==================== block 1
block_1/congestion_map.png
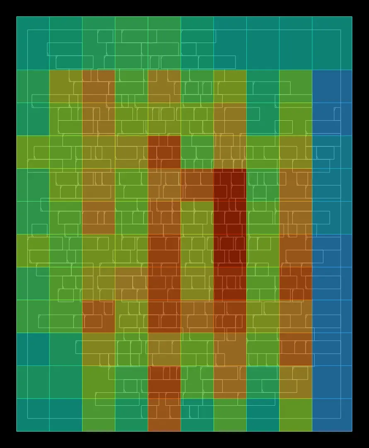
<file path="config.mk">
export PLATFORM = sky130hd
export DESIGN_NAME = deserializer
export DESIGN_NICKNAME = d
export VERILOG_FILES = /design/src/rtl/deserializer_pkg.sv /design/src/rtl/deser_bit_counter.sv /design/src/rtl/deserializer.sv
export SDC_FILE = /design/constraint.sdc
export NUM_CORES = 1
export LEC_CHECK = 0
export CAP_MARGIN = 10
export CORE_ASPECT_RATIO = 1.25
export CORE_MARGIN = 2
export CORE_UTILIZATION = 35
export DETAILED_ROUTE_END_ITERATION = 10
export GPL_ROUTABILITY_DRIVEN = 0
export SETUP_SLACK_MARGIN = 0.4
export SLEW_MARGIN = 10
export SYNTH_ARGS = -nofsm -noshare
export SYNTH_HDL_FRONTEND = slang
export SYNTH_SLANG_ARGS = --single-unit
</file>
<file path="constraint.sdc">
create_clock -name clk -period 1.25 [get_ports clk]
set_input_delay 0.375 -clock clk [delete_from_list [all_inputs] [get_ports clk]]
set_output_delay 0.375 -clock clk [all_outputs]
set_load 0.05 [all_outputs]
</file>
<file path="src/rtl/deserializer_pkg.sv">
// rtl/deserializer_pkg.sv - shared widths, frame lengths and shift-path state type for the deserializer
package deserializer_pkg;

  localparam int DATA_W           = 16;
  localparam int CNT_W            = 5;
  localparam int FRAME_LEN_PLAIN  = DATA_W;
  localparam int FRAME_LEN_PARITY = DATA_W + 1;

  typedef enum logic {
    COLLECT  = 1'b0,
    COMPLETE = 1'b1
  } shift_state_e;

  function automatic int frame_len(input int n, input bit parity_en);
    return parity_en ? n + 2 : n + 1;
  endfunction

endpackage

</file>
<file path="src/rtl/deser_bit_counter.sv">
// rtl/deser_bit_counter.sv - frame bit counter with frame_start reload and wrap after the last bit
module deser_bit_counter
  import deserializer_pkg::*;
#(
  parameter int CW   = CNT_W,
  parameter int LAST = FRAME_LEN_PLAIN - 1
) (
  input  logic          clk,
  input  logic          init,
  input  logic          bit_valid,
  input  logic          frame_start,
  output logic [CW-1:0] count,
  output logic          at_last
);

  localparam logic [CW-1:0] LAST_C = CW'(LAST);

  logic [CW-1:0] count_q;
  logic [CW-1:0] count_d;

  always_comb begin
    count_d = count_q;
    if (bit_valid) begin
      if (frame_start) begin
        // The frame_start bit is bit 0, so the next expected position is 1.
        count_d = CW'(1);
      end else if (count_q == LAST_C) begin
        count_d = '0;
      end else begin
        count_d = count_q + CW'(1);
      end
    end
  end

  always_ff @(posedge clk) begin
    if (init) begin
      count_q <= '0;
    end else begin
      count_q <= count_d;
    end
  end

  assign count   = count_q;
  assign at_last = (count_q == LAST_C);

endmodule

</file>
<file path="src/rtl/deserializer.sv">
// rtl/deserializer.sv - LSB-first serial-to-parallel converter; DESERIALIZER_PARITY_EN adds an even-parity bit per frame
module deserializer
  import deserializer_pkg::*;
#(
  parameter int N = DATA_W - 1
) (
  input  logic       clk,
  input  logic       init,
  input  logic       data_in,
  input  logic       bit_valid,
  input  logic       frame_start,
  input  logic       data_ack,
  output logic [N:0] data_out,
  output logic       data_valid,
  output logic       overrun,
  output logic       parity_err
);

`ifdef DESERIALIZER_PARITY_EN
  localparam int FRAME = frame_len(N, 1'b1);
`else
  localparam int FRAME = frame_len(N, 1'b0);
`endif
  localparam int LAST = FRAME - 1;
  localparam int CW   = ($clog2(FRAME) > CNT_W) ? $clog2(FRAME) : CNT_W;

  logic [CW-1:0] count;
  logic          at_last;
  shift_state_e  shift_state;
  logic          complete;

  logic [N:0] shift_q, shift_d;
  logic [N:0] data_out_q, data_out_d;
  logic       data_valid_q, data_valid_d;
  logic       overrun_q, overrun_d;

  deser_bit_counter #(
    .CW   (CW),
    .LAST (LAST)
  ) u_bit_counter (
    .clk         (clk),
    .init        (init),
    .bit_valid   (bit_valid),
    .frame_start (frame_start),
    .count       (count),
    .at_last     (at_last)
  );

  always_comb begin
    shift_state = at_last ? COMPLETE : COLLECT;
    // frame_start outranks completion even on the last bit position.
    complete    = bit_valid && !frame_start && (shift_state == COMPLETE);
  end

  always_comb begin
    shift_d = shift_q;
    if (bit_valid) begin
      if (frame_start) begin
        shift_d    = '0;
        shift_d[0] = data_in;
      end else begin
        // The parity position lies beyond N and matches no data index.
        for (int i = 0; i <= N; i++) begin
          if (count == CW'(i)) begin
            shift_d[i] = data_in;
          end
        end
      end
    end
  end

  always_comb begin
    data_out_d   = data_out_q;
    data_valid_d = data_valid_q;
    overrun_d    = overrun_q;
    if (complete) begin
      data_out_d   = shift_d;
      data_valid_d = 1'b1;
      if (data_valid_q && !data_ack) begin
        overrun_d = 1'b1;
      end
    end else if (data_ack) begin
      data_valid_d = 1'b0;
    end
  end

  always_ff @(posedge clk) begin
    if (init) begin
      shift_q      <= '0;
      data_out_q   <= '0;
      data_valid_q <= 1'b0;
      overrun_q    <= 1'b0;
    end else begin
      shift_q      <= shift_d;
      data_out_q   <= data_out_d;
      data_valid_q <= data_valid_d;
      overrun_q    <= overrun_d;
    end
  end

`ifdef DESERIALIZER_PARITY_EN
  logic parity_err_q, parity_err_d;

  always_comb begin
    parity_err_d = parity_err_q;
    if (complete) begin
      parity_err_d = (^shift_d) ^ data_in;
    end
  end

  always_ff @(posedge clk) begin
    if (init) begin
      parity_err_q <= 1'b0;
    end else begin
      parity_err_q <= parity_err_d;
    end
  end

  assign parity_err = parity_err_q;
`else
  assign parity_err = 1'b0;
`endif

  assign data_out   = data_out_q;
  assign data_valid = data_valid_q;
  assign overrun    = overrun_q;

endmodule

</file>
==> reports/results.ini <==
[status]
status = finished, violations left
violations = negative setup slack

[timing]
setup_viol = 26
setup_ws_ns = -0.1110
holdWs_ns = 0.4748

[route]
wl_met3_um = 149
wl_per_cell_um = 15.53
met2_length_mm = 2.766

[setup_path]
slowest_stage = dfxtp_4
worst_path_dominant_cell_family = flip-flops
required_ns = 1.46
r2r_end = data_out[2]$_SDFFE_PP0P_

[cts]
clock.latency.late_pin_ns = 0.29

[place]
port_buffers = 23
pre_cts_ws_ns = -0.6012

[final_layout]
num-fill-cells = 464

[synth]
ys_cells = 210

[die]
nWellTaps = 64

[flow_run]
warning_count = 32

About block_1/congestion_map.png:
GR Util met1: 18.83%
met3 Usage GRT: 3.588%
total track usage: 16.55%
fin util: 58.55%
GR peak layer: met2

[timing repair]
| action | in CTS | in global routing |
|---|---|---|
| gates resized | 32 | 35 |
| endpoints found under the setup margin | 56 | 56 |
| pin swaps | 13 | 26 |
| cloned | 0 | 1 |
| buffers inserted | 6 | 7 |
[state kept, by name (all words and copies together), names as in the netlist]
name                 count
data_out                16
data_valid               1
overrun                  1
shift_q                 15
u_bit_counter.count      5
[power breakdown]
| part | switching [W] | internal (W) |
|---|---|---|
| sequential | 0.00000992 | 0.00121 |
| clock | 0.000456 | 0.000445 |
| combinational | 0.000121 | 0.000104 |
| total | 0.000586 | 0.00175 |

==================== block 2
block_2/congestion_map.png
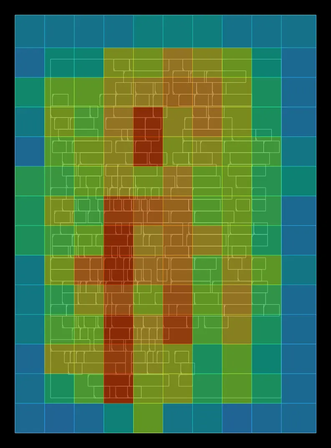
block_2/closeup.png
Scale bar: 5 µm. Window x 43 to 63, y 63 to 83 µm. Cells in grey, sequential cells in the stronger grey; small squares are vias.
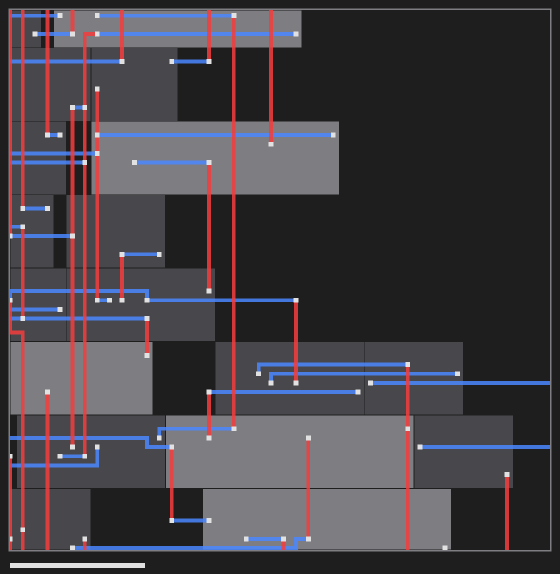
## src/rtl/fetch_unit_if.sv

```systemverilog
// Fetch unit bus bundle: ROM read port plus instruction hand-off port.
// master = fetch unit side, slave = ROM/consumer side.
interface fetch_unit_if #(
    parameter int ADDR_W = 8
);
    logic [ADDR_W-1:0] rom_addr;
    logic              rom_req;
    logic              rom_ack;
    logic [15:0]       rom_data;
    logic [15:0]       instr_out;
    logic [ADDR_W-1:0] instr_pc;
    logic              instr_valid;
    logic              instr_ready;

    modport master (
        output rom_addr, rom_req, instr_out, instr_pc, instr_valid,
        input  rom_ack, rom_data, instr_ready
    );

    modport slave (
        input  rom_addr, rom_req, instr_out, instr_pc, instr_valid,
        output rom_ack, rom_data, instr_ready
    );
endinterface

```

## src/rtl/fetch_unit.sv

```systemverilog
// Instruction fetch FSM: requests one ROM word at a time, holds it for the
// consumer, and supports single-cycle branch redirects and halting.
module fetch_unit #(
    parameter int                ADDR_W   = 8,
    parameter logic [ADDR_W-1:0] RESET_PC = '0
) (
    input  logic              clk,
    input  logic              rstn,
    fetch_unit_if.master      bus,
    input  logic              branch_en,
    input  logic [ADDR_W-1:0] branch_target,
    input  logic              halt_in,
    output logic              halted
);
    typedef enum logic [1:0] {IDLE, REQ, HOLD, HALT} state_t;

    state_t            state;
    logic [ADDR_W-1:0] pc;
    logic [15:0]       instr_q;
    logic [ADDR_W-1:0] instr_pc_q;
    logic              req_q;
    logic              valid_q;
    logic              halted_q;

    // pc only changes on ack or branch, so rom_addr is stable throughout REQ.
    assign bus.rom_addr    = pc;
    assign bus.rom_req     = req_q;
    assign bus.instr_out   = instr_q;
    assign bus.instr_pc    = instr_pc_q;
    assign bus.instr_valid = valid_q;
    assign halted          = halted_q;

    always_ff @(posedge clk or negedge rstn) begin
        if (!rstn) begin
            state      <= IDLE;
            pc         <= RESET_PC;
            instr_q    <= 16'h0000;
            instr_pc_q <= '0;
            req_q      <= 1'b0;
            valid_q    <= 1'b0;
            halted_q   <= 1'b0;
        end else begin
            case (state)
                IDLE: begin
                    if (branch_en) begin
                        pc    <= branch_target;
                        state <= REQ;
                        req_q <= 1'b1;
                    end else if (halt_in) begin
                        state    <= HALT;
                        halted_q <= 1'b1;
                    end else begin
                        state <= REQ;
                        req_q <= 1'b1;
                    end
                end
                REQ: begin
                    // A branch drops any same-cycle ack; the new address restarts the request.
                    if (branch_en) begin
                        pc <= branch_target;
                    end else if (bus.rom_ack) begin
                        instr_q    <= bus.rom_data;
                        instr_pc_q <= pc;
                        pc         <= pc + 1'b1;
                        state      <= HOLD;
                        req_q      <= 1'b0;
                        valid_q    <= 1'b1;
                    end
                end
                HOLD: begin
                    if (branch_en) begin
                        pc      <= branch_target;
                        state   <= REQ;
                        req_q   <= 1'b1;
                        valid_q <= 1'b0;
                    end else if (bus.instr_ready) begin
                        state   <= IDLE;
                        valid_q <= 1'b0;
                    end
                end
                HALT: begin
                    if (branch_en) begin
                        pc       <= branch_target;
                        state    <= REQ;
                        req_q    <= 1'b1;
                        halted_q <= 1'b0;
                    end
                end
                default: begin
                    state    <= IDLE;
                    req_q    <= 1'b0;
                    valid_q  <= 1'b0;
                    halted_q <= 1'b0;
                end
            endcase
        end
    end
endmodule

```

## src/flat_wrapper.sv

```systemverilog
// flat-port wrapper written by rule: the top's interface ports become plain ports
module fetch_unit_flat 
#(
    parameter int                ADDR_W   = 8,
    parameter logic [ADDR_W-1:0] RESET_PC = '0
)
  (clk, rstn, branch_en, branch_target, halt_in, halted, bus_rom_addr, bus_rom_req, bus_instr_out, bus_instr_pc, bus_instr_valid, bus_rom_ack, bus_rom_data, bus_instr_ready);
  fetch_unit_if #(.ADDR_W(ADDR_W)) bus_i ();
  input  logic clk;
  input  logic rstn;
  input  logic branch_en;
  input  logic [ADDR_W-1:0] branch_target;
  input  logic halt_in;
  output logic halted;
  output wire logic [$bits(bus_i.rom_addr)-1:0] bus_rom_addr;
  output wire logic [$bits(bus_i.rom_req)-1:0] bus_rom_req;
  output wire logic [$bits(bus_i.instr_out)-1:0] bus_instr_out;
  output wire logic [$bits(bus_i.instr_pc)-1:0] bus_instr_pc;
  output wire logic [$bits(bus_i.instr_valid)-1:0] bus_instr_valid;
  input wire logic [$bits(bus_i.rom_ack)-1:0] bus_rom_ack;
  input wire logic [$bits(bus_i.rom_data)-1:0] bus_rom_data;
  input wire logic [$bits(bus_i.instr_ready)-1:0] bus_instr_ready;
  assign bus_rom_addr = bus_i.rom_addr;
  assign bus_rom_req = bus_i.rom_req;
  assign bus_instr_out = bus_i.instr_out;
  assign bus_instr_pc = bus_i.instr_pc;
  assign bus_instr_valid = bus_i.instr_valid;
  assign bus_i.rom_ack = bus_rom_ack;
  assign bus_i.rom_data = bus_rom_data;
  assign bus_i.instr_ready = bus_instr_ready;
  fetch_unit #(.ADDR_W(ADDR_W), .RESET_PC(RESET_PC)) u_core (.clk(clk), .rstn(rstn), .bus(bus_i), .branch_en(branch_en), .branch_target(branch_target), .halt_in(halt_in), .halted(halted));
endmodule
```

## config.mk

```make
export PLATFORM = sky130hd
export DESIGN_NAME = fetch_unit_flat
export DESIGN_NICKNAME = d
export VERILOG_FILES = /design/src/rtl/fetch_unit_if.sv /design/src/rtl/fetch_unit.sv /design/src/flat_wrapper.sv
export SDC_FILE = /design/constraint.sdc
export NUM_CORES = 1
export LEC_CHECK = 0
export ABC_CLOCK_PERIOD_IN_PS = 1700
export CAP_MARGIN = 15
export CORE_ASPECT_RATIO = 1.5
export CORE_MARGIN = 8
export CORE_UTILIZATION = 39
export CTS_CLUSTER_SIZE = 10
export DETAILED_ROUTE_END_ITERATION = 10
export HOLD_SLACK_MARGIN = 0.06
export PLACE_DENSITY = 0.75
export SETUP_SLACK_MARGIN = 0.05
export SKIP_LAST_GASP = 1
export SLEW_MARGIN = 30
export SYNTH_ARGS = -nofsm -noshare
export SYNTH_HDL_FRONTEND = slang
export SYNTH_SLANG_ARGS = --single-unit
```

## constraint.sdc

```tcl
create_clock -name clk -period 1.7 [get_ports clk]
set_clock_uncertainty 0.15 [all_clocks]
set_input_delay 0.34 -clock clk [delete_from_list [all_inputs] [get_ports clk]]
set_output_delay 0.34 -clock clk [all_outputs]
set_load 0.01 [all_outputs]
```

==> reports/results.ini <==
[cts]
clock-sinks = 37
htreeDepth = 2
cts_tree = done
cts_max_path_buffers = 2

[power]
p_seq_share_pct = 41.7
p_clk_share_pct = 26.7
leakagePower_nw = 1.212
vdd_drop_max_mv = 0.7732
p_switching_w = 0.0007775
total_power_w = 0.002870

[synth]
ys_sh_aoi_pct = 6.114
syn_area_um2 = 1719
ys_types = 33
top_cell_area_share_pct = 53.86
edf_count = 0
synth.largest_area_cell = dfrtp_1
yosysWarningCount = 0
synthAdderAreaFrac_pct = 0.7278
synthMuxAreaShare_pct = 21.11
fp_nets = 161
ys_cells = 130
top_logic_kind = multiplexers

[final_layout]
num-fill-cells = 353
n_all_inverters = 2
fin_nets = 245
signal_buffers = 85
n_clock_buffer = 7
layout.area.comb_um2 = 711.9
drive_gt1_share_pct = 27.91
clk_share_pct = 4.437
fin_cells = 261
regArea_um2 = 928.4

[die]
initCoreUtil_pct = 40.50
rows = 29
chipArea_um2 = 6832
core_region_area_um2 = 4245

[route]
vias = 1343
wl_met3_um = 331
postRouteAntennaNets = 0
wl_met1_mm = 1.795

[timing]
fmax_mhz = 604.4
setup_viol = 0
finalSetupTns_ns = 0
setup_ws_ns = 0.04548
hold_viol_final = 0
holdWs_ns = 0.3595

[setup_path]
worst-r2r-cell-count = 3
worst_path_dominant_cell_family = buffers and inverters
timing.rr.start = u_core.state[1]$_DFFE_PN0P_
setup.worst_path.end_class = flop
slowest_stage = clkdlybuf4s50_1
cpPeakStageDelay_ns = 0.41

[place]
post-dp-hpwl_mm = 3.584
gp_congestion = 0.8821
dp_cells = 248

[grt]
track_usage_pct = 14.33
grt.met3_usage_pct = 5.521

[worst_hold_path]
min_path_type = flop to flop
hold_depth = 2
hold_start = u_core.halted$_DFFE_PN0P_

[status]
status = finished clean

[flow_run]
warning_count = 28

Notes on block_2/congestion_map.png above:
GR Util met2: 24.84%
fin util: 61.77%
GR Util met1: 15.11%
WL per Instance: 17.92 µm
GR peak layer: met2

Notes on block_2/closeup.png above:
layer	colour
M1	blue
M2	red
sequential cells in the window	5
cells with their middle in the window	16
netlist names of flops here include	u_core.bus.instr_out (5)
most frequent	dfrtp_1 (5), mux2_4 (4), clkdlybuf4s50_1 (4)

power groups by stage:
stage / sequential [W] / clock [W] / combinational [W]
floorplan: 0.00130 / 0 / 0.000345
global placement: 0.00121 / 0 / 0.00100
detailed placement: 0.00122 / 0 / 0.00102
CTS: 0.00120 / 0.000799 / 0.000916
global route: 0.00122 / 0.000832 / 0.000983
finish: 0.00120 / 0.000768 / 0.000906
state kept, by name, summed over array words and instances, names as in the netlist:
register,cells
u_core.bus.instr_out,16
u_core.bus.instr_pc,8
u_core.bus.instr_valid,1
u_core.bus.rom_addr,8
u_core.bus.rom_req,1
u_core.halted,1
u_core.state,2

==================== block 3
`config.mk`:
```
export PLATFORM = sky130hd
export DESIGN_NAME = arm_seq_ctrl
export DESIGN_NICKNAME = d
export VERILOG_FILES = /design/src/rtl/arm_seq_ctrl.sv
export SDC_FILE = /design/constraint.sdc
export NUM_CORES = 1
export LEC_CHECK = 0
export ABC_AREA = 1
export CAP_MARGIN = 25
export CORE_MARGIN = 2
export CORE_UTILIZATION = 60
export CTS_BUF_LIST = sky130_fd_sc_hd__clkbuf_8
export DETAILED_ROUTE_END_ITERATION = 10
export DONT_BUFFER_PORTS = 1
export GPL_ROUTABILITY_DRIVEN = 1
export GPL_TIMING_DRIVEN = 0
export PLACE_DENSITY_LB_ADDON = 0.1
export SLEW_MARGIN = 20
export SYNTH_ARGS = -nofsm -noshare
export SYNTH_HDL_FRONTEND = slang
export SYNTH_SLANG_ARGS = --single-unit
export TNS_END_PERCENT = 5
```
`constraint.sdc`:
```
create_clock -name clk -period 2.1 [get_ports clk]
set_clock_uncertainty 0.1 [all_clocks]
set_input_delay 0.315 -clock clk [delete_from_list [all_inputs] [get_ports clk]]
set_output_delay 0.315 -clock clk [all_outputs]
set_load 0.02 [all_outputs]
```
`src/rtl/arm_seq_ctrl.sv`:
```
// rtl/arm_seq_ctrl.sv - multi-cycle fetch/decode/exec/mem/wb sequencer for the ARM datapath
//
// Purpose: fetches one instruction at a time over a req/ready instruction
// port into the IR feeding arm_decode, steps it through EXEC/MEM/WB and
// gates the decoder write enables so register_file, PC and CPSR are only
// written in the right cycle and only when the condition check passes.
//
// Ports:
//   clk, rst_b                  clock (rising edge), async active-low reset
//   imem_req/imem_ready         instruction fetch handshake, address = pc_out
//   imem_rdata                  fetched instruction
//   ir                          latched instruction for arm_decode
//   cond_pass                   condition-check result for ir
//   dec_rd_we/pc_we/cpsr_we     raw decoder write enables
//   rf_rd_we/rf_pc_we/cpsr_we   gated single-cycle write enables
//   pc_inc                      PC <= PC+4 strobe, fires with the fetch handshake
//   dmem_req/dmem_we/dmem_ready data access handshake (dmem_we=1 for stores)
//   retire, undef               one-cycle completion / undefined-class pulses
//   bus_err                     sticky memory-timeout flag
//   retired_cnt                 wrapping count of retire pulses
//   state_dbg                   current state encoding
module arm_seq_ctrl #(
  parameter int MEM_TIMEOUT = 15,
  parameter int CNT_W       = 16
) (
  input  logic             clk,
  input  logic             rst_b,
  output logic             imem_req,
  input  logic             imem_ready,
  input  logic [31:0]      imem_rdata,
  output logic [31:0]      ir,
  input  logic             cond_pass,
  input  logic             dec_rd_we,
  input  logic             dec_pc_we,
  input  logic             dec_cpsr_we,
  output logic             rf_rd_we,
  output logic             rf_pc_we,
  output logic             rf_cpsr_we,
  output logic             pc_inc,
  output logic             dmem_req,
  output logic             dmem_we,
  input  logic             dmem_ready,
  output logic             retire,
  output logic             undef,
  output logic             bus_err,
  output logic [CNT_W-1:0] retired_cnt,
  output logic [2:0]       state_dbg
);

  typedef enum logic [2:0] {
    S_FETCH  = 3'd0,
    S_DECODE = 3'd1,
    S_EXEC   = 3'd2,
    S_MEM    = 3'd3,
    S_WB     = 3'd4,
    S_ABORT  = 3'd5
  } state_t;

  localparam logic [7:0] TIMEOUT = 8'(MEM_TIMEOUT);

  state_t     state;
  logic [7:0] wait_cnt;
  logic [7:0] wait_nxt;
  logic       waiting;
  logic       retire_q;
  logic       mem_go;      // load/store that passed its condition
  logic       store_done;
  logic       is_dp;
  logic       is_ls;
  logic       is_br;
  logic       fetch_undef;

  assign is_dp       = (ir[27:26] == 2'b00);
  assign is_ls       = (ir[27:26] == 2'b01);
  assign is_br       = (ir[27:25] == 3'b101);
  assign fetch_undef = !((imem_rdata[27:26] == 2'b00) || (imem_rdata[27:26] == 2'b01) ||
                         (imem_rdata[27:25] == 3'b101));

  // Only cycles spent actually requesting without a response count as waits.
  assign waiting  = ((state == S_FETCH) && !imem_ready) || (dmem_req && !dmem_ready);
  assign wait_nxt = wait_cnt + 8'd1;

  // The fetch request and its PC increment complete in the handshake cycle
  // itself; both are held low while reset is asserted.
  assign imem_req   = rst_b && (state == S_FETCH);
  assign pc_inc     = imem_req && imem_ready;
  // A store retires in the cycle its data access completes.
  assign store_done = dmem_req && dmem_we && dmem_ready;
  assign retire     = retire_q || store_done;
  assign state_dbg  = state;

  always_ff @(posedge clk or negedge rst_b) begin
    if (!rst_b) begin
      state       <= S_FETCH;
      ir          <= 32'h0;
      wait_cnt    <= 8'd0;
      retire_q    <= 1'b0;
      undef       <= 1'b0;
      rf_rd_we    <= 1'b0;
      rf_pc_we    <= 1'b0;
      rf_cpsr_we  <= 1'b0;
      dmem_req    <= 1'b0;
      dmem_we     <= 1'b0;
      mem_go      <= 1'b0;
      bus_err     <= 1'b0;
      retired_cnt <= '0;
    end else begin
      retire_q   <= 1'b0;
      undef      <= 1'b0;
      rf_rd_we   <= 1'b0;
      rf_pc_we   <= 1'b0;
      rf_cpsr_we <= 1'b0;
      if (retire) retired_cnt <= retired_cnt + CNT_W'(1);
      if (waiting) wait_cnt <= wait_nxt;

      case (state)
        S_FETCH: begin
          if (imem_ready) begin
            ir       <= imem_rdata;
            wait_cnt <= 8'd0;
            state    <= S_DECODE;
            // Undefined classes are known at latch time so their pulses can
            // be registered for the DECODE cycle.
            if (fetch_undef) begin
              undef    <= 1'b1;
              retire_q <= 1'b1;
            end
          end else if (wait_nxt == TIMEOUT) begin
            wait_cnt <= 8'd0;
            state    <= S_ABORT;
          end
        end

        S_DECODE: begin
          if (undef) begin
            state <= S_FETCH;
          end else begin
            // Decoder and condition outputs have settled by the end of
            // DECODE; the EXEC enables are captured here as clean pulses.
            state    <= S_EXEC;
            mem_go   <= is_ls && cond_pass;
            retire_q <= !(is_ls && cond_pass);
            if (cond_pass && is_dp) begin
              rf_rd_we   <= dec_rd_we;
              rf_pc_we   <= dec_pc_we;
              rf_cpsr_we <= dec_cpsr_we;
            end
            if (cond_pass && is_br) begin
              rf_pc_we <= 1'b1;
              rf_rd_we <= dec_rd_we;
            end
          end
        end

        S_EXEC: begin
          if (mem_go) begin
            state    <= S_MEM;
            dmem_req <= 1'b1;
            dmem_we  <= ~ir[20];
          end else begin
            state <= S_FETCH;
          end
        end

        S_MEM: begin
          if (dmem_ready) begin
            dmem_req <= 1'b0;
            dmem_we  <= 1'b0;
            wait_cnt <= 8'd0;
            if (ir[20]) begin
              state    <= S_WB;
              retire_q <= 1'b1;
              if (ir[15:12] == 4'hF) rf_pc_we <= 1'b1;
              else                   rf_rd_we <= 1'b1;
            end else begin
              state <= S_FETCH;
            end
          end else if (wait_nxt == TIMEOUT) begin
            dmem_req <= 1'b0;
            dmem_we  <= 1'b0;
            wait_cnt <= 8'd0;
            state    <= S_ABORT;
          end
        end

        S_WB: state <= S_FETCH;

        S_ABORT: begin
          bus_err <= 1'b1;
          state   <= S_FETCH;
        end

        default: state <= S_FETCH;
      endcase
    end
  end

endmodule

```
block_3/m1.png
Scale bar: 20 µm. Cells faint in the background.
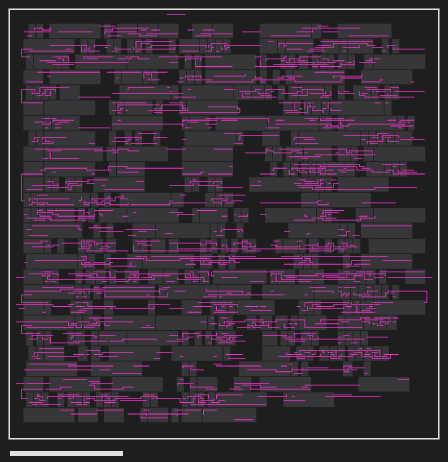
longest straight run	15.2 µm
main direction	horizontal
wire length on this layer	2780 µm
share of all routed wire	42%
nets with wire on the layer	418
final wirelength: 6.666 mm
GR Util met1: 29.95%
DR vias: 2506

==> reports/results.ini <==
[final_layout]
drive_gt1_share_pct = 8.879
layout.area.comb_um2 = 1224
num_antenna_cells = 0
comb_area_share_pct = 32.88
fin_cells = 498
largest_class = flip-flops and latches
area_growth_pct = 20.31
ff_count = 68
fin_nets = 466
stdcell_area_um2 = 3721
layout_top_cell = nand2_1

[power]
p_int_w = 0.002913
power_leader = sequential cells
sw_frac_of_total_pct = 45.22
p_clk_w = 0.00101
power_density_nw_per_um2 = 1429
total_power_w = 0.005317
p_switching_w = 0.002404
p_seq_share_pct = 52.6

[timing]
period_needed_ns = 2.018
post-route-period-util_pct = 96.09
tightest_slew_ns = 0.4227
setup_ws_ns = 0.08204
finalSetupTns_ns = 0
maxSlewViolCount = 0
rsz0062_at_grt = false
hold_viol_final = 0

[route]
wl_met3_um = 562
drc = 0
wl_met1_mm = 2.775
wl_per_cell_um = 13.39

[die]
nWellTaps = 70
boundaryPins = 101
initCoreUtil_pct = 61.34
dieHeight_um = 75.80

[grt]
globalRouteOverflowTotal = 0
grtUsageMet2_pct = 39.46
grt.met3_usage_pct = 8.466
grt_pass1_vias = 2420
track_usage_pct = 24.64

[synth]
top_cell_area_share_pct = 55.02
yosysWarningCount = 0
syn_avg_cell_area_um2 = 8.139
synthMuxAreaShare_pct = 0
edf_count = 0
top_logic_kind = simple AND/OR/NAND/NOR gates
yosysMostFrequentCell = nand2_1
ys_types = 26

[setup_path]
r2r_end = retired_cnt[14]$_DFFE_PN0P_
worst_path_dominant_cell_family = simple AND/OR/NAND/NOR gates
cp-start-kind = flop
timing.rr.start = retired_cnt[0]$_DFFE_PN0P_
crit_start = state_dbg[2]$_DFF_PN0_
worst-r2r-cell-count = 8
slowest_stage = dfrtp_2
cpPeakStageDelay_ns = 0.49

[cts]
clock.latency.late_pin_ns = 0.34
cts_tree = done
cts_buffers = 9
postCtsResizedCells = 7
clk_pin_slew_ns = 0.07

[place]
dp_cells = 450
post-dp-hpwl_mm = 4.413
gp_congestion = 0.7944

[worst_hold_path]
hold_depth = 2

[status]
status = finished clean

[flow_run]
max-cap-violations = 0

==> kinds of logic after synthesis <==
group / Yosys count
buf+inv: 46
flops: 68
xor+xnor: 12
compound gates: 23
fa+ha+maj: 3
simple gates: 228
==> per-stage QoR <==
stage | hold slack, ns | utilization, %
after CTS | 0.006714 | 73.57
after floorplan | -0.08059 | -
after detailed placement | -0.07884 | 63.08
after global placement | -0.07870 | 63.08
final | 0.008808 | 73.80
after global routing | 0.01982 | 73.80
==> sequential cells by signal (all words and copies together) (netlist names), 3 cells and up <==
| register | count |
|---|---|
| state_dbg | 3 |
| wait_cnt | 8 |
| ir | 32 |
| retired_cnt | 16 |

==================== block 4
$ cat src/rtl/dct_transpose_ctrl.sv
// rtl/dct_transpose_ctrl.sv - ping-pong transpose buffer controller between row and column DCT passes
module dct_transpose_ctrl #(
    parameter int  DATA_WIDTH = 10,
    parameter int  N          = 8,
    localparam int ADDR_W     = $clog2(2 * N * N)
) (
    input  logic                  clk,
    input  logic                  rst_n,
    input  logic [DATA_WIDTH-1:0] in_data,
    input  logic                  in_valid,
    output logic                  in_ready,
    output logic                  ram_wr_en,
    output logic [ADDR_W-1:0]     ram_wr_addr,
    output logic [DATA_WIDTH-1:0] ram_wr_data,
    output logic                  ram_rd_en,
    output logic [ADDR_W-1:0]     ram_rd_addr,
    input  logic [DATA_WIDTH-1:0] ram_rd_data,
    output logic [DATA_WIDTH-1:0] out_data,
    output logic                  out_valid,
    output logic                  block_done
);

    localparam int NN   = N * N;
    localparam int CW   = $clog2(NN);
    localparam int LOGN = $clog2(N);

    typedef enum logic {
        IDLE = 1'b0,
        READ = 1'b1
    } state_t;

    state_t        state, state_nxt;
    logic [CW-1:0] wr_cnt, rd_cnt;
    logic          wr_bank, rd_bank;
    logic [1:0]    bank_full;
    logic [1:0]    set_mask, clr_mask;
    logic          wr_fire, wr_last, rd_last;

    // Writer owns only a non-full bank; held off while reset is asserted.
    assign in_ready    = rst_n & ~bank_full[wr_bank];
    assign wr_fire     = in_valid & in_ready;
    assign wr_last     = wr_fire & (wr_cnt == CW'(NN - 1));
    assign rd_last     = (state == READ) & (rd_cnt == CW'(NN - 1));

    assign ram_wr_en   = wr_fire;
    assign ram_wr_addr = {wr_bank, wr_cnt};
    assign ram_wr_data = in_data;

    // Column-major walk: low bits of the count select the row, high bits the column.
    assign ram_rd_en   = (state == READ);
    assign ram_rd_addr = {rd_bank, rd_cnt[LOGN-1:0], rd_cnt[CW-1:LOGN]};

    assign out_data    = out_valid ? ram_rd_data : '0;

    // Write pointer: advances only on accepted samples, flips bank at block end.
    always_ff @(posedge clk or negedge rst_n) begin
        if (!rst_n) begin
            wr_cnt  <= '0;
            wr_bank <= 1'b0;
        end else if (wr_fire) begin
            if (wr_last) begin
                wr_cnt  <= '0;
                wr_bank <= ~wr_bank;
            end else begin
                wr_cnt <= wr_cnt + CW'(1);
            end
        end
    end

    // Per-bank set/clear requests; writer and reader never target the same bank together.
    always_comb begin
        set_mask = 2'b00;
        clr_mask = 2'b00;
        if (wr_last) set_mask[wr_bank] = 1'b1;
        if (rd_last) clr_mask[rd_bank] = 1'b1;
    end

    // Bank ownership flags.
    always_ff @(posedge clk or negedge rst_n) begin
        if (!rst_n) bank_full <= 2'b00;
        else        bank_full <= (bank_full | set_mask) & ~clr_mask;
    end

    // Read FSM state register.
    always_ff @(posedge clk or negedge rst_n) begin
        if (!rst_n) state <= IDLE;
        else        state <= state_nxt;
    end

    // Next state; at a block end the other bank counts as ready if its fill completes
    // this same cycle, so back-to-back blocks stream with no output gap.
    always_comb begin
        state_nxt = state;
        case (state)
            IDLE: if (bank_full[rd_bank]) state_nxt = READ;
            READ: if (rd_last) state_nxt = (bank_full[~rd_bank] | set_mask[~rd_bank]) ? READ : IDLE;
            default: state_nxt = IDLE;
        endcase
    end

    // Read pointer: runs every READ cycle, flips bank after the last read of a block.
    always_ff @(posedge clk or negedge rst_n) begin
        if (!rst_n) begin
            rd_cnt  <= '0;
            rd_bank <= 1'b0;
        end else if (rd_last) begin
            rd_cnt  <= '0;
            rd_bank <= ~rd_bank;
        end else if (state == READ) begin
            rd_cnt <= rd_cnt + CW'(1);
        end
    end

    // Output qualifiers track the one-cycle RAM read latency.
    always_ff @(posedge clk or negedge rst_n) begin
        if (!rst_n) begin
            out_valid  <= 1'b0;
            block_done <= 1'b0;
        end else begin
            out_valid  <= ram_rd_en;
            block_done <= rd_last;
        end
    end

endmodule

$ cat config.mk
export PLATFORM = sky130hd
export DESIGN_NAME = dct_transpose_ctrl
export DESIGN_NICKNAME = d
export VERILOG_FILES = /design/src/rtl/dct_transpose_ctrl.sv
export SDC_FILE = /design/constraint.sdc
export NUM_CORES = 1
export LEC_CHECK = 0
export ABC_AREA = 1
export CORE_AREA = 2 2 56 58
export CTS_BUF_LIST = sky130_fd_sc_hd__clkbuf_8
export DETAILED_ROUTE_END_ITERATION = 8
export DIE_AREA = 0 0 58 60
export GPL_ROUTABILITY_DRIVEN = 0
export MAX_ROUTING_LAYER = met4
export PLACE_DENSITY = 0.92
export SLEW_MARGIN = 15
export SYNTH_ARGS = -nofsm -noshare
export SYNTH_HDL_FRONTEND = slang
export SYNTH_SLANG_ARGS = --single-unit
$ cat constraint.sdc
create_clock -name clk -period 4 [get_ports clk]
set_input_delay 0.4 -clock clk [delete_from_list [all_inputs] [get_ports clk]]
set_output_delay 0.4 -clock clk [all_outputs]
set_load 0.03 [all_outputs]
block_4/congestion_map.png
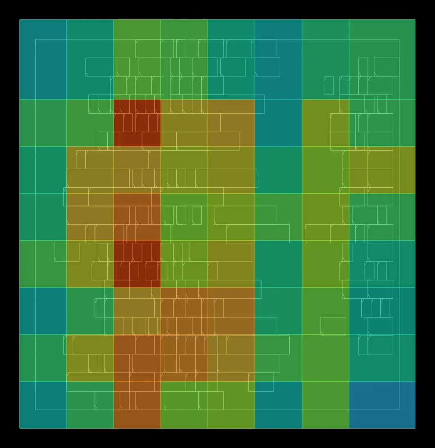
total track usage: 14.68%
WL per Instance: 11.15 µm

==> reports/results.ini <==
[status]
status = finished clean

[synth]
syn_avg_cell_area_um2 = 7.682
ys.flop_type = dfrtp_1
synthAdderAreaFrac_pct = 2.278
ys_types = 23
top_cell_area_share_pct = 43.28
synthSimpleGateAreaFrac_pct = 28.59
top_logic_kind = simple AND/OR/NAND/NOR gates
ys_chip_area_um2 = 1099
yosysMostFrequentCell = nand2_1
synth_async_sr_flop_share_pct = 100.0
ys_cells = 143
yosys.area_share.xor_xnor_pct = 2.392
synth_cells = 143

[timing]
setup_viol = 0
maxSlewViolCount = 0
hold_viol_final = 0
setup_ws_ns = 1.524
fin_skew_ns = 0.002240
finalSetupTns_ns = 0
period_needed_ns = 2.476

[cts]
cts_setup_buffers = 0
cts_buffers = 3
clock-sinks = 19
cts_tree = done

[setup_path]
timing.rr.start = rd_cnt[1]$_DFFE_PN0P_
cp_cell_sequence = clkdlybuf4s50_1, nand3_2, nor2_8, clkdlybuf4s50_1
cpPeakStageDelay_ns = 0.69
crit_start = rst_n
required_ns = 3.60
cp-start-kind = input port
cp_max_fo = 10
cp.depth = 4
r2r_end = ram_rd_en$_DFF_PN0_

[route]
drt-vias-per-instance = 4.722
vias = 987

[final_layout]
num_antenna_cells = 0
final-nonclk-buf-share_pct = 27.67
num-fill-cells = 261
fin_cells = 209
ff_count = 19
comb_area_share_pct = 28.58
area_growth_pct = 37.47
final_cell_mix = 41 x clkdlybuf4s50_1, 39 x nand2_1, 25 x inv_1, 19 x dfrtp_1, 9 x nor2_1
stdcell_area_um2 = 1510
fin_nets = 202
n_clock_buffer = 3

[power]
p_clk_w = 0.000131
p_comb_w = 0.000631
p_seq_share_pct = 32.4
p_int_w = 0.0005922
p_clk_share_pct = 11.6

[grt]
grt.met3_usage_pct = 3.030
grt_busiest_layer = met2
grt_pass1_vias = 849
grt_max_degree = 16

[die]
core_region_area_um2 = 2903
boundaryPins = 62

[place]
post_dp_cell_area_um2 = 1464
post-dp-hpwl_mm = 1.836

[flow_run]
warning_count = 26

-- per-layer routing --
metal,share of wire (%),routed length [µm],vias up
li1,-,-,497
met1,42,986,444
met2,47,1091,35
met3,7.1,165,11
met4,3.7,86,0
met5,0,0,-
-- sequential cells by signal (all words and copies together), names as in the netlist --
signal      count
wr_cnt          6
ram_rd_en       1
rd_bank         1
wr_bank         1
rd_cnt          6
block_done      1
bank_full       2
out_valid       1

==================== block 5
## src/rtl/alu_multicycle.sv

```systemverilog
// Multi-cycle ALU: single-cycle logic/arith ops, iterative MUL/DIVU/REMU (DATA_WIDTH steps).
// Result and Zero are registered on entry to DONE and held until the next DONE.
module alu_multicycle #(
    parameter int DATA_WIDTH = 32
) (
    input  logic                  clk,
    input  logic                  reset,
    input  logic                  start_i,
    input  logic [3:0]            ALU_Operation_i,
    input  logic [DATA_WIDTH-1:0] A_i,
    input  logic [DATA_WIDTH-1:0] B_i,
    output logic                  busy_o,
    output logic                  done_o,
    output logic [DATA_WIDTH-1:0] ALU_Result_o,
    output logic                  Zero_o
);
    localparam int SHW = $clog2(DATA_WIDTH);
    localparam int CW  = $clog2(DATA_WIDTH);

    localparam logic [3:0] OP_ADD  = 4'b0000;
    localparam logic [3:0] OP_SUB  = 4'b0001;
    localparam logic [3:0] OP_AND  = 4'b0010;
    localparam logic [3:0] OP_OR   = 4'b0011;
    localparam logic [3:0] OP_XOR  = 4'b0100;
    localparam logic [3:0] OP_SLL  = 4'b0101;
    localparam logic [3:0] OP_SRL  = 4'b0110;
    localparam logic [3:0] OP_SRA  = 4'b0111;
    localparam logic [3:0] OP_SLT  = 4'b1000;
    localparam logic [3:0] OP_SLTU = 4'b1001;
    localparam logic [3:0] OP_LUI  = 4'b1010;
    localparam logic [3:0] OP_MUL  = 4'b1011;
    localparam logic [3:0] OP_DIVU = 4'b1100;
    localparam logic [3:0] OP_REMU = 4'b1101;

    typedef enum logic [1:0] {IDLE, ITER, DONE} state_t;

    state_t                state;
    logic [CW-1:0]         cnt;
    logic [3:0]            op_q;
    logic [DATA_WIDTH-1:0] a_q;    // MUL: shifted multiplicand; DIV: quotient/dividend
    logic [DATA_WIDTH-1:0] b_q;    // MUL: shifted multiplier;   DIV: divisor
    logic [DATA_WIDTH-1:0] acc_q;  // MUL: partial product;      DIV: partial remainder

    logic [DATA_WIDTH-1:0] single_res;
    logic [SHW-1:0]        sh;
    logic                  is_iter;

    always_comb begin
        sh         = B_i[SHW-1:0];
        single_res = '0;
        case (ALU_Operation_i)
            OP_ADD:  single_res = A_i + B_i;
            OP_SUB:  single_res = A_i - B_i;
            OP_AND:  single_res = A_i & B_i;
            OP_OR:   single_res = A_i | B_i;
            OP_XOR:  single_res = A_i ^ B_i;
            OP_SLL:  single_res = A_i << sh;
            OP_SRL:  single_res = A_i >> sh;
            OP_SRA:  single_res = $unsigned($signed(A_i) >>> sh);
            OP_SLT:  single_res = {{(DATA_WIDTH-1){1'b0}}, ($signed(A_i) < $signed(B_i))};
            OP_SLTU: single_res = {{(DATA_WIDTH-1){1'b0}}, (A_i < B_i)};
            OP_LUI:  single_res = B_i;
            OP_DIVU: single_res = '1;  // only reached here with B == 0
            OP_REMU: single_res = A_i;
            default: single_res = '0;
        endcase
    end

    assign is_iter = (ALU_Operation_i == OP_MUL) ||
                     (((ALU_Operation_i == OP_DIVU) || (ALU_Operation_i == OP_REMU)) && (B_i != '0));

    // One iteration step of each algorithm, computed from current state.
    logic [DATA_WIDTH-1:0] mul_next;
    logic [DATA_WIDTH:0]   rem_sh;
    logic [DATA_WIDTH:0]   diff;
    logic                  div_ge;
    logic [DATA_WIDTH-1:0] rem_next;
    logic [DATA_WIDTH-1:0] quot_next;
    logic [DATA_WIDTH-1:0] iter_res;

    always_comb begin
        mul_next  = acc_q + (b_q[0] ? a_q : '0);
        rem_sh    = {acc_q, a_q[DATA_WIDTH-1]};
        diff      = rem_sh - {1'b0, b_q};
        div_ge    = ~diff[DATA_WIDTH];
        rem_next  = div_ge ? diff[DATA_WIDTH-1:0] : rem_sh[DATA_WIDTH-1:0];
        quot_next = {a_q[DATA_WIDTH-2:0], div_ge};
        case (op_q)
            OP_MUL:  iter_res = mul_next;
            OP_DIVU: iter_res = quot_next;
            default: iter_res = rem_next;
        endcase
    end

    always_ff @(posedge clk) begin
        if (reset) begin
            state        <= IDLE;
            cnt          <= '0;
            op_q         <= '0;
            a_q          <= '0;
            b_q          <= '0;
            acc_q        <= '0;
            busy_o       <= 1'b0;
            done_o       <= 1'b0;
            ALU_Result_o <= '0;
            Zero_o       <= 1'b1;
        end else begin
            case (state)
                IDLE: begin
                    done_o <= 1'b0;
                    busy_o <= 1'b0;
                    if (start_i) begin
                        op_q   <= ALU_Operation_i;
                        a_q    <= A_i;
                        b_q    <= B_i;
                        acc_q  <= '0;
                        cnt    <= '0;
                        busy_o <= 1'b1;
                        if (is_iter) begin
                            state <= ITER;
                        end else begin
                            state        <= DONE;
                            done_o       <= 1'b1;
                            ALU_Result_o <= single_res;
                            Zero_o       <= (single_res == '0);
                        end
                    end
                end
                ITER: begin
                    busy_o <= 1'b1;
                    cnt    <= cnt + 1'b1;
                    if (op_q == OP_MUL) begin
                        acc_q <= mul_next;
                        a_q   <= a_q << 1;
                        b_q   <= b_q >> 1;
                    end else begin
                        acc_q <= rem_next;
                        a_q   <= quot_next;
                    end
                    if (cnt == CW'(DATA_WIDTH-1)) begin
                        state        <= DONE;
                        done_o       <= 1'b1;
                        ALU_Result_o <= iter_res;
                        Zero_o       <= (iter_res == '0);
                    end
                end
                default: begin
                    state  <= IDLE;
                    done_o <= 1'b0;
                    busy_o <= 1'b0;
                end
            endcase
        end
    end
endmodule

```

## config.mk

```make
export PLATFORM = sky130hd
export DESIGN_NAME = alu_multicycle
export DESIGN_NICKNAME = d
export VERILOG_FILES = /design/src/rtl/alu_multicycle.sv
export SDC_FILE = /design/constraint.sdc
export NUM_CORES = 1
export LEC_CHECK = 0
export ABC_CLOCK_PERIOD_IN_PS = 9150
export CAP_MARGIN = 20
export CORE_UTILIZATION = 50
export DETAILED_ROUTE_END_ITERATION = 12
export PLACE_DENSITY = 0.68
export SETUP_SLACK_MARGIN = 0.15
export SYNTH_ARGS = -nofsm -noshare
export SYNTH_HDL_FRONTEND = slang
export SYNTH_SLANG_ARGS = --single-unit
```

## constraint.sdc

```tcl
create_clock -name clk -period 9.15 [get_ports clk]
set_input_delay 1.83 -clock clk [delete_from_list [all_inputs] [get_ports clk]]
set_output_delay 1.83 -clock clk [all_outputs]
set_load 0.005 [all_outputs]
```

block_5/congestion_map.png
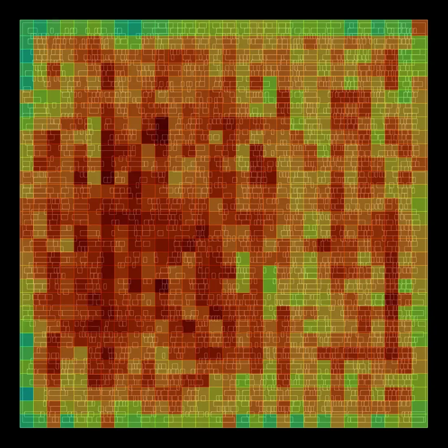
GR Util met2: 67.15%
met3 Usage GRT: 7.955%
WL per Instance: 28.86 µm
GR peak layer: met2

block_5/closeup.png
Scale bar: 5 µm. Window x 146 to 166, y 146 to 166 µm. Cells in grey, sequential cells in the stronger grey; small squares are vias.
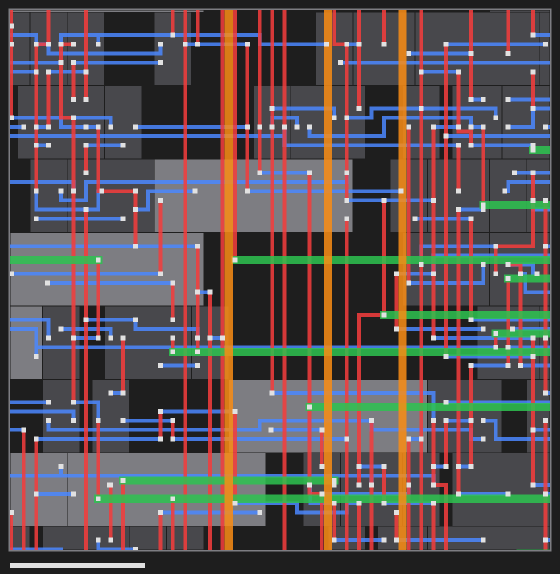
layer	colour
M3	green
M2	red
M4	orange
M1	blue
cells with their middle in the window	35
netlist names of flops here include	b_q (3), acc_q (1)
sequential cells in the window	4
most frequent	nand2_1 (7), nor2_1 (6), dfxtp_1 (4)

block_5/m1.png
Scale bar: 50 µm. Cells faint in the background.
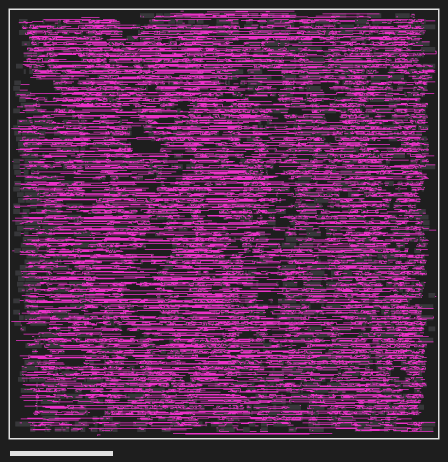
longest straight run	77.3 µm
wire length on this layer	39.0 mm
main direction	horizontal
final wirelength: 99.24 mm
DR vias: 24663
GR Util met1: 58.62%

## routing by layer
metal  up-vias  GRT usage, %  routed length, µm  share of wire [%]
met2      1654         67.15              42140                 42
met5         -             0                  0                  0
met3       322         7.955              10760                 11
li1      10840             -                  -                  -
met1     11847         58.62              39000                 39
met4         0         28.58               7335                7.4
## cells by family (layout without fill, tap and decap cells)
logic type	Yosys count	in the layout
xor+xnor	58	58
mux	161	161
compound gates	970	970
buf+inv	391	332
simple gates	1055	1055
flops	142	142
fa+ha+maj	182	182
## tightest hold or removal path: stages, from the launching register on
cell and delay (ns):
dfxtp_1 0.31, nand2_1 0.05, a21oi_1 0.05
==> reports/results.ini <==
[power]
sw_frac_of_total_pct = 40.48
power_leader = combinational cells
p_comb_share_pct = 42.8
p_comb_w = 0.00110
p_clk_share_pct = 30.0
p_switching_w = 0.001036
power_density_nw_per_um2 = 111.3

[place]
post-dp-hpwl_mm = 74.19
gp_congestion = 1.096
port_buffers = 105

[die]
core_region_area_um2 = 41950
chipArea_um2 = 43320
die_x_um = 208.1
nWellTaps = 539
initCoreUtil_pct = 50.65
rows = 75

[final_layout]
fin_nets = 3142
clk_share_pct = 2.736
stdcell_area_um2 = 23000
comb.multi_input.count = 2426
area_growth_pct = 8.262
comb_area_share_pct = 73.42
ff_count = 142

[cts]
cts_tree = done
htreeDepth = 4
cts_buffers = 17
postCtsResizedCells = 0
clk_pin_slew_ns = 0.06
clock.latency.late_pin_ns = 0.44
cts_root_buf = clkbuf_16
cts_setup_buffers = 0

[setup_path]
timing.rr.start = a_q[31]$_SDFFE_PP0P_
crit_buf_inv = 2
cp_cell_sequence = clkdlybuf4s50_1, inv_1, ha_1, nand2_1, or3_1, a21oi_2, a41oi_1, xnor2_1, nor2_1, or4b_1, nor4_1, nand4_1, nor4_1, nand4_1, nand3_1
cp-endpoint = Zero_o$_SDFFE_PP1P_
slowest_stage = clkdlybuf4s50_1
cp-start-kind = input port

[timing]
setup_viol = 0
maxSlewViolCount = 0
fin_skew_ns = 0.01087
holdWs_ns = 0.4590
period_needed_ns = 6.554

[synth]
numSynthFlops = 142
topCellsByArea = dfxtp_1 13%, ha_1 10%, mux4_2 7.9%, a21oi_1 6.5%, nand2_1 6.4%
top_cell_area_share_pct = 13.38
synthMuxAreaShare_pct = 12.13
syn_area_um2 = 21250
ys_seq_share_pct = 13.38
synth_cells = 2959
ys.flop_type = dfxtp_1
synth.largest_area_cell = dfxtp_1

[status]
status = finished clean

[route]
postRouteAntennaNets = 0
drt-vias-per-instance = 7.172

[worst_hold_path]
hold_depth = 2
hold_start = ALU_Result_o[29]$_SDFFE_PP0P_
worstHoldEndpoint = ALU_Result_o[29]$_SDFFE_PP0P_
min_path_type = flop to flop

[grt]
grt_pass1_vias = 22730
globalRouteOverflowTotal = 0


==================== block 6
block_6/closeup.png
Scale bar: 5 µm. Window x 197 to 217, y 149 to 169 µm. Cells in grey, sequential cells in the stronger grey; small squares are vias.
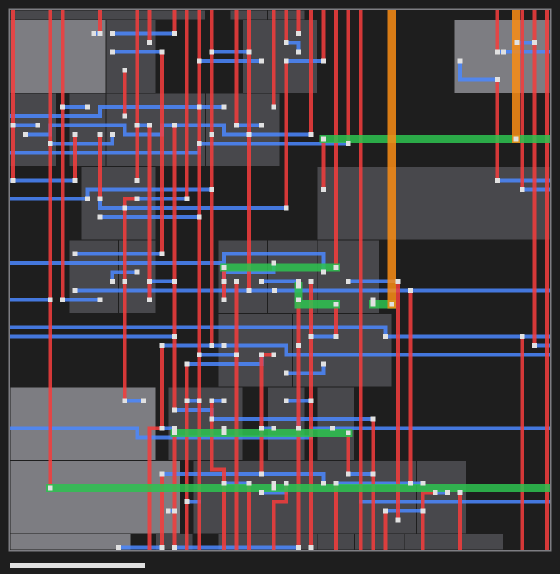
block_6/congestion_map.png
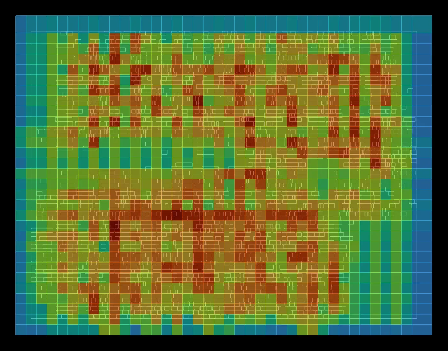
<file path="src/rtl/mem_pkg.sv">
// Shared types and default sizes for the data-memory store buffer.
// Latency: n/a (types and constants only).
// Backpressure: n/a.
package mem_pkg;

    localparam int SB_DATA_WIDTH = 32;
    localparam int SB_DEPTH      = 4;

    // One buffered store. The valid bit is held apart from adrs/data in the
    // storage so that only it needs a reset.
    typedef struct packed {
        logic                     valid;
        logic [SB_DATA_WIDTH-1:0] adrs;
        logic [SB_DATA_WIDTH-1:0] data;
    } sb_entry_t;

endpackage

</file>
<file path="src/rtl/sb_fwd_match.sv">
// Youngest-first address match of a load against the occupied buffer entries.
// Latency: purely combinational, zero cycles.
// Backpressure: none; it only observes buffer state.
module sb_fwd_match
    import mem_pkg::*;
#(
    parameter int DATA_WIDTH = SB_DATA_WIDTH,
    parameter int DEPTH      = SB_DEPTH,
    parameter int PTR_W      = $clog2(DEPTH)
) (
    input  sb_entry_t             ent_i [DEPTH],
    input  logic [PTR_W-1:0]      head_i,
    input  logic [PTR_W:0]        count_i,
    input  logic [DATA_WIDTH-1:0] ld_adrs_i,
    output logic                  hit_o,
    output logic [PTR_W-1:0]      sel_o
);

    logic [PTR_W-1:0] idx;

    // Walk from oldest (head) to youngest; later matches overwrite earlier
    // ones, so the surviving selection is the entry nearest tail-1.
    always_comb begin
        hit_o = 1'b0;
        sel_o = '0;
        idx   = '0;
        for (int i = 0; i < DEPTH; i++) begin
            idx = head_i + PTR_W'(i);
            if (((PTR_W+1)'(i) < count_i) && ent_i[idx].valid &&
                (ent_i[idx].adrs == ld_adrs_i)) begin
                hit_o = 1'b1;
                sel_o = idx;
            end
        end
    end

endmodule

</file>
<file path="src/rtl/store_buffer.sv">
// Posted-write buffer in front of dMem: queues stores, drains one per idle port cycle, forwards youngest match to loads.
// Latency: a store reaches dMem no earlier than the edge after it is accepted; load forwarding is combinational.
// Backpressure: st_ready drops when all DEPTH entries are occupied; loads always win the memory port.
module store_buffer
    import mem_pkg::*;
#(
    // DATA_WIDTH must track mem_pkg::SB_DATA_WIDTH, since entries use sb_entry_t.
    parameter int DATA_WIDTH = SB_DATA_WIDTH,
    parameter int DEPTH      = SB_DEPTH,
    parameter int PTR_W      = $clog2(DEPTH)
) (
    input  logic                  CLK,
    input  logic                  RST_N,
    input  logic                  st_valid,
    input  logic [DATA_WIDTH-1:0] st_adrs,
    input  logic [DATA_WIDTH-1:0] st_wd,
    output logic                  st_ready,
    input  logic                  ld_valid,
    input  logic [DATA_WIDTH-1:0] ld_adrs,
    output logic [DATA_WIDTH-1:0] ld_data,
    output logic                  ld_hit,
    output logic                  mem_we,
    output logic [DATA_WIDTH-1:0] mem_adrs,
    output logic [DATA_WIDTH-1:0] mem_wd,
    input  logic [DATA_WIDTH-1:0] mem_rdata,
    output logic                  sb_empty,
    output logic [PTR_W:0]        sb_count
);

    logic [PTR_W-1:0]      head_q, head_d;
    logic [PTR_W-1:0]      tail_q, tail_d;
    logic [PTR_W:0]        count_q, count_d;

    logic                  ent_vld_q  [DEPTH];
    logic [DATA_WIDTH-1:0] ent_adrs_q [DEPTH];
    logic [DATA_WIDTH-1:0] ent_dat_q  [DEPTH];
    sb_entry_t             ent        [DEPTH];

    logic                  push;
    logic                  pop;
    logic                  fwd_hit;
    logic [PTR_W-1:0]      fwd_sel;

    // Ready is a pure function of registered occupancy; a pop in a full
    // cycle does not reopen the buffer until the following cycle.
    assign st_ready = (count_q != (PTR_W+1)'(DEPTH));
    assign sb_empty = (count_q == '0);
    assign sb_count = count_q;

    // Loads own the port; a store only drains in a load-free cycle.
    assign push = st_valid && st_ready;
    assign pop  = !ld_valid && (count_q != '0);

    // Next-state for the FIFO pointers and occupancy.
    always_comb begin
        head_d  = head_q;
        tail_d  = tail_q;
        count_d = count_q;
        if (pop) begin
            head_d = head_q + 1'b1;
        end
        if (push) begin
            tail_d = tail_q + 1'b1;
        end
        count_d = count_q + {{PTR_W{1'b0}}, push} - {{PTR_W{1'b0}}, pop};
    end

    // Pointer and occupancy registers; reset discards any pending stores.
    always_ff @(posedge CLK or negedge RST_N) begin
        if (!RST_N) begin
            head_q  <= '0;
            tail_q  <= '0;
            count_q <= '0;
        end else begin
            head_q  <= head_d;
            tail_q  <= tail_d;
            count_q <= count_d;
        end
    end

    // Entry valid bits: cleared on pop, set on push.
    always_ff @(posedge CLK or negedge RST_N) begin
        if (!RST_N) begin
            for (int i = 0; i < DEPTH; i++) begin
                ent_vld_q[i] <= 1'b0;
            end
        end else begin
            if (pop) begin
                ent_vld_q[head_q] <= 1'b0;
            end
            if (push) begin
                ent_vld_q[tail_q] <= 1'b1;
            end
        end
    end

    // Entry payload storage; left unreset since valid bits qualify it.
    always_ff @(posedge CLK) begin
        if (push) begin
            ent_adrs_q[tail_q] <= st_adrs;
            ent_dat_q[tail_q]  <= st_wd;
        end
    end

    // Present the storage as entry structs for the matcher.
    always_comb begin
        for (int i = 0; i < DEPTH; i++) begin
            ent[i].valid = ent_vld_q[i];
            ent[i].adrs  = ent_adrs_q[i];
            ent[i].data  = ent_dat_q[i];
        end
    end

    sb_fwd_match #(
        .DATA_WIDTH (DATA_WIDTH),
        .DEPTH      (DEPTH),
        .PTR_W      (PTR_W)
    ) u_fwd_match (
        .ent_i      (ent),
        .head_i     (head_q),
        .count_i    (count_q),
        .ld_adrs_i  (ld_adrs),
        .hit_o      (fwd_hit),
        .sel_o      (fwd_sel)
    );

    // Load result: forwarded data only for a valid load that matched, so a
    // store arriving this same cycle is never visible to the load.
    always_comb begin
        ld_hit  = 1'b0;
        ld_data = mem_rdata;
        if (ld_valid && fwd_hit) begin
            ld_hit  = 1'b1;
            ld_data = ent_dat_q[fwd_sel];
        end
    end

    // Memory port arbitration: load read, else drain head, else idle.
    always_comb begin
        mem_we   = 1'b0;
        mem_adrs = '0;
        mem_wd   = '0;
        if (ld_valid) begin
            mem_adrs = ld_adrs;
        end else if (count_q != '0) begin
            mem_we   = 1'b1;
            mem_adrs = ent_adrs_q[head_q];
            mem_wd   = ent_dat_q[head_q];
        end
    end

endmodule

</file>
<file path="config.mk">
export PLATFORM = sky130hd
export DESIGN_NAME = store_buffer
export DESIGN_NICKNAME = d
export VERILOG_FILES = /design/src/rtl/mem_pkg.sv /design/src/rtl/sb_fwd_match.sv /design/src/rtl/store_buffer.sv
export SDC_FILE = /design/constraint.sdc
export NUM_CORES = 1
export LEC_CHECK = 0
export CORE_ASPECT_RATIO = 0.75
export CORE_MARGIN = 10
export CORE_UTILIZATION = 40
export CTS_BUF_LIST = sky130_fd_sc_hd__clkbuf_16
export DETAILED_ROUTE_END_ITERATION = 6
export MAX_ROUTING_LAYER = met4
export PLACE_DENSITY = 0.6
export SLEW_MARGIN = 15
export SYNTH_ARGS = -nofsm -noshare
export SYNTH_HDL_FRONTEND = slang
export SYNTH_SLANG_ARGS = --single-unit
</file>
<file path="constraint.sdc">
create_clock -name CLK -period 6.95 [get_ports CLK]
set_input_delay 1.0425 -clock CLK [delete_from_list [all_inputs] [get_ports CLK]]
set_output_delay 1.0425 -clock CLK [all_outputs]
set_load 0.01 [all_outputs]
</file>
==> reports/results.ini <==
[setup_path]
cp.arrival_ns = 5.76
slowest_stage = clkdlybuf4s50_1
cp.depth = 13
cp_max_fo = 97

[status]
status = finished clean

[timing]
setup_viol = 0
period_needed_ns = 6.804

[grt]
globalRouteOverflowTotal = 0

[final_layout]
num_antenna_cells = 7
signal_buffers = 283

[synth]
synth_async_sr_flop_share_pct = 4.120
ys_chip_area_um2 = 19580

[die]
initCoreUtil_pct = 40.28
boundaryPins = 235

[cts]
clk_pin_slew_ns = 0.06
cts_buffers = 31

[place]
dp_cells = 2374

[flow_run]
warning_count = 37

[route]
met2_length_mm = 27.96
drc = 0

[power]
p_comb_share_pct = 58.5
p_clk_share_pct = 16.7

## Picture notes: block_6/closeup.png
layer	colour
M3	green
M1	blue
M4	orange
M2	red
cells with their middle in the window	21
netlist names of flops here include	ent_dat_q (1)
most frequent	o211ai_1 (6), nand2_1 (3), a21oi_1 (3)
sequential cells in the window	1

## Picture notes: block_6/congestion_map.png
total track usage: 21.20%
fin util: 48.29%
GR Util met2: 31.25%

-- cells in the final DEF (no fill, tap or decap), types with 31 or more instances in the layout --
cell,n
a21oi_1,74
and2_1,34
buf_4,33
clkbuf_16,31
clkdlybuf4s50_1,233
edfxtp_1,256
mux2_2,38
mux2i_1,218
mux4_2,132
nand2_1,156
nor3_1,68
o211ai_1,126
xnor2_1,99
-- logic make-up after synthesis --
group,Yosys count,synth area share [%]
AND-OR/OR-AND,308,11.19
XOR/XNOR,119,5.323
adder cells (fa/ha/maj),13,0.8690
buffers and inverters,194,4.907
flip-flops,267,40.66
multiplexers,391,28.83
AND/OR/NAND/NOR,334,8.217

==================== block 7
block_7/layers.png
Scale bar: 50 µm. Only two layers are drawn.
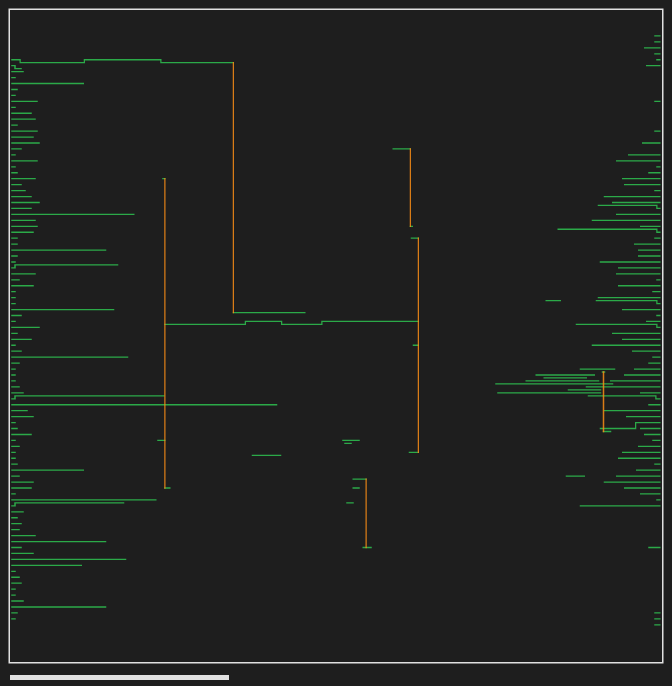
block_7/m1.png
Scale bar: 50 µm. Cells faint in the background.
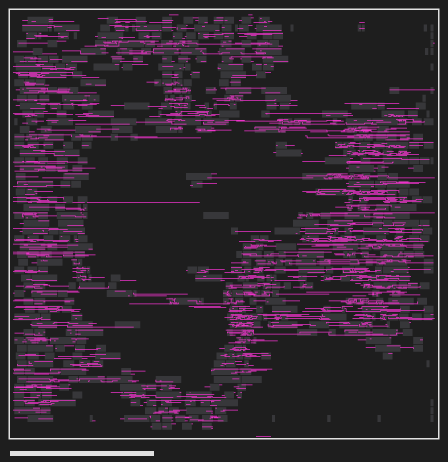
==> config.mk <==
export PLATFORM = sky130hd
export DESIGN_NAME = dmem_access_ctrl
export DESIGN_NICKNAME = d
export VERILOG_FILES = /design/src/rtl/dmem_access_ctrl.sv
export SDC_FILE = /design/constraint.sdc
export NUM_CORES = 1
export LEC_CHECK = 0
export CAP_MARGIN = 20
export CORE_UTILIZATION = 24
export CTS_CLUSTER_SIZE = 25
export DETAILED_ROUTE_END_ITERATION = 16
export MAX_ROUTING_LAYER = met4
export SYNTH_ARGS = -nofsm -noshare
export SYNTH_HDL_FRONTEND = slang
export SYNTH_SLANG_ARGS = --single-unit
==> constraint.sdc <==
create_clock -name CLK -period 1.9 [get_ports CLK]
set_input_delay 0.285 -clock CLK [delete_from_list [all_inputs] [get_ports CLK]]
set_output_delay 0.285 -clock CLK [all_outputs]
set_load 0.02 [all_outputs]
==> src/rtl/dmem_access_ctrl.sv <==
// dmem_access_ctrl: sequences one data-memory access per MEM-stage load/store,
// drives the dmem valid/ready request channel, formats load data and reports
// bus faults as traps. Optional request/response timeout: DMEM_TIMEOUT_EN.
module dmem_access_ctrl #(
  parameter int unsigned TIMEOUT_CYCLES = 64
) (
  input  logic        CLK,
  input  logic        RST_N,
  input  logic        REQ_VALID,
  input  logic        REQ_WE,
  input  logic [31:0] REQ_ADDR,
  input  logic [31:0] REQ_WDATA,
  input  logic [3:0]  REQ_WSTRB,
  input  logic [3:0]  REQ_RMASK,
  input  logic        REQ_IS_SIGNED,
  input  logic        FLUSH,
  output logic        STALL,
  output logic        RESP_VALID,
  output logic [31:0] RESP_RDATA,
  output logic        RESP_TRAP_VALID,
  output logic [30:0] RESP_TRAP_MCAUSE,
  output logic        DMEM_REQ_VALID,
  input  logic        DMEM_REQ_READY,
  output logic [31:0] DMEM_ADDR,
  output logic        DMEM_WE,
  output logic [3:0]  DMEM_WSTRB,
  output logic [31:0] DMEM_WDATA,
  input  logic        DMEM_RSP_VALID,
  input  logic [31:0] DMEM_RSP_RDATA,
  input  logic        DMEM_RSP_ERR
);

  typedef enum logic [2:0] {S_IDLE, S_REQ, S_WAIT_RSP, S_DRAIN, S_DONE} state_e;

  state_e      state_q;
  logic [29:0] addr_q;
  logic        we_q;
  logic [31:0] wdata_q;
  logic [3:0]  wstrb_q;
  logic [3:0]  rmask_q;
  logic        signed_q;
  logic [31:0] rdata_q;
  logic        trap_q;
  logic [30:0] mcause_q;

  logic [1:0]  sh;
  logic [3:0]  mask_sh;
  logic [31:0] w;
  logic [31:0] fmt;
  logic [31:0] rdata_d;
  logic [30:0] mcause_d;
  logic        timeout_hit;
  logic        unused_bits;

`ifdef DMEM_TIMEOUT_EN
  localparam int unsigned CNT_W = $clog2(TIMEOUT_CYCLES + 1);
  logic [CNT_W-1:0] cnt_q;

  // Timeout counter: cleared on entry to REQ, counts while an access is outstanding
  always_ff @(posedge CLK or negedge RST_N) begin
    if (!RST_N) begin
      cnt_q <= '0;
    end else if (state_q == S_IDLE) begin
      cnt_q <= '0;
    end else if (state_q == S_REQ || state_q == S_WAIT_RSP || state_q == S_DRAIN) begin
      cnt_q <= cnt_q + 1'b1;
    end
  end

  assign timeout_hit = (cnt_q == CNT_W'(TIMEOUT_CYCLES - 1));
  assign unused_bits = ^REQ_ADDR[1:0];
`else
  assign timeout_hit = 1'b0;
  assign unused_bits = ^{REQ_ADDR[1:0], TIMEOUT_CYCLES[0]};
`endif

  // Load formatting: align the addressed lane to bit 0 and extend by access size
  always_comb begin
    sh = 2'd0;
    if (rmask_q[0])      sh = 2'd0;
    else if (rmask_q[1]) sh = 2'd1;
    else if (rmask_q[2]) sh = 2'd2;
    else if (rmask_q[3]) sh = 2'd3;
    mask_sh = rmask_q >> sh;
    w       = DMEM_RSP_RDATA >> {sh, 3'b000};
    case (mask_sh)
      4'hF:    fmt = w;
      4'h3:    fmt = {{16{signed_q & w[15]}}, w[15:0]};
      4'h1:    fmt = {{24{signed_q & w[7]}}, w[7:0]};
      default: fmt = '0;
    endcase
    rdata_d  = (we_q || DMEM_RSP_ERR) ? '0 : fmt;
    mcause_d = we_q ? 31'd7 : 31'd5;
  end

  // Access sequencer with registered request fields and response results
  always_ff @(posedge CLK or negedge RST_N) begin
    if (!RST_N) begin
      state_q  <= S_IDLE;
      addr_q   <= '0;
      we_q     <= 1'b0;
      wdata_q  <= '0;
      wstrb_q  <= '0;
      rmask_q  <= '0;
      signed_q <= 1'b0;
      rdata_q  <= '0;
      trap_q   <= 1'b0;
      mcause_q <= '0;
    end else begin
      case (state_q)
        S_IDLE: begin
          if (REQ_VALID && !FLUSH) begin
            addr_q   <= REQ_ADDR[31:2];
            we_q     <= REQ_WE;
            wdata_q  <= REQ_WDATA;
            wstrb_q  <= REQ_WE ? REQ_WSTRB : 4'h0;
            rmask_q  <= REQ_RMASK;
            signed_q <= REQ_IS_SIGNED;
            state_q  <= S_REQ;
          end
        end
        S_REQ: begin
          // An accepted handshake must be drained even if flushed the same cycle
          if (DMEM_REQ_READY) begin
            state_q <= FLUSH ? S_DRAIN : S_WAIT_RSP;
          end else if (FLUSH) begin
            state_q <= S_IDLE;
          end else if (timeout_hit) begin
            trap_q   <= 1'b1;
            mcause_q <= mcause_d;
            rdata_q  <= '0;
            state_q  <= S_DONE;
          end
        end
        S_WAIT_RSP: begin
          if (DMEM_RSP_VALID) begin
            if (FLUSH) begin
              state_q <= S_IDLE;
            end else begin
              rdata_q  <= rdata_d;
              trap_q   <= DMEM_RSP_ERR;
              mcause_q <= DMEM_RSP_ERR ? mcause_d : '0;
              state_q  <= S_DONE;
            end
          end else if (FLUSH) begin
            state_q <= S_DRAIN;
          end else if (timeout_hit) begin
            trap_q   <= 1'b1;
            mcause_q <= mcause_d;
            rdata_q  <= '0;
            state_q  <= S_DONE;
          end
        end
        S_DRAIN: begin
          if (DMEM_RSP_VALID || timeout_hit) state_q <= S_IDLE;
        end
        S_DONE: begin
          rdata_q  <= '0;
          trap_q   <= 1'b0;
          mcause_q <= '0;
          state_q  <= S_IDLE;
        end
        default: state_q <= S_IDLE;
      endcase
    end
  end

  // Output decode from state and held request/result registers
  always_comb begin
    case (state_q)
      S_IDLE:                      STALL = REQ_VALID && !FLUSH;
      S_REQ, S_WAIT_RSP, S_DRAIN:  STALL = 1'b1;
      default:                     STALL = 1'b0;
    endcase
  end

  assign DMEM_REQ_VALID   = (state_q == S_REQ);
  assign RESP_VALID       = (state_q == S_DONE);
  assign RESP_RDATA       = rdata_q;
  assign RESP_TRAP_VALID  = trap_q;
  assign RESP_TRAP_MCAUSE = mcause_q;
  assign DMEM_ADDR        = {addr_q, 2'b00};
  assign DMEM_WE          = we_q;
  assign DMEM_WSTRB       = wstrb_q;
  assign DMEM_WDATA       = wdata_q;

endmodule
==> reports/results.ini <==
[die]
core_region_area_um2 = 21090
chipArea_um2 = 22220
dieHeight_um = 149.1
initCoreUtil_pct = 24.62
boundaryPins = 249
die_x_um = 149.1

[setup_path]
cpPeakStageDelay_ns = 0.49
cp.depth = 6
setup.worst_path.end_class = flop
cp_max_fo = 11
cp.arrival_ns = 2.12

[synth]
top_cell_area_share_pct = 52.54
synth_async_sr_flop_share_pct = 100.0
ys_seq_share_pct = 52.54
ys_chip_area_um2 = 5191
numSynthFlops = 109
ys_cells = 411
synthMuxAreaShare_pct = 21.21

[worst_hold_path]
min_path_type = flop to flop
worstHoldEndpoint = RESP_RDATA[28]$_DFFE_PN0P_

[grt]
grt.met3_usage_pct = 3.853
grt_pass1_vias = 4372

[cts]
cts_max_path_buffers = 2
clock.latency.late_pin_ns = 0.36
htreeDepth = 3

[timing]
maxSlewViolCount = 0
setup_viol = 0
rsz0062_at_grt = true
holdWs_ns = 0.4951

[status]
status = finished clean

[route]
wl_met3_mm = 1.380
postRouteAntennaNets = 0

[power]
leakagePower_nw = 3.323
p_clk_share_pct = 14.6

[final_layout]
regArea_um2 = 2735
stdcell_area_um2 = 8184
comb.multi_input.count = 261

[flow_run]
warning_count = 29

[place]
dp_cells = 900
gp_congestion = 0.8034

Notes on block_7/layers.png above:
layer	colour	wire length
M3	green	1380 µm
M4	orange	224 µm
WL per Instance: 16.47 µm
total track usage: 13.93%
DR vias: 4214
final wirelength: 15.26 mm

Notes on block_7/m1.png above:
nets with wire on the layer	607
main direction	horizontal
GR Util met1: 16.50%

[cell usage in the layout, fill, tap and decap left out, types with 9 or more instances in the layout]
master and n:
conb_1 30, dfrtp_1 103, mux2_2 82, o21ai_0 21
a22o_1 9, clkdlybuf4s50_1 212, buf_4 34, a32oi_1 10
a22oi_1 14, nand2_1 14, clkbuf_16 10
[registers in the layout, summed over array words and instances, names as in the netlist]
signal	cells
DMEM_WDATA	32
RESP_RDATA	32
rmask_q	4
state_q	3
DMEM_WE	1
RESP_TRAP_MCAUSE	2
DMEM_WSTRB	4
addr_q	30
signed_q	1

==================== block 8
===== config.mk =====
export PLATFORM = sky130hd
export DESIGN_NAME = bp_tournament_pred_flat
export DESIGN_NICKNAME = d
export VERILOG_FILES = /design/src/rtl/bp_tournament_pred_if.sv /design/src/rtl/bp_tournament_pred.sv /design/src/flat_wrapper.sv
export SDC_FILE = /design/constraint.sdc
export NUM_CORES = 2
export LEC_CHECK = 0
export ABC_AREA = 0
export CORE_MARGIN = 3
export CORE_UTILIZATION = 40
export CTS_CLUSTER_SIZE = 8
export DETAILED_ROUTE_END_ITERATION = 8
export GPL_TIMING_DRIVEN = 0
export PLACE_DENSITY = 0.65
export REMOVE_ABC_BUFFERS = 1
export SETUP_SLACK_MARGIN = 0.02
export SLEW_MARGIN = 40
export SYNTH_ARGS = -nofsm -noshare
export SYNTH_HDL_FRONTEND = slang
export SYNTH_SLANG_ARGS = --single-unit

===== constraint.sdc =====
create_clock -name clk -period 4.55 [get_ports clk]
set_clock_uncertainty 0.2 [all_clocks]
set_input_delay 1.365 -clock clk [delete_from_list [all_inputs] [get_ports clk]]
set_output_delay 1.365 -clock clk [all_outputs]
set_load 0.03 [all_outputs]

===== src/rtl/bp_tournament_pred_if.sv =====
// Fetch-side lookup and EX-side training signals of the tournament branch predictor.
// The master drives fetch/resolution inputs; the predictor uses the slave modport.
interface bp_tournament_pred_if #(
    parameter int IDX_W = 8
);
    logic             if1_req;
    logic [31:0]      if1_pc;
    logic             if2_wen;
    logic             flush;
    logic             if2_answ_bht;
    logic             if2_answ_ghr;
    logic             if2_branch_bp;
    logic [IDX_W-1:0] if2_pht_idx;
    logic             ex_upd_valid;
    logic [31:0]      ex_upd_pc;
    logic [IDX_W-1:0] ex_upd_pht_idx;
    logic             ex_upd_taken;
    logic             ex_answ_bht;
    logic             ex_answ_ghr;

    modport master (
        output if1_req, if1_pc, if2_wen, flush,
        output ex_upd_valid, ex_upd_pc, ex_upd_pht_idx, ex_upd_taken, ex_answ_bht, ex_answ_ghr,
        input  if2_answ_bht, if2_answ_ghr, if2_branch_bp, if2_pht_idx
    );

    modport slave (
        input  if1_req, if1_pc, if2_wen, flush,
        input  ex_upd_valid, ex_upd_pc, ex_upd_pht_idx, ex_upd_taken, ex_answ_bht, ex_answ_ghr,
        output if2_answ_bht, if2_answ_ghr, if2_branch_bp, if2_pht_idx
    );
endinterface


===== src/rtl/bp_tournament_pred.sv =====
// Tournament predictor: local BHT, gshare PHT and a chooser table, looked up in IF1 and
// registered into IF2; trained non-speculatively from EX resolutions.
module bp_tournament_pred #(
    parameter int IDX_W = 8,
    parameter int GHR_W = 8
) (
    input  logic                clk,
    input  logic                rst_n,
    bp_tournament_pred_if.slave bus
);
    localparam int N = 1 << IDX_W;

    logic [1:0]       bht_reg  [N];
    logic [1:0]       pht_reg  [N];
    logic [1:0]       cht_reg  [N];
    logic [1:0]       bht_next [N];
    logic [1:0]       pht_next [N];
    logic [1:0]       cht_next [N];
    logic [GHR_W-1:0] ghr_reg;
    logic [GHR_W-1:0] ghr_next;

    logic             answ_bht_reg;
    logic             answ_ghr_reg;
    logic             branch_bp_reg;
    logic [IDX_W-1:0] pht_idx_reg;

    logic [IDX_W-1:0] lk_bht_idx;
    logic [IDX_W-1:0] lk_pht_idx;
    logic [IDX_W-1:0] up_bht_idx;
    logic             lk_answ_bht;
    logic             lk_answ_ghr;
    logic             cht_train;
    logic             cht_up;
    logic             unused_pc_bits;

    function automatic logic [1:0] sat_step(input logic [1:0] cnt, input logic up);
        if (up)
            return (cnt == 2'b11) ? cnt : cnt + 2'b01;
        else
            return (cnt == 2'b00) ? cnt : cnt - 2'b01;
    endfunction

    // Lookup uses the committed GHR; same-cycle training is not bypassed.
    assign lk_bht_idx  = bus.if1_pc[IDX_W+1:2];
    assign lk_pht_idx  = lk_bht_idx ^ IDX_W'(ghr_reg);
    assign up_bht_idx  = bus.ex_upd_pc[IDX_W+1:2];
    assign lk_answ_bht = bht_reg[lk_bht_idx][1];
    assign lk_answ_ghr = pht_reg[lk_pht_idx][1];

    // Chooser only learns when the two components disagreed.
    assign cht_train = bus.ex_upd_valid && (bus.ex_answ_bht != bus.ex_answ_ghr);
    assign cht_up    = (bus.ex_answ_ghr == bus.ex_upd_taken);

    assign unused_pc_bits = ^{bus.if1_pc[31:IDX_W+2], bus.if1_pc[1:0],
                              bus.ex_upd_pc[31:IDX_W+2], bus.ex_upd_pc[1:0]};

    genvar gi;
    generate
        for (gi = 0; gi < N; gi++) begin : g_entry
            assign bht_next[gi] = (bus.ex_upd_valid && up_bht_idx == IDX_W'(gi))
                                  ? sat_step(bht_reg[gi], bus.ex_upd_taken) : bht_reg[gi];
            assign pht_next[gi] = (bus.ex_upd_valid && bus.ex_upd_pht_idx == IDX_W'(gi))
                                  ? sat_step(pht_reg[gi], bus.ex_upd_taken) : pht_reg[gi];
            assign cht_next[gi] = (cht_train && up_bht_idx == IDX_W'(gi))
                                  ? sat_step(cht_reg[gi], cht_up) : cht_reg[gi];
        end

        if (GHR_W == 1) begin : g_ghr1
            assign ghr_next = bus.ex_upd_taken;
        end else begin : g_ghrn
            assign ghr_next = {ghr_reg[GHR_W-2:0], bus.ex_upd_taken};
        end
    endgenerate

    always_ff @(posedge clk) begin
        if (!rst_n) begin
            for (int i = 0; i < N; i++) begin
                bht_reg[i] <= 2'b01;
                pht_reg[i] <= 2'b01;
                cht_reg[i] <= 2'b01;
            end
            ghr_reg <= '0;
        end else begin
            for (int i = 0; i < N; i++) begin
                bht_reg[i] <= bht_next[i];
                pht_reg[i] <= pht_next[i];
                cht_reg[i] <= cht_next[i];
            end
            if (bus.ex_upd_valid)
                ghr_reg <= ghr_next;
        end
    end

    always_ff @(posedge clk) begin
        if (!rst_n || bus.flush) begin
            answ_bht_reg  <= 1'b0;
            answ_ghr_reg  <= 1'b0;
            branch_bp_reg <= 1'b0;
            pht_idx_reg   <= '0;
        end else if (bus.if2_wen) begin
            if (bus.if1_req) begin
                answ_bht_reg  <= lk_answ_bht;
                answ_ghr_reg  <= lk_answ_ghr;
                branch_bp_reg <= cht_reg[lk_bht_idx][1] ? lk_answ_ghr : lk_answ_bht;
                pht_idx_reg   <= lk_pht_idx;
            end else begin
                answ_bht_reg  <= 1'b0;
                answ_ghr_reg  <= 1'b0;
                branch_bp_reg <= 1'b0;
                pht_idx_reg   <= '0;
            end
        end
    end

    assign bus.if2_answ_bht  = answ_bht_reg;
    assign bus.if2_answ_ghr  = answ_ghr_reg;
    assign bus.if2_branch_bp = branch_bp_reg;
    assign bus.if2_pht_idx   = pht_idx_reg;
endmodule


===== src/flat_wrapper.sv =====
// flat-port wrapper written by rule: the top's interface ports become plain ports
module bp_tournament_pred_flat 
#(
    parameter int IDX_W = 8,
    parameter int GHR_W = 8
)
  (clk, rst_n, bus_if1_req, bus_if1_pc, bus_if2_wen, bus_flush, bus_ex_upd_valid, bus_ex_upd_pc, bus_ex_upd_pht_idx, bus_ex_upd_taken, bus_ex_answ_bht, bus_ex_answ_ghr, bus_if2_answ_bht, bus_if2_answ_ghr, bus_if2_branch_bp, bus_if2_pht_idx);
  bp_tournament_pred_if #(.IDX_W(IDX_W)) bus_i ();
  input  logic clk;
  input  logic rst_n;
  input wire logic [$bits(bus_i.if1_req)-1:0] bus_if1_req;
  input wire logic [$bits(bus_i.if1_pc)-1:0] bus_if1_pc;
  input wire logic [$bits(bus_i.if2_wen)-1:0] bus_if2_wen;
  input wire logic [$bits(bus_i.flush)-1:0] bus_flush;
  input wire logic [$bits(bus_i.ex_upd_valid)-1:0] bus_ex_upd_valid;
  input wire logic [$bits(bus_i.ex_upd_pc)-1:0] bus_ex_upd_pc;
  input wire logic [$bits(bus_i.ex_upd_pht_idx)-1:0] bus_ex_upd_pht_idx;
  input wire logic [$bits(bus_i.ex_upd_taken)-1:0] bus_ex_upd_taken;
  input wire logic [$bits(bus_i.ex_answ_bht)-1:0] bus_ex_answ_bht;
  input wire logic [$bits(bus_i.ex_answ_ghr)-1:0] bus_ex_answ_ghr;
  output wire logic [$bits(bus_i.if2_answ_bht)-1:0] bus_if2_answ_bht;
  output wire logic [$bits(bus_i.if2_answ_ghr)-1:0] bus_if2_answ_ghr;
  output wire logic [$bits(bus_i.if2_branch_bp)-1:0] bus_if2_branch_bp;
  output wire logic [$bits(bus_i.if2_pht_idx)-1:0] bus_if2_pht_idx;
  assign bus_i.if1_req = bus_if1_req;
  assign bus_i.if1_pc = bus_if1_pc;
  assign bus_i.if2_wen = bus_if2_wen;
  assign bus_i.flush = bus_flush;
  assign bus_i.ex_upd_valid = bus_ex_upd_valid;
  assign bus_i.ex_upd_pc = bus_ex_upd_pc;
  assign bus_i.ex_upd_pht_idx = bus_ex_upd_pht_idx;
  assign bus_i.ex_upd_taken = bus_ex_upd_taken;
  assign bus_i.ex_answ_bht = bus_ex_answ_bht;
  assign bus_i.ex_answ_ghr = bus_ex_answ_ghr;
  assign bus_if2_answ_bht = bus_i.if2_answ_bht;
  assign bus_if2_answ_ghr = bus_i.if2_answ_ghr;
  assign bus_if2_branch_bp = bus_i.if2_branch_bp;
  assign bus_if2_pht_idx = bus_i.if2_pht_idx;
  bp_tournament_pred #(.IDX_W(IDX_W), .GHR_W(GHR_W)) u_core (.clk(clk), .rst_n(rst_n), .bus(bus_i));
endmodule

==> reports/results.ini <==
[status]
status = finished clean

[timing]
tightest_slew_ns = 0.9430
slew_headroom_pct = 37.07
hold_viol_final = 0
maxSlewViolCount = 0

[synth]
topCellsByArea = dfxtp_1 38%, o21ai_0 18%, a21boi_0 7.0%, nor2_1 6.0%, nand2_1 5.4%
syn_area_um2 = 81270
ys_cells = 10654
synthSimpleGateAreaFrac_pct = 18.74
numSynthFlops = 1555
synthMuxAreaShare_pct = 5.442
yosysMostFrequentCell = o21ai_0
synth_async_sr_flop_share_pct = 0
ys_types = 68
edf_count = 0
syn_avg_cell_area_um2 = 7.628
synth_cells = 10654
ys_sh_aoi_pct = 33.27

[die]
die_x_um = 456.8
initCoreUtil_pct = 40.46
rows = 164
dieHeight_um = 456.8

[power]
sw_frac_of_total_pct = 27.62
p_switching_w = 0.009076
p_seq_share_pct = 44.8
p_comb_share_pct = 11.3
p_clk_share_pct = 43.9
p_seq_w = 0.0147
power_leader = sequential cells
p_int_w = 0.02379
power_density_nw_per_um2 = 355.2

[final_layout]
num-fill-cells = 18908
final-nonclk-buf-share_pct = 4.888
clk_share_pct = 6.176
ff_count = 1555
layout_top_cell = o21ai_0
n_clock_buffer = 216
area_growth_pct = 13.83
signal_buffers = 320
stdcell_area_um2 = 92510
sh_seq_area_pct = 33.65

[setup_path]
crit_start = bus_if1_pc[2]
r2r_end = u_core.bus.if2_branch_bp$_SDFFE_PP0P_
cp-start-kind = input port
crit_type = input port to flop
setup.worst_path.end_class = flop
crit_buf_inv = 4
cp-endpoint = u_core.bus.if2_branch_bp$_SDFFE_PP0P_
r2r_slack_ns = 0.57
timing.rr.start = u_core.ghr_reg[0]$_SDFFE_PN0P_

[grt]
antenna_found_initial = 14
grt_pass1_vias = 78339

[route]
vias = 82705
wirelength_mm = 276.1
dr.first_iter.drc_count = 8942
drc = 0

[cts]
cts_tree = done
cts_root_buf = clkbuf_16
cts_max_path_buffers = 3
holdBufCountCts = 0
htreeDepth = 4
clk_pin_slew_ns = 0.05

[worst_hold_path]
hold_depth = 2
worstHoldEndpoint = u_core.bht_reg[121][1]$_SDFFE_PN0P_
min_path_type = flop to flop

[place]
gp_congestion = 0.8072
dp_cells = 12843
post_dp_cell_area_um2 = 86190

[flow_run]
max-cap-violations = 0
warning_count = 121

## through the flow
stage / util (%) / worst slack [ns]
global placement: 40.80 / -194.49
finish: 46.05 / 0.05777
CTS: 45.96 / 0.04639
detailed placement: 42.91 / -2.188
floorplan: - / -18.41
global route: 46.05 / 0.02236
## metal layers
metal,routed length (µm),part of all wire (%)
met5,9,0.0033
met2,127600,46
met4,13860,5.0
met1,111800,40
met3,22870,8.3
block_8/closeup.png
Scale bar: 5 µm. Window x 333 to 353, y 333 to 353 µm. Cells in grey, sequential cells in the stronger grey; small squares are vias.
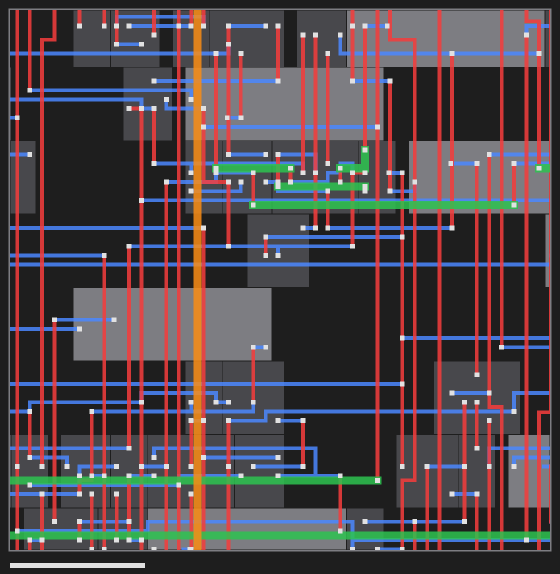
layer	colour
M4	orange
M3	green
M1	blue
M2	red
sequential cells in the window	5
netlist names of flops here include	u_core.bht_reg (5)
cells with their middle in the window	29
most frequent	o21ai_0 (7), nor2_1 (5), dfxtp_1 (5)

block_8/congestion_map.png
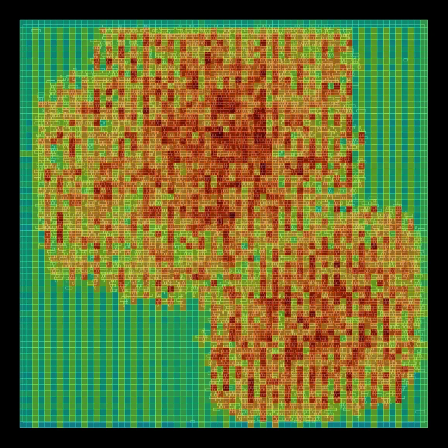
GR Util met1: 31.64%
GR Util met2: 40.91%
WL per Instance: 21.07 µm
fin util: 46.05%
GR peak layer: met2


==================== block 9
--- config.mk ---
export PLATFORM = sky130hd
export DESIGN_NAME = riscv_soft_bypass_ctrl_flat
export DESIGN_NICKNAME = d
export VERILOG_FILES = /design/src/rtl/riscv_soft_bypass_ctrl_pkg.sv /design/src/rtl/riscv_soft_bypass_ctrl_if.sv /design/src/rtl/riscv_soft_bypass_match.sv /design/src/rtl/riscv_soft_bypass_ctrl.sv /design/src/flat_wrapper.sv
export SDC_FILE = /design/constraint.sdc
export NUM_CORES = 1
export LEC_CHECK = 0
export ABC_AREA = 1
export CAP_MARGIN = 10
export CORE_UTILIZATION = 23
export CTS_BUF_LIST = sky130_fd_sc_hd__clkbuf_4 sky130_fd_sc_hd__clkbuf_8
export DETAILED_ROUTE_END_ITERATION = 10
export PLACE_DENSITY_LB_ADDON = 0.1
export REMOVE_ABC_BUFFERS = 1
export SLEW_MARGIN = 20
export SYNTH_ARGS = -nofsm -noshare
export SYNTH_HDL_FRONTEND = slang
export SYNTH_SLANG_ARGS = --single-unit
--- constraint.sdc ---
create_clock -name clk -period 2.3 [get_ports clk]
set_input_delay 0.575 -clock clk [delete_from_list [all_inputs] [get_ports clk]]
set_output_delay 0.575 -clock clk [all_outputs]
set_load 0.01 [all_outputs]
--- src/rtl/riscv_soft_bypass_ctrl_pkg.sv ---
// Shared defaults and ALU source-select codes for the EX-stage operand bypass.
// Optional build macro: RISCV_SOFT_BYPASS_PERF_EN (performance counters).
package riscv_soft_bypass_ctrl_pkg;

   localparam int XPR_LEN_DEFAULT    = 32;
   localparam int REG_ADDR_W_DEFAULT = 5;

   localparam logic [1:0] ALU_SRC_RS  = 2'd0;
   localparam logic [1:0] ALU_SRC_PC  = 2'd1;
   localparam logic [1:0] ALU_SRC_IMM = 2'd2;
   localparam logic [1:0] ALU_SRC_FWD = 2'd3;

endpackage

--- src/rtl/riscv_soft_bypass_ctrl_if.sv ---
// Datapath <-> bypass controller signal bundle; slave = bypass controller side.
// Perf counter signals exist only with RISCV_SOFT_BYPASS_PERF_EN.
interface riscv_soft_bypass_ctrl_if #(
   parameter int XPR_LEN    = 32,
   parameter int REG_ADDR_W = 5
);
   // No valid/ready pair here: ex_valid qualifies the EX slot every cycle and
   // stall_out is a same-cycle request that the datapath must honour.
   logic                  pipe_stall;
   logic                  ex_valid;
   logic                  ex_wen;
   logic                  ex_is_load;
   logic [REG_ADDR_W-1:0] ex_rd;
   logic [XPR_LEN-1:0]    ex_result;
   logic [REG_ADDR_W-1:0] ex_rs1;
   logic [REG_ADDR_W-1:0] ex_rs2;
   logic                  ex_rs1_used;
   logic                  ex_rs2_used;
   logic [XPR_LEN-1:0]    mem_rdata;
   logic                  fwd_a;
   logic                  fwd_b;
   logic [XPR_LEN-1:0]    bypass_data_a;
   logic [XPR_LEN-1:0]    bypass_data_b;
   logic                  stall_out;
`ifdef RISCV_SOFT_BYPASS_PERF_EN
   logic [31:0]           perf_fwd_cnt;
   logic [31:0]           perf_luse_cnt;
`endif

   modport master (
      output pipe_stall, ex_valid, ex_wen, ex_is_load, ex_rd, ex_result,
             ex_rs1, ex_rs2, ex_rs1_used, ex_rs2_used, mem_rdata,
      input  fwd_a, fwd_b, bypass_data_a, bypass_data_b, stall_out
`ifdef RISCV_SOFT_BYPASS_PERF_EN
      , input perf_fwd_cnt, perf_luse_cnt
`endif
   );

   modport slave (
      input  pipe_stall, ex_valid, ex_wen, ex_is_load, ex_rd, ex_result,
             ex_rs1, ex_rs2, ex_rs1_used, ex_rs2_used, mem_rdata,
      output fwd_a, fwd_b, bypass_data_a, bypass_data_b, stall_out
`ifdef RISCV_SOFT_BYPASS_PERF_EN
      , output perf_fwd_cnt, perf_luse_cnt
`endif
   );

endinterface

--- src/rtl/riscv_soft_bypass_match.sv ---
// One operand's slot match: MEM beats WB, and a load in MEM blocks forwarding
// and raises a load-use request instead.
module riscv_soft_bypass_match
   import riscv_soft_bypass_ctrl_pkg::*;
#(
   parameter int XPR_LEN    = XPR_LEN_DEFAULT,
   parameter int REG_ADDR_W = REG_ADDR_W_DEFAULT
) (
   input  logic [REG_ADDR_W-1:0] src,
   input  logic                  src_used,
   input  logic                  m_v,
   input  logic [REG_ADDR_W-1:0] m_rd,
   input  logic                  m_is_load,
   input  logic [XPR_LEN-1:0]    m_result,
   input  logic                  w_v,
   input  logic [REG_ADDR_W-1:0] w_rd,
   input  logic [XPR_LEN-1:0]    w_data,
   output logic                  fwd,
   output logic [XPR_LEN-1:0]    data,
   output logic                  luse
);

   logic hit_m;
   logic hit_w;

   assign hit_m = m_v & (m_rd == src) & src_used;
   assign hit_w = w_v & (w_rd == src) & src_used;

   always_comb begin
      fwd  = 1'b0;
      data = '0;
      luse = 1'b0;
      if (hit_m) begin
         // An older W copy of the same register is stale; wait for the load.
         if (m_is_load) begin
            luse = 1'b1;
         end else begin
            fwd  = 1'b1;
            data = m_result;
         end
      end else if (hit_w) begin
         fwd  = 1'b1;
         data = w_data;
      end
   end

endmodule

--- src/rtl/riscv_soft_bypass_ctrl.sv ---
// EX-stage operand bypass producer: tracks MEM/WB writes, drives forwarding
// selects and load-use stalls. Optional counters: RISCV_SOFT_BYPASS_PERF_EN.
module riscv_soft_bypass_ctrl
   import riscv_soft_bypass_ctrl_pkg::*;
#(
   parameter int XPR_LEN    = XPR_LEN_DEFAULT,
   parameter int REG_ADDR_W = REG_ADDR_W_DEFAULT
) (
   input  logic                   clk,
   input  logic                   reset_n,
   riscv_soft_bypass_ctrl_if.slave bus
);

   logic                  m_v;
   logic [REG_ADDR_W-1:0] m_rd;
   logic                  m_is_load;
   logic [XPR_LEN-1:0]    m_result;
   logic                  w_v;
   logic [REG_ADDR_W-1:0] w_rd;
   logic [XPR_LEN-1:0]    w_data;

   logic                  ex_track;
   logic                  luse_a;
   logic                  luse_b;
   logic                  stall_out;

   // x0 writes are never tracked so a reader of x0 can never match.
   assign ex_track  = bus.ex_valid & bus.ex_wen & (bus.ex_rd != '0);
   assign stall_out = luse_a | luse_b;
   assign bus.stall_out = stall_out;

   always_ff @(posedge clk or negedge reset_n) begin
      if (!reset_n) begin
         m_v       <= 1'b0;
         m_rd      <= '0;
         m_is_load <= 1'b0;
         m_result  <= '0;
         w_v       <= 1'b0;
         w_rd      <= '0;
         w_data    <= '0;
      end else if (!bus.pipe_stall) begin
         w_v    <= m_v;
         w_rd   <= m_rd;
         w_data <= m_is_load ? bus.mem_rdata : m_result;
         if (stall_out) begin
            m_v <= 1'b0;
         end else begin
            m_v       <= ex_track;
            m_rd      <= bus.ex_rd;
            m_is_load <= bus.ex_is_load;
            m_result  <= bus.ex_result;
         end
      end
   end

   riscv_soft_bypass_match #(.XPR_LEN(XPR_LEN), .REG_ADDR_W(REG_ADDR_W)) u_match_a (
      .src       (bus.ex_rs1),
      .src_used  (bus.ex_rs1_used),
      .m_v       (m_v),
      .m_rd      (m_rd),
      .m_is_load (m_is_load),
      .m_result  (m_result),
      .w_v       (w_v),
      .w_rd      (w_rd),
      .w_data    (w_data),
      .fwd       (bus.fwd_a),
      .data      (bus.bypass_data_a),
      .luse      (luse_a)
   );

   riscv_soft_bypass_match #(.XPR_LEN(XPR_LEN), .REG_ADDR_W(REG_ADDR_W)) u_match_b (
      .src       (bus.ex_rs2),
      .src_used  (bus.ex_rs2_used),
      .m_v       (m_v),
      .m_rd      (m_rd),
      .m_is_load (m_is_load),
      .m_result  (m_result),
      .w_v       (w_v),
      .w_rd      (w_rd),
      .w_data    (w_data),
      .fwd       (bus.fwd_b),
      .data      (bus.bypass_data_b),
      .luse      (luse_b)
   );

`ifdef RISCV_SOFT_BYPASS_PERF_EN
   logic [31:0] perf_fwd_cnt;
   logic [31:0] perf_luse_cnt;

   always_ff @(posedge clk or negedge reset_n) begin
      if (!reset_n) begin
         perf_fwd_cnt  <= '0;
         perf_luse_cnt <= '0;
      end else if (!bus.pipe_stall) begin
         perf_fwd_cnt  <= perf_fwd_cnt + {31'd0, bus.fwd_a | bus.fwd_b};
         perf_luse_cnt <= perf_luse_cnt + {31'd0, stall_out};
      end
   end

   assign bus.perf_fwd_cnt  = perf_fwd_cnt;
   assign bus.perf_luse_cnt = perf_luse_cnt;
`endif

endmodule

--- src/flat_wrapper.sv ---
// flat-port wrapper written by rule: the top's interface ports become plain ports
module riscv_soft_bypass_ctrl_flat import riscv_soft_bypass_ctrl_pkg::*;
#(
   parameter int XPR_LEN    = XPR_LEN_DEFAULT,
   parameter int REG_ADDR_W = REG_ADDR_W_DEFAULT
)
  (clk, reset_n, bus_pipe_stall, bus_ex_valid, bus_ex_wen, bus_ex_is_load, bus_ex_rd, bus_ex_result, bus_ex_rs1, bus_ex_rs2, bus_ex_rs1_used, bus_ex_rs2_used, bus_mem_rdata, bus_fwd_a, bus_fwd_b, bus_bypass_data_a, bus_bypass_data_b, bus_stall_out);
  riscv_soft_bypass_ctrl_if #(.XPR_LEN(XPR_LEN), .REG_ADDR_W(REG_ADDR_W)) bus_i ();
  input  logic clk;
  input  logic reset_n;
  input wire logic [$bits(bus_i.pipe_stall)-1:0] bus_pipe_stall;
  input wire logic [$bits(bus_i.ex_valid)-1:0] bus_ex_valid;
  input wire logic [$bits(bus_i.ex_wen)-1:0] bus_ex_wen;
  input wire logic [$bits(bus_i.ex_is_load)-1:0] bus_ex_is_load;
  input wire logic [$bits(bus_i.ex_rd)-1:0] bus_ex_rd;
  input wire logic [$bits(bus_i.ex_result)-1:0] bus_ex_result;
  input wire logic [$bits(bus_i.ex_rs1)-1:0] bus_ex_rs1;
  input wire logic [$bits(bus_i.ex_rs2)-1:0] bus_ex_rs2;
  input wire logic [$bits(bus_i.ex_rs1_used)-1:0] bus_ex_rs1_used;
  input wire logic [$bits(bus_i.ex_rs2_used)-1:0] bus_ex_rs2_used;
  input wire logic [$bits(bus_i.mem_rdata)-1:0] bus_mem_rdata;
  output wire logic [$bits(bus_i.fwd_a)-1:0] bus_fwd_a;
  output wire logic [$bits(bus_i.fwd_b)-1:0] bus_fwd_b;
  output wire logic [$bits(bus_i.bypass_data_a)-1:0] bus_bypass_data_a;
  output wire logic [$bits(bus_i.bypass_data_b)-1:0] bus_bypass_data_b;
  output wire logic [$bits(bus_i.stall_out)-1:0] bus_stall_out;
  assign bus_i.pipe_stall = bus_pipe_stall;
  assign bus_i.ex_valid = bus_ex_valid;
  assign bus_i.ex_wen = bus_ex_wen;
  assign bus_i.ex_is_load = bus_ex_is_load;
  assign bus_i.ex_rd = bus_ex_rd;
  assign bus_i.ex_result = bus_ex_result;
  assign bus_i.ex_rs1 = bus_ex_rs1;
  assign bus_i.ex_rs2 = bus_ex_rs2;
  assign bus_i.ex_rs1_used = bus_ex_rs1_used;
  assign bus_i.ex_rs2_used = bus_ex_rs2_used;
  assign bus_i.mem_rdata = bus_mem_rdata;
  assign bus_fwd_a = bus_i.fwd_a;
  assign bus_fwd_b = bus_i.fwd_b;
  assign bus_bypass_data_a = bus_i.bypass_data_a;
  assign bus_bypass_data_b = bus_i.bypass_data_b;
  assign bus_stall_out = bus_i.stall_out;
  riscv_soft_bypass_ctrl #(.XPR_LEN(XPR_LEN), .REG_ADDR_W(REG_ADDR_W)) u_core (.clk(clk), .reset_n(reset_n), .bus(bus_i));
endmodule
block_9/route_heat.png
29 x 29 tiles, from white (low) to dark blue (high), scaled to the fullest tile. Values are wire area over tile area, all layers added.
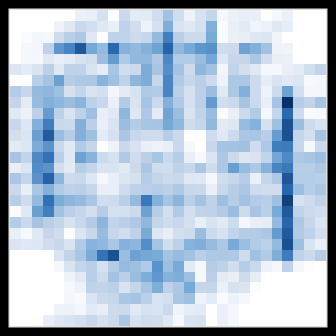
nearly empty tiles	13%
mean over tiles	0.14
tiles over half the peak	8.3%

==> reports/results.ini <==
[status]
status = finished, violations left
violations = negative setup slack

[timing]
slew_headroom_pct = 62.92
setup_ws_ns = -0.2307
setup_viol = 66

[power]
p_switching_w = 0.001115
power_density_nw_per_um2 = 501.0

[setup_path]
cpPeakStageDelay_ns = 0.24
worst-r2r-cell-count = 9
r2r_end = u_core.m_result[6]$_DFFE_PN0P_

[flow_run]
warning_count = 27

[die]
nWellTaps = 265
chipArea_um2 = 21020

[final_layout]
num_antenna_cells = 0
regArea_um2 = 1928
clk_share_pct = 3.508

[synth]
syn_area_um2 = 4702
yosys.area_share.xor_xnor_pct = 0.1863

[route]
top_layer = met4

[grt]
grtUsageMet2_pct = 30.43

block_9/congestion_map.png
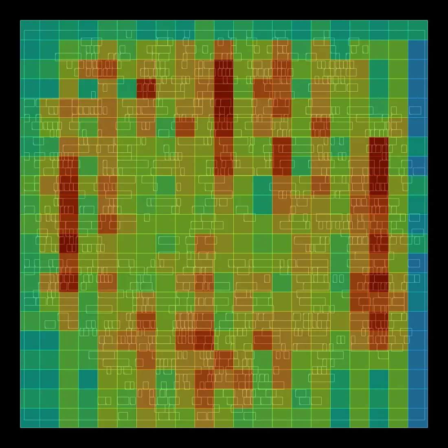
WL per Instance: 16.49 µm
fin util: 38.40%
total track usage: 18.19%
GR peak layer: met2

## power by group through the flow
| stage | registers (W) | clock network, W | logic, W |
|---|---|---|---|
| 2_1_floorplan | 0.00163 | 0 | 0.000310 |
| 3_3_place_gp | 0.00164 | 0 | 0.000693 |
| 3_5_place_dp | 0.00164 | 0 | 0.000706 |
| 4_1_cts | 0.00162 | 0.00144 | 0.000739 |
| 5_1_grt | 0.00167 | 0.00149 | 0.000850 |
| 6_report | 0.00165 | 0.00140 | 0.000760 |
## repair_timing
item	in CTS	in global routing
gates cloned	5	4
setup buffers	14	9
gates resized	332	114
setup endpoints to repair	67	67
pin swaps	23	45

==================== block 10
==> config.mk <==
export PLATFORM = sky130hd
export DESIGN_NAME = lock_ctrl
export DESIGN_NICKNAME = d
export VERILOG_FILES = /design/src/rtl/lock_ctrl.sv
export SDC_FILE = /design/constraint.sdc
export NUM_CORES = 1
export LEC_CHECK = 0
export CAP_MARGIN = 10
export CORE_ASPECT_RATIO = 1.25
export CORE_MARGIN = 2
export CORE_UTILIZATION = 43
export DETAILED_ROUTE_END_ITERATION = 6
export DONT_BUFFER_PORTS = 1
export PLACE_DENSITY_LB_ADDON = 0.1
export SLEW_MARGIN = 10
export SYNTH_ARGS = -nofsm -noshare
export SYNTH_HDL_FRONTEND = slang
export SYNTH_SLANG_ARGS = --single-unit
==> constraint.sdc <==
create_clock -name clk -period 4.1 [get_ports clk]
set_clock_uncertainty 0.1 [all_clocks]
set_input_delay 0.82 -clock clk [delete_from_list [all_inputs] [get_ports clk]]
set_output_delay 0.82 -clock clk [all_outputs]
set_load 0.05 [all_outputs]
==> src/rtl/lock_ctrl.sv <==
// Keypad password lock: entry FSM, shared state timer, display refresh and actuator enable.
// Optional failure lockout is built when LOCK_LOCKOUT_EN is defined.
module lock_ctrl #(
    parameter int          SEGMENT_NUM  = 6,
    parameter int          W_DATA       = 5,
    parameter logic [15:0] PASSWORD     = 16'h1234,
    parameter int unsigned OPEN_TIME    = 150_000_000,
    parameter int unsigned ERR_TIME     = 100_000_000,
    parameter int unsigned LOCKOUT_TIME = 1_500_000_000,
    parameter int unsigned MAX_FAIL     = 3
) (
    input  logic                          clk,
    input  logic                          rst_n,
    input  logic                          key_vld,
    input  logic [3:0]                    key_num,
    output logic [SEGMENT_NUM*W_DATA-1:0] dout,
    output logic [SEGMENT_NUM-1:0]        dout_vld,
    output logic                          unlock
);

    localparam int DW = SEGMENT_NUM * W_DATA;

    // Timer is sized for the longest timed state so its width is build-independent.
    localparam int unsigned T_MAX0  = (OPEN_TIME > ERR_TIME) ? OPEN_TIME : ERR_TIME;
    localparam int unsigned T_MAX   = (LOCKOUT_TIME > T_MAX0) ? LOCKOUT_TIME : T_MAX0;
    localparam int          TIMER_W = $clog2(64'(T_MAX) + 64'd1);

    localparam logic [DW-1:0] DISP_LOCK = {5'h14, 5'h10, 5'h15, 5'h16, 5'h1F, 5'h1F};
    localparam logic [DW-1:0] DISP_OPEN = {5'h10, 5'h11, 5'h12, 5'h13, 5'h1F, 5'h1F};
    localparam logic [DW-1:0] DISP_ERR  = {5'h12, 5'h18, 5'h18, 5'h1F, 5'h1F, 5'h1F};
`ifdef LOCK_LOCKOUT_EN
    localparam logic [DW-1:0] DISP_LOCKED = {5'h14, 5'h10, 5'h15, 5'h16, 5'h12, 5'h17};
`endif

    typedef enum logic [2:0] {
        ST_IDLE    = 3'd0,
        ST_INPUT   = 3'd1,
        ST_OPEN    = 3'd2,
        ST_ERR     = 3'd3
`ifdef LOCK_LOCKOUT_EN
        , ST_LOCKOUT = 3'd4
`endif
    } state_t;

    state_t               state_r, state_s;
    logic [15:0]          entry_r, entry_s;
    logic [2:0]           count_r, count_s;
    logic [TIMER_W-1:0]   timer_r, timer_s;
    logic [DW-1:0]        dout_r, dout_s;
    logic [3:0]           refresh_r, refresh_s;
    logic [SEGMENT_NUM-1:0] dout_vld_r;
    logic                 unlock_r;

    logic is_digit_s, is_enter_s, is_clear_s;
    logic open_done_s, err_done_s;

    // Newest digit in slot 0, older digits to the left, unused slots blank.
    function automatic logic [DW-1:0] entry_disp(input logic [15:0] entry, input logic [2:0] count);
        logic [DW-1:0] d;
        d = {DW{1'b1}};
        for (int k = 0; k < 4; k++) begin
            if (k < int'(count)) begin
                d[k*W_DATA +: W_DATA] = W_DATA'(entry[k*4 +: 4]);
            end else begin
                d[k*W_DATA +: W_DATA] = {W_DATA{1'b1}};
            end
        end
        return d;
    endfunction

    assign is_digit_s  = key_vld && (key_num <= 4'd9);
    assign is_enter_s  = key_vld && (key_num == 4'd10);
    assign is_clear_s  = key_vld && (key_num == 4'd11);
    assign open_done_s = (timer_r == TIMER_W'(OPEN_TIME - 32'd1));
    assign err_done_s  = (timer_r == TIMER_W'(ERR_TIME - 32'd1));

`ifdef LOCK_LOCKOUT_EN
    logic [1:0] fail_r, fail_s;
    logic       lock_done_s;

    assign lock_done_s = (timer_r == TIMER_W'(LOCKOUT_TIME - 32'd1));

    // Consecutive-failure count: up on ERR entry, cleared by an open or a served lockout.
    always_comb begin
        if ((state_s == ST_ERR) && (state_r != ST_ERR)) begin
            fail_s = fail_r + 2'd1;
        end else if ((state_s == ST_OPEN) || ((state_r == ST_LOCKOUT) && (state_s != ST_LOCKOUT))) begin
            fail_s = 2'd0;
        end else begin
            fail_s = fail_r;
        end
    end

    // Fail counter register
    always_ff @(posedge clk or posedge rst_n) begin
        if (rst_n) begin
            fail_r <= 2'd0;
        end else begin
            fail_r <= fail_s;
        end
    end
`endif

    // Next-state and entry register; timer expiry beats any key in the same cycle.
    always_comb begin
        state_s = state_r;
        entry_s = entry_r;
        count_s = count_r;
        case (state_r)
            ST_IDLE: begin
                if (is_digit_s) begin
                    entry_s = {12'h000, key_num};
                    count_s = 3'd1;
                    state_s = ST_INPUT;
                end else begin
                    state_s = ST_IDLE;
                end
            end
            ST_INPUT: begin
                if (is_clear_s) begin
                    state_s = ST_IDLE;
                    count_s = 3'd0;
                end else if (is_enter_s) begin
                    count_s = 3'd0;
                    if ((count_r == 3'd4) && (entry_r == PASSWORD)) begin
                        state_s = ST_OPEN;
                    end else begin
                        state_s = ST_ERR;
                    end
                end else if (is_digit_s && (count_r < 3'd4)) begin
                    entry_s = {entry_r[11:0], key_num};
                    count_s = count_r + 3'd1;
                end else begin
                    state_s = ST_INPUT;
                end
            end
            ST_OPEN: begin
                if (open_done_s || is_enter_s) begin
                    state_s = ST_IDLE;
                end else begin
                    state_s = ST_OPEN;
                end
            end
            ST_ERR: begin
                if (err_done_s) begin
`ifdef LOCK_LOCKOUT_EN
                    if (fail_r == 2'(MAX_FAIL)) begin
                        state_s = ST_LOCKOUT;
                    end else begin
                        state_s = ST_IDLE;
                    end
`else
                    state_s = ST_IDLE;
`endif
                end else begin
                    state_s = ST_ERR;
                end
            end
`ifdef LOCK_LOCKOUT_EN
            ST_LOCKOUT: begin
                if (lock_done_s) begin
                    state_s = ST_IDLE;
                end else begin
                    state_s = ST_LOCKOUT;
                end
            end
`endif
            default: begin
                state_s = ST_IDLE;
                count_s = 3'd0;
            end
        endcase
    end

    // Display content, refresh window and shared timer for the next cycle.
    always_comb begin
        dout_s = DISP_LOCK;
        case (state_s)
            ST_IDLE:    dout_s = DISP_LOCK;
            ST_INPUT:   dout_s = entry_disp(entry_s, count_s);
            ST_OPEN:    dout_s = DISP_OPEN;
            ST_ERR:     dout_s = DISP_ERR;
`ifdef LOCK_LOCKOUT_EN
            ST_LOCKOUT: dout_s = DISP_LOCKED;
`endif
            default:    dout_s = DISP_LOCK;
        endcase

        if (dout_s != dout_r) begin
            refresh_s = 4'd8;
        end else if (refresh_r != 4'd0) begin
            refresh_s = refresh_r - 4'd1;
        end else begin
            refresh_s = 4'd0;
        end

        if (state_s != state_r) begin
            timer_s = {TIMER_W{1'b0}};
        end else begin
            timer_s = timer_r + TIMER_W'(1);
        end
    end

    // State and output registers; reset preloads the refresh window.
    always_ff @(posedge clk or posedge rst_n) begin
        if (rst_n) begin
            state_r    <= ST_IDLE;
            entry_r    <= 16'h0000;
            count_r    <= 3'd0;
            timer_r    <= {TIMER_W{1'b0}};
            dout_r     <= DISP_LOCK;
            refresh_r  <= 4'd8;
            dout_vld_r <= {SEGMENT_NUM{1'b1}};
            unlock_r   <= 1'b0;
        end else begin
            state_r    <= state_s;
            entry_r    <= entry_s;
            count_r    <= count_s;
            timer_r    <= timer_s;
            dout_r     <= dout_s;
            refresh_r  <= refresh_s;
            dout_vld_r <= (refresh_s != 4'd0) ? {SEGMENT_NUM{1'b1}} : {SEGMENT_NUM{1'b0}};
            unlock_r   <= (state_s == ST_OPEN);
        end
    end

    assign dout     = dout_r;
    assign dout_vld = dout_vld_r;
    assign unlock   = unlock_r;

endmodule

block_10/closeup.png
Scale bar: 5 µm. Window x 61 to 81, y 78 to 98 µm. Cells in grey, sequential cells in the stronger grey; small squares are vias.
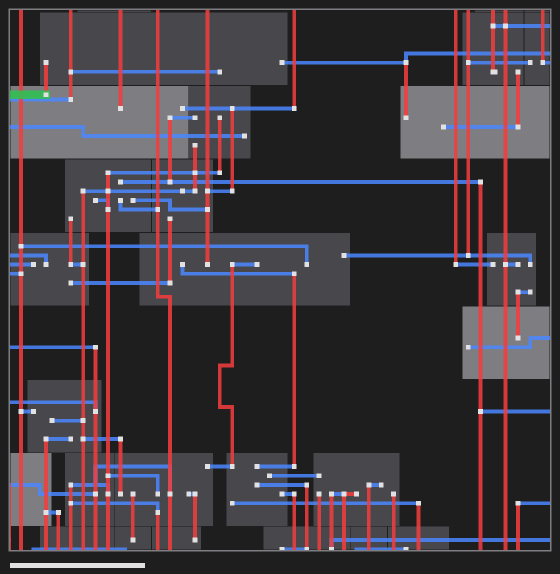
layer	colour
M2	red
M3	green
M1	blue
sequential cells in the window	2
cells with their middle in the window	15
most frequent	nand3_1 (2)
netlist names of flops here include	dout (1), refresh_r (1)

block_10/route_heat.png
19 x 24 tiles, from white (low) to dark blue (high), scaled to the fullest tile. Values are wire area over tile area, all layers added.
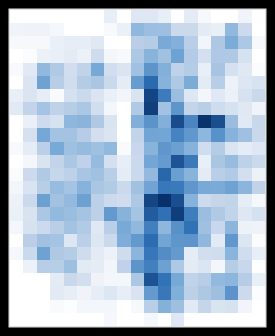
fullest tile	0.54
tiles over half the peak	15%
mean over tiles	0.14
nearly empty tiles	13%
densest ninth of the die	centre

==> reports/results.ini <==
[setup_path]
cp.arrival_ns = 3.50
cp_max_fo = 10
timing.rr.start = state_r[0]$_DFF_PP0_

[die]
core_region_area_um2 = 10050
nWellTaps = 129
die_x_um = 94.83

[synth]
numSynthFlops = 83
yosys.area_share.xor_xnor_pct = 6.716
synthMuxAreaShare_pct = 0.7054
ys_chip_area_um2 = 4434
synth.largest_area_cell = dfrtp_1
edf_count = 0
yosysWarningCount = 0
ys_types = 77
yosysMostFrequentCell = dfrtp_1
ys_seq_share_pct = 47.38

[status]
status = finished clean

[route]
drt-vias-per-instance = 5.681
vias = 3272

[place]
gp_congestion = 0.8797
dp_cells = 560

[cts]
clock-sinks = 83
cts_root_buf = clkbuf_16
cts_max_path_buffers = 2

[final_layout]
sh_seq_area_pct = 43.59
signal_buffers = 10
fin_cells = 576
regArea_um2 = 2102
n_all_inverters = 25
final_cell_mix = 63 x dfrtp_1, 56 x nor2_1, 33 x nand2_1, 23 x xor2_1, 21 x inv_1

[worst_hold_path]
worstHoldEndpoint = timer_r[0]$_DFF_PP0_
min_path_type = flop to flop

[grt]
grt_util_met1_pct = 24.00
antenna_found_initial = 0

[power]
leakagePower_nw = 2.073

[timing]
post-route-period-util_pct = 81.28

block_10/layers.png
Scale bar: 20 µm. Only two layers are drawn.
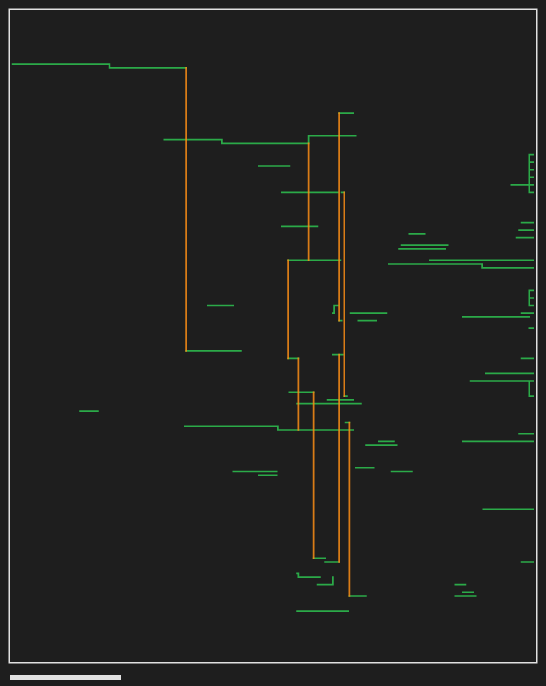
layer	colour	wire length
M3	green	405 µm
M4	orange	275 µm
final wirelength: 10.14 mm
WL per Instance: 17.60 µm

==> state kept, by name, summed over array words and instances, names as in the netlist <==
register	cells
dout	24
entry_r	16
refresh_r	4
state_r	3
timer_r	31
dout_vld	1
unlock	1
count_r	3
==> power by group <==
| part | switching [W] | internal [W] |
|---|---|---|
| clock | 0.000318 | 0.000532 |
| combinational | 0.000354 | 0.000223 |
| sequential | 0.000286 | 0.000928 |
| total | 0.000958 | 0.00168 |
==> routing by layer <==
metal | share of wire [%] | vias up
li1 | - | 1557
met1 | 41 | 1605
met2 | 52 | 92
met3 | 4.0 | 18
met4 | 2.7 | 0
met5 | 0 | -

==================== block 11
block_11/layers.png
Scale bar: 20 µm. Only two layers are drawn.
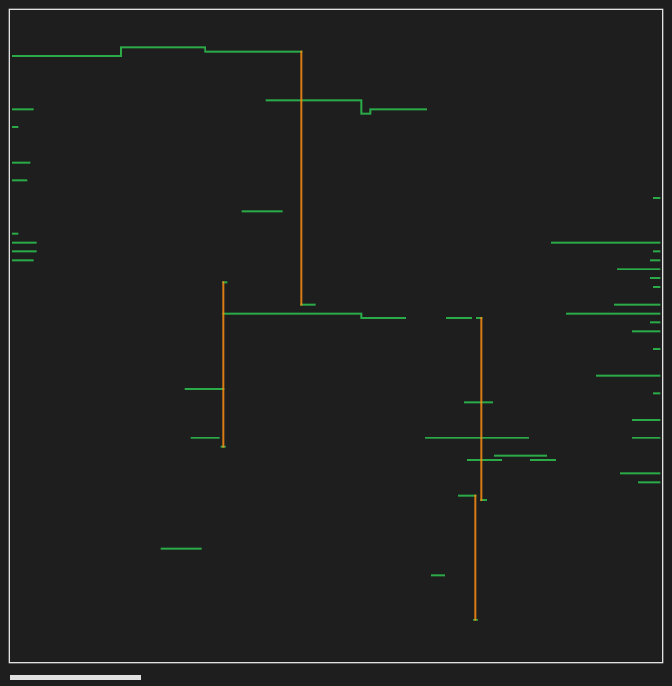
block_11/m1.png
Scale bar: 20 µm. Cells faint in the background.
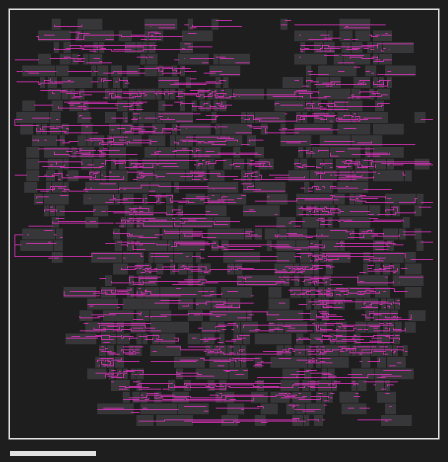
[config.mk]
export PLATFORM = sky130hd
export DESIGN_NAME = output_display_driver
export DESIGN_NICKNAME = d
export VERILOG_FILES = /design/src/rtl/output_display_driver.sv
export SDC_FILE = /design/constraint.sdc
export NUM_CORES = 1
export LEC_CHECK = 0
export ABC_AREA = 1
export CAP_MARGIN = 40
export CORE_UTILIZATION = 40
export CTS_CLUSTER_SIZE = 8
export DETAILED_ROUTE_END_ITERATION = 8
export PLACE_DENSITY_LB_ADDON = 0.15
export SETUP_SLACK_MARGIN = 0.5
export SYNTH_ARGS = -nofsm -noshare
export SYNTH_HDL_FRONTEND = slang
export SYNTH_SLANG_ARGS = --single-unit
[constraint.sdc]
create_clock -name clk -period 1.77 [get_ports clk]
set_input_delay 0.354 -clock clk [delete_from_list [all_inputs] [get_ports clk]]
set_output_delay 0.354 -clock clk [all_outputs]
set_load 0.02 [all_outputs]
[src/rtl/output_display_driver.sv]
// output_display_driver: sequential double-dabble of the output register driving a 4-digit multiplexed 7-segment display
module output_display_driver #(
  parameter int SCAN_DIV = 1024,
  parameter int DIV_W = 10
) (
  input logic clk,
  input logic rst,
  input logic [7:0] value,
  input logic signed_mode,
  output logic [6:0] seg,
  output logic [3:0] dig_sel,
  output logic busy,
  output logic [11:0] bcd_out,
  output logic neg
);
  typedef enum logic [1:0] {IDLE, CONVERT, UPDATE} state_t;
  localparam logic [6:0] SEG_LUT [16] = '{
    7'h3F, 7'h06, 7'h5B, 7'h4F, 7'h66, 7'h6D, 7'h7D, 7'h07,
    7'h7F, 7'h6F, 7'h00, 7'h00, 7'h00, 7'h00, 7'h00, 7'h00
  };
  state_t state, state_n;
  logic [8:0] shadow;
  logic [11:0] bcd, adj;
  logic [7:0] sh, mag;
  logic [2:0] iter;
  logic neg_pending, start;
  logic [DIV_W-1:0] presc;
  logic [3:0] nxt_sel, hund, tens, ones;
  logic [6:0] nxt_seg;
  assign start = state == IDLE && {signed_mode, value} != shadow;
  assign mag = (signed_mode && value[7]) ? ~value + 8'd1 : value;
  for (genvar g = 0; g < 3; g++) begin : g_adj
    assign adj[4*g +: 4] = bcd[4*g +: 4] >= 4'd5 ? bcd[4*g +: 4] + 4'd3 : bcd[4*g +: 4];
  end
  always_comb begin
    state_n = start ? CONVERT :
              (state == CONVERT && iter == 3'd7) ? UPDATE :
              state == UPDATE ? IDLE : state;
  end
  always_ff @(posedge clk) begin
    if (rst) begin
      state <= IDLE;
      shadow <= '0;
      bcd <= '0;
      sh <= '0;
      iter <= '0;
      neg_pending <= 1'b0;
      busy <= 1'b0;
      bcd_out <= '0;
      neg <= 1'b0;
    end else begin
      state <= state_n;
      if (start) begin
        shadow <= {signed_mode, value};
        sh <= mag;
        bcd <= '0;
        iter <= '0;
        neg_pending <= signed_mode & value[7];
        busy <= 1'b1;
      end
      if (state == CONVERT) begin
        {bcd, sh} <= {adj, sh} << 1;
        iter <= iter + 3'd1;
      end
      if (state == UPDATE) begin
        bcd_out <= bcd;
        neg <= neg_pending;
        busy <= 1'b0;
      end
    end
  end
  assign nxt_sel = {dig_sel[2:0], dig_sel[3]};
  assign {hund, tens, ones} = bcd_out;
  always_comb begin
    nxt_seg = nxt_sel[3] ? (neg ? 7'h40 : 7'h00) :
              nxt_sel[2] ? (hund == 4'd0 ? 7'h00 : SEG_LUT[hund]) :
              nxt_sel[1] ? ((hund == 4'd0 && tens == 4'd0) ? 7'h00 : SEG_LUT[tens]) :
              SEG_LUT[ones];
  end
  always_ff @(posedge clk) begin
    if (rst) begin
      presc <= '0;
      dig_sel <= 4'b0001;
      seg <= 7'h3F;
    end else if (presc == DIV_W'(SCAN_DIV - 1)) begin
      presc <= '0;
      dig_sel <= nxt_sel;
      seg <= nxt_seg;
    end else begin
      presc <= presc + DIV_W'(1);
    end
  end
endmodule

==> reports/results.ini <==
[synth]
synth_cells = 527
ys_sh_aoi_pct = 16.45
yosysMostFrequentCell = nand2_1
top_cell_area_share_pct = 36.57
ys_cells = 527
fp_nets = 563
ys.flop_type = dfxtp_1
synth.largest_area_cell = dfxtp_1
synthAdderAreaFrac_pct = 8.162

[die]
dieHeight_um = 99.88
rows = 35
die_x_um = 99.88
initCoreUtil_pct = 41.48

[setup_path]
worst-r2r-cell-count = 10
r2r_slack_ns = 0.33
cp-endpoint = iter[0]$_SDFFE_PP0P_
crit_type = flop to flop
cp.depth = 10
worst_path_dominant_cell_family = simple AND/OR/NAND/NOR gates
timing.rr.start = shadow[0]$_SDFFE_PP0P_
required_ns = 2.05
r2r_end = iter[0]$_SDFFE_PP0P_
setup.worst_path.end_class = flop
cp-start-kind = flop

[route]
met2_length_mm = 4.539
drc = 0
dr.first_iter.drc_count = 121
wl_met3_um = 273
wl_per_cell_um = 12.63
vias = 3692
wirelength_mm = 9.413

[timing]
fmax_mhz = 693.3
rsz0062_at_grt = true
tightest_slew_ns = 0.4255
slew_headroom_pct = 71.27
maxSlewViolCount = 0
post-route-period-util_pct = 81.49

[grt]
grtUsageMet2_pct = 34.06
antenna_found_initial = 0
grt_max_degree = 31
grt_first_pass_wirelength_mm = 15.77
track_usage_pct = 19.75

[final_layout]
clk_share_pct = 4.338
layout.area.comb_um2 = 2454
drive_gt1_share_pct = 37.99
signal_buffers = 90
fin_nets = 647
comb.multi_input.count = 378
regArea_um2 = 1465

[status]
status = finished clean

[cts]
clock-sinks = 70
cts_max_path_buffers = 2
cts_tree = done

[power]
p_comb_w = 0.000605
p_switching_w = 0.001047
p_clk_w = 0.00149

[place]
post-dp-hpwl_mm = 6.345

[worst_hold_path]
worstHoldEndpoint = shadow[4]$_SDFFE_PP0P_

Notes on block_11/layers.png above:
layer	colour	wire length
M3	green	273 µm
M4	orange	111 µm

Notes on block_11/m1.png above:
main direction	horizontal
nets with wire on the layer	582
longest straight run	30.8 µm
share of all routed wire	48%
wire length on this layer	4490 µm

-- stage by stage --
stage | total power, W | instances | hold WS [ns] | setup TNS (ns) | cell area, µm²
after floorplan | 0.002053 | 527 | 0.4138 | 0 | 3961
after global placement | 0.002196 | 701 | 0.4240 | -3.426 | 4603
after detailed placement | 0.002207 | 701 | 0.4339 | -4.197 | 4603
after CTS | 0.003792 | 738 | 0.4559 | 0 | 5155
after global routing | 0.003955 | 745 | 0.4775 | 0 | 5423
final | 0.003775 | 745 | 0.4547 | 0 | 5423


==> layout pictures side by side <==
Close-up of the layout.
picture 1
Scale bar: 5 µm. Window x 34 to 54, y 35 to 55 µm. Cells in grey, sequential cells in the stronger grey; small squares are vias.
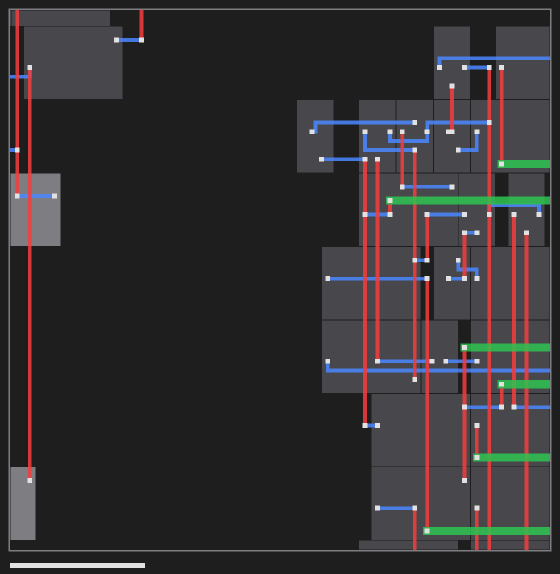
picture 2
Scale bar: 5 µm. Window x 47 to 67, y 47 to 67 µm. Cells in grey, sequential cells in the stronger grey; small squares are vias.
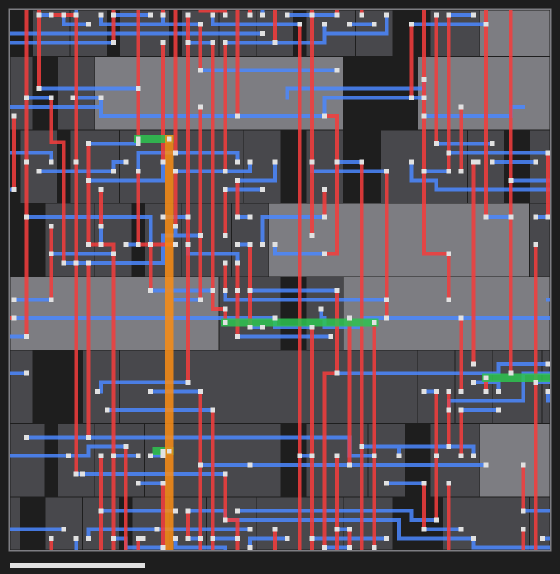
picture 3
Scale bar: 5 µm. Window x 43 to 63, y 55 to 75 µm. Cells in grey, sequential cells in the stronger grey; small squares are vias.
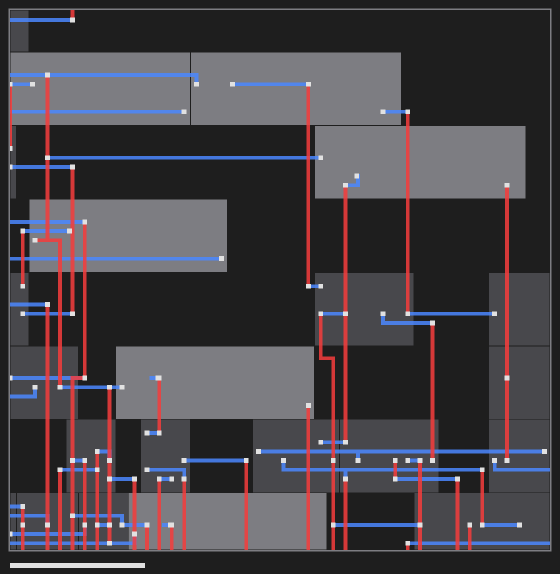
picture 4
Scale bar: 5 µm. Window x 65 to 85, y 65 to 85 µm. Cells in grey, sequential cells in the stronger grey; small squares are vias.
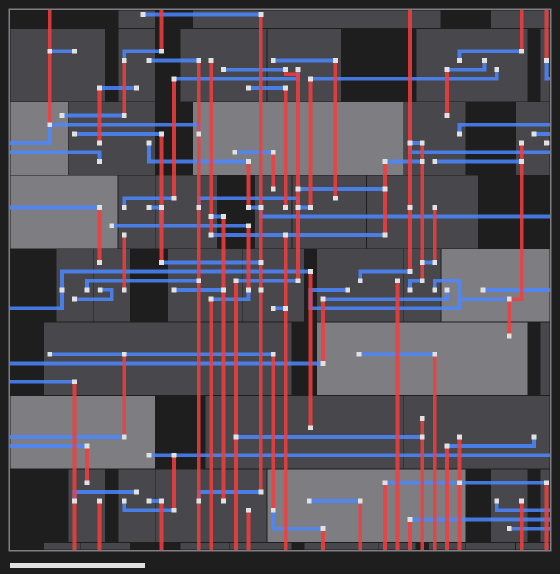
picture 5
Scale bar: 5 µm. Window x 102 to 122, y 102 to 122 µm. Cells in grey, sequential cells in the stronger grey; small squares are vias.
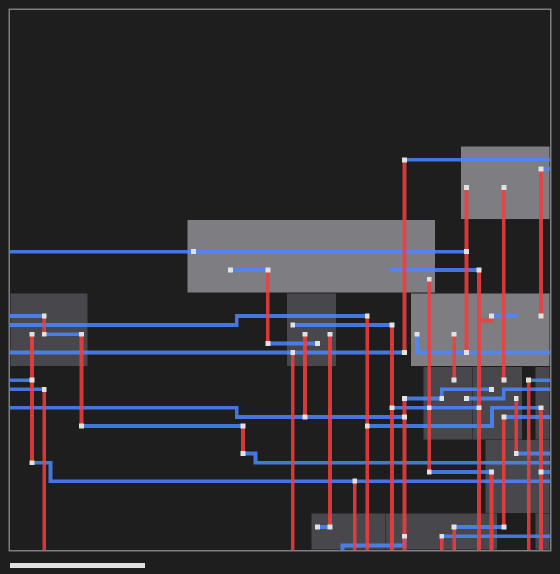
picture 6
Scale bar: 5 µm. Window x 99 to 119, y 99 to 119 µm. Cells in grey, sequential cells in the stronger grey; small squares are vias.
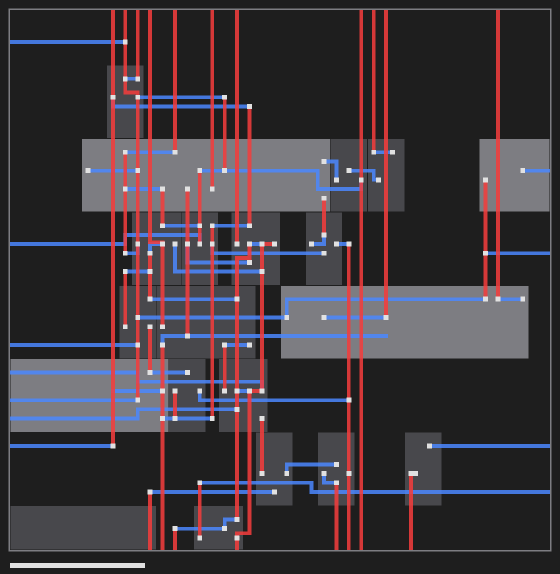
Picture 2 comes from block 3.
Picture 4 comes from block 11.
Picture 6 comes from block 9.
Picture 5 comes from block 7.
Picture 1 comes from block 4.
Picture 3 comes from block 1.
The one with the smallest die is picture 1.


==> screenshots <==
Routing congestion.
image #1
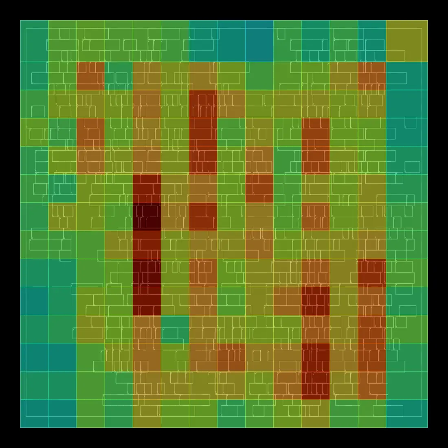
image #2
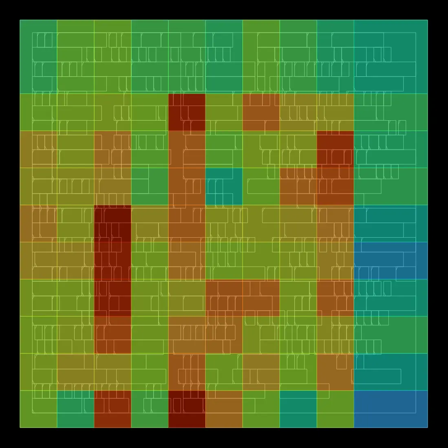
image #3
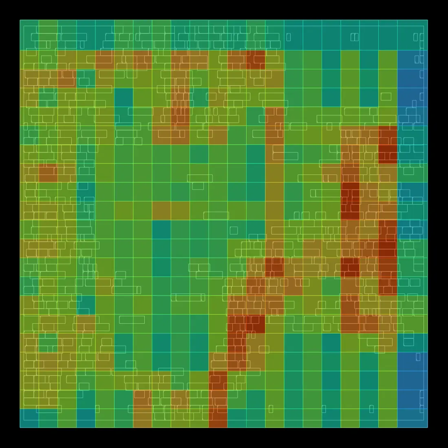
image #4
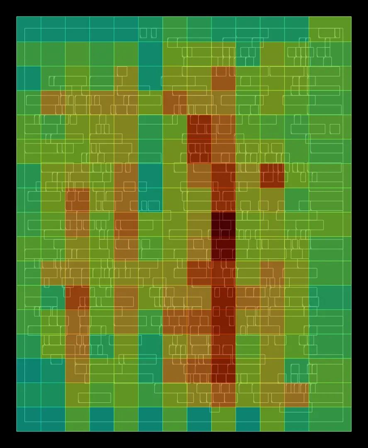
The one with the lowest utilization is image #3.
| picture | from |
|---|---|
| image #1 | block 11 |
| image #2 | block 3 |
| image #4 | block 10 |
| image #3 | block 7 |

Power is estimated from default activity; no workload was simulated.
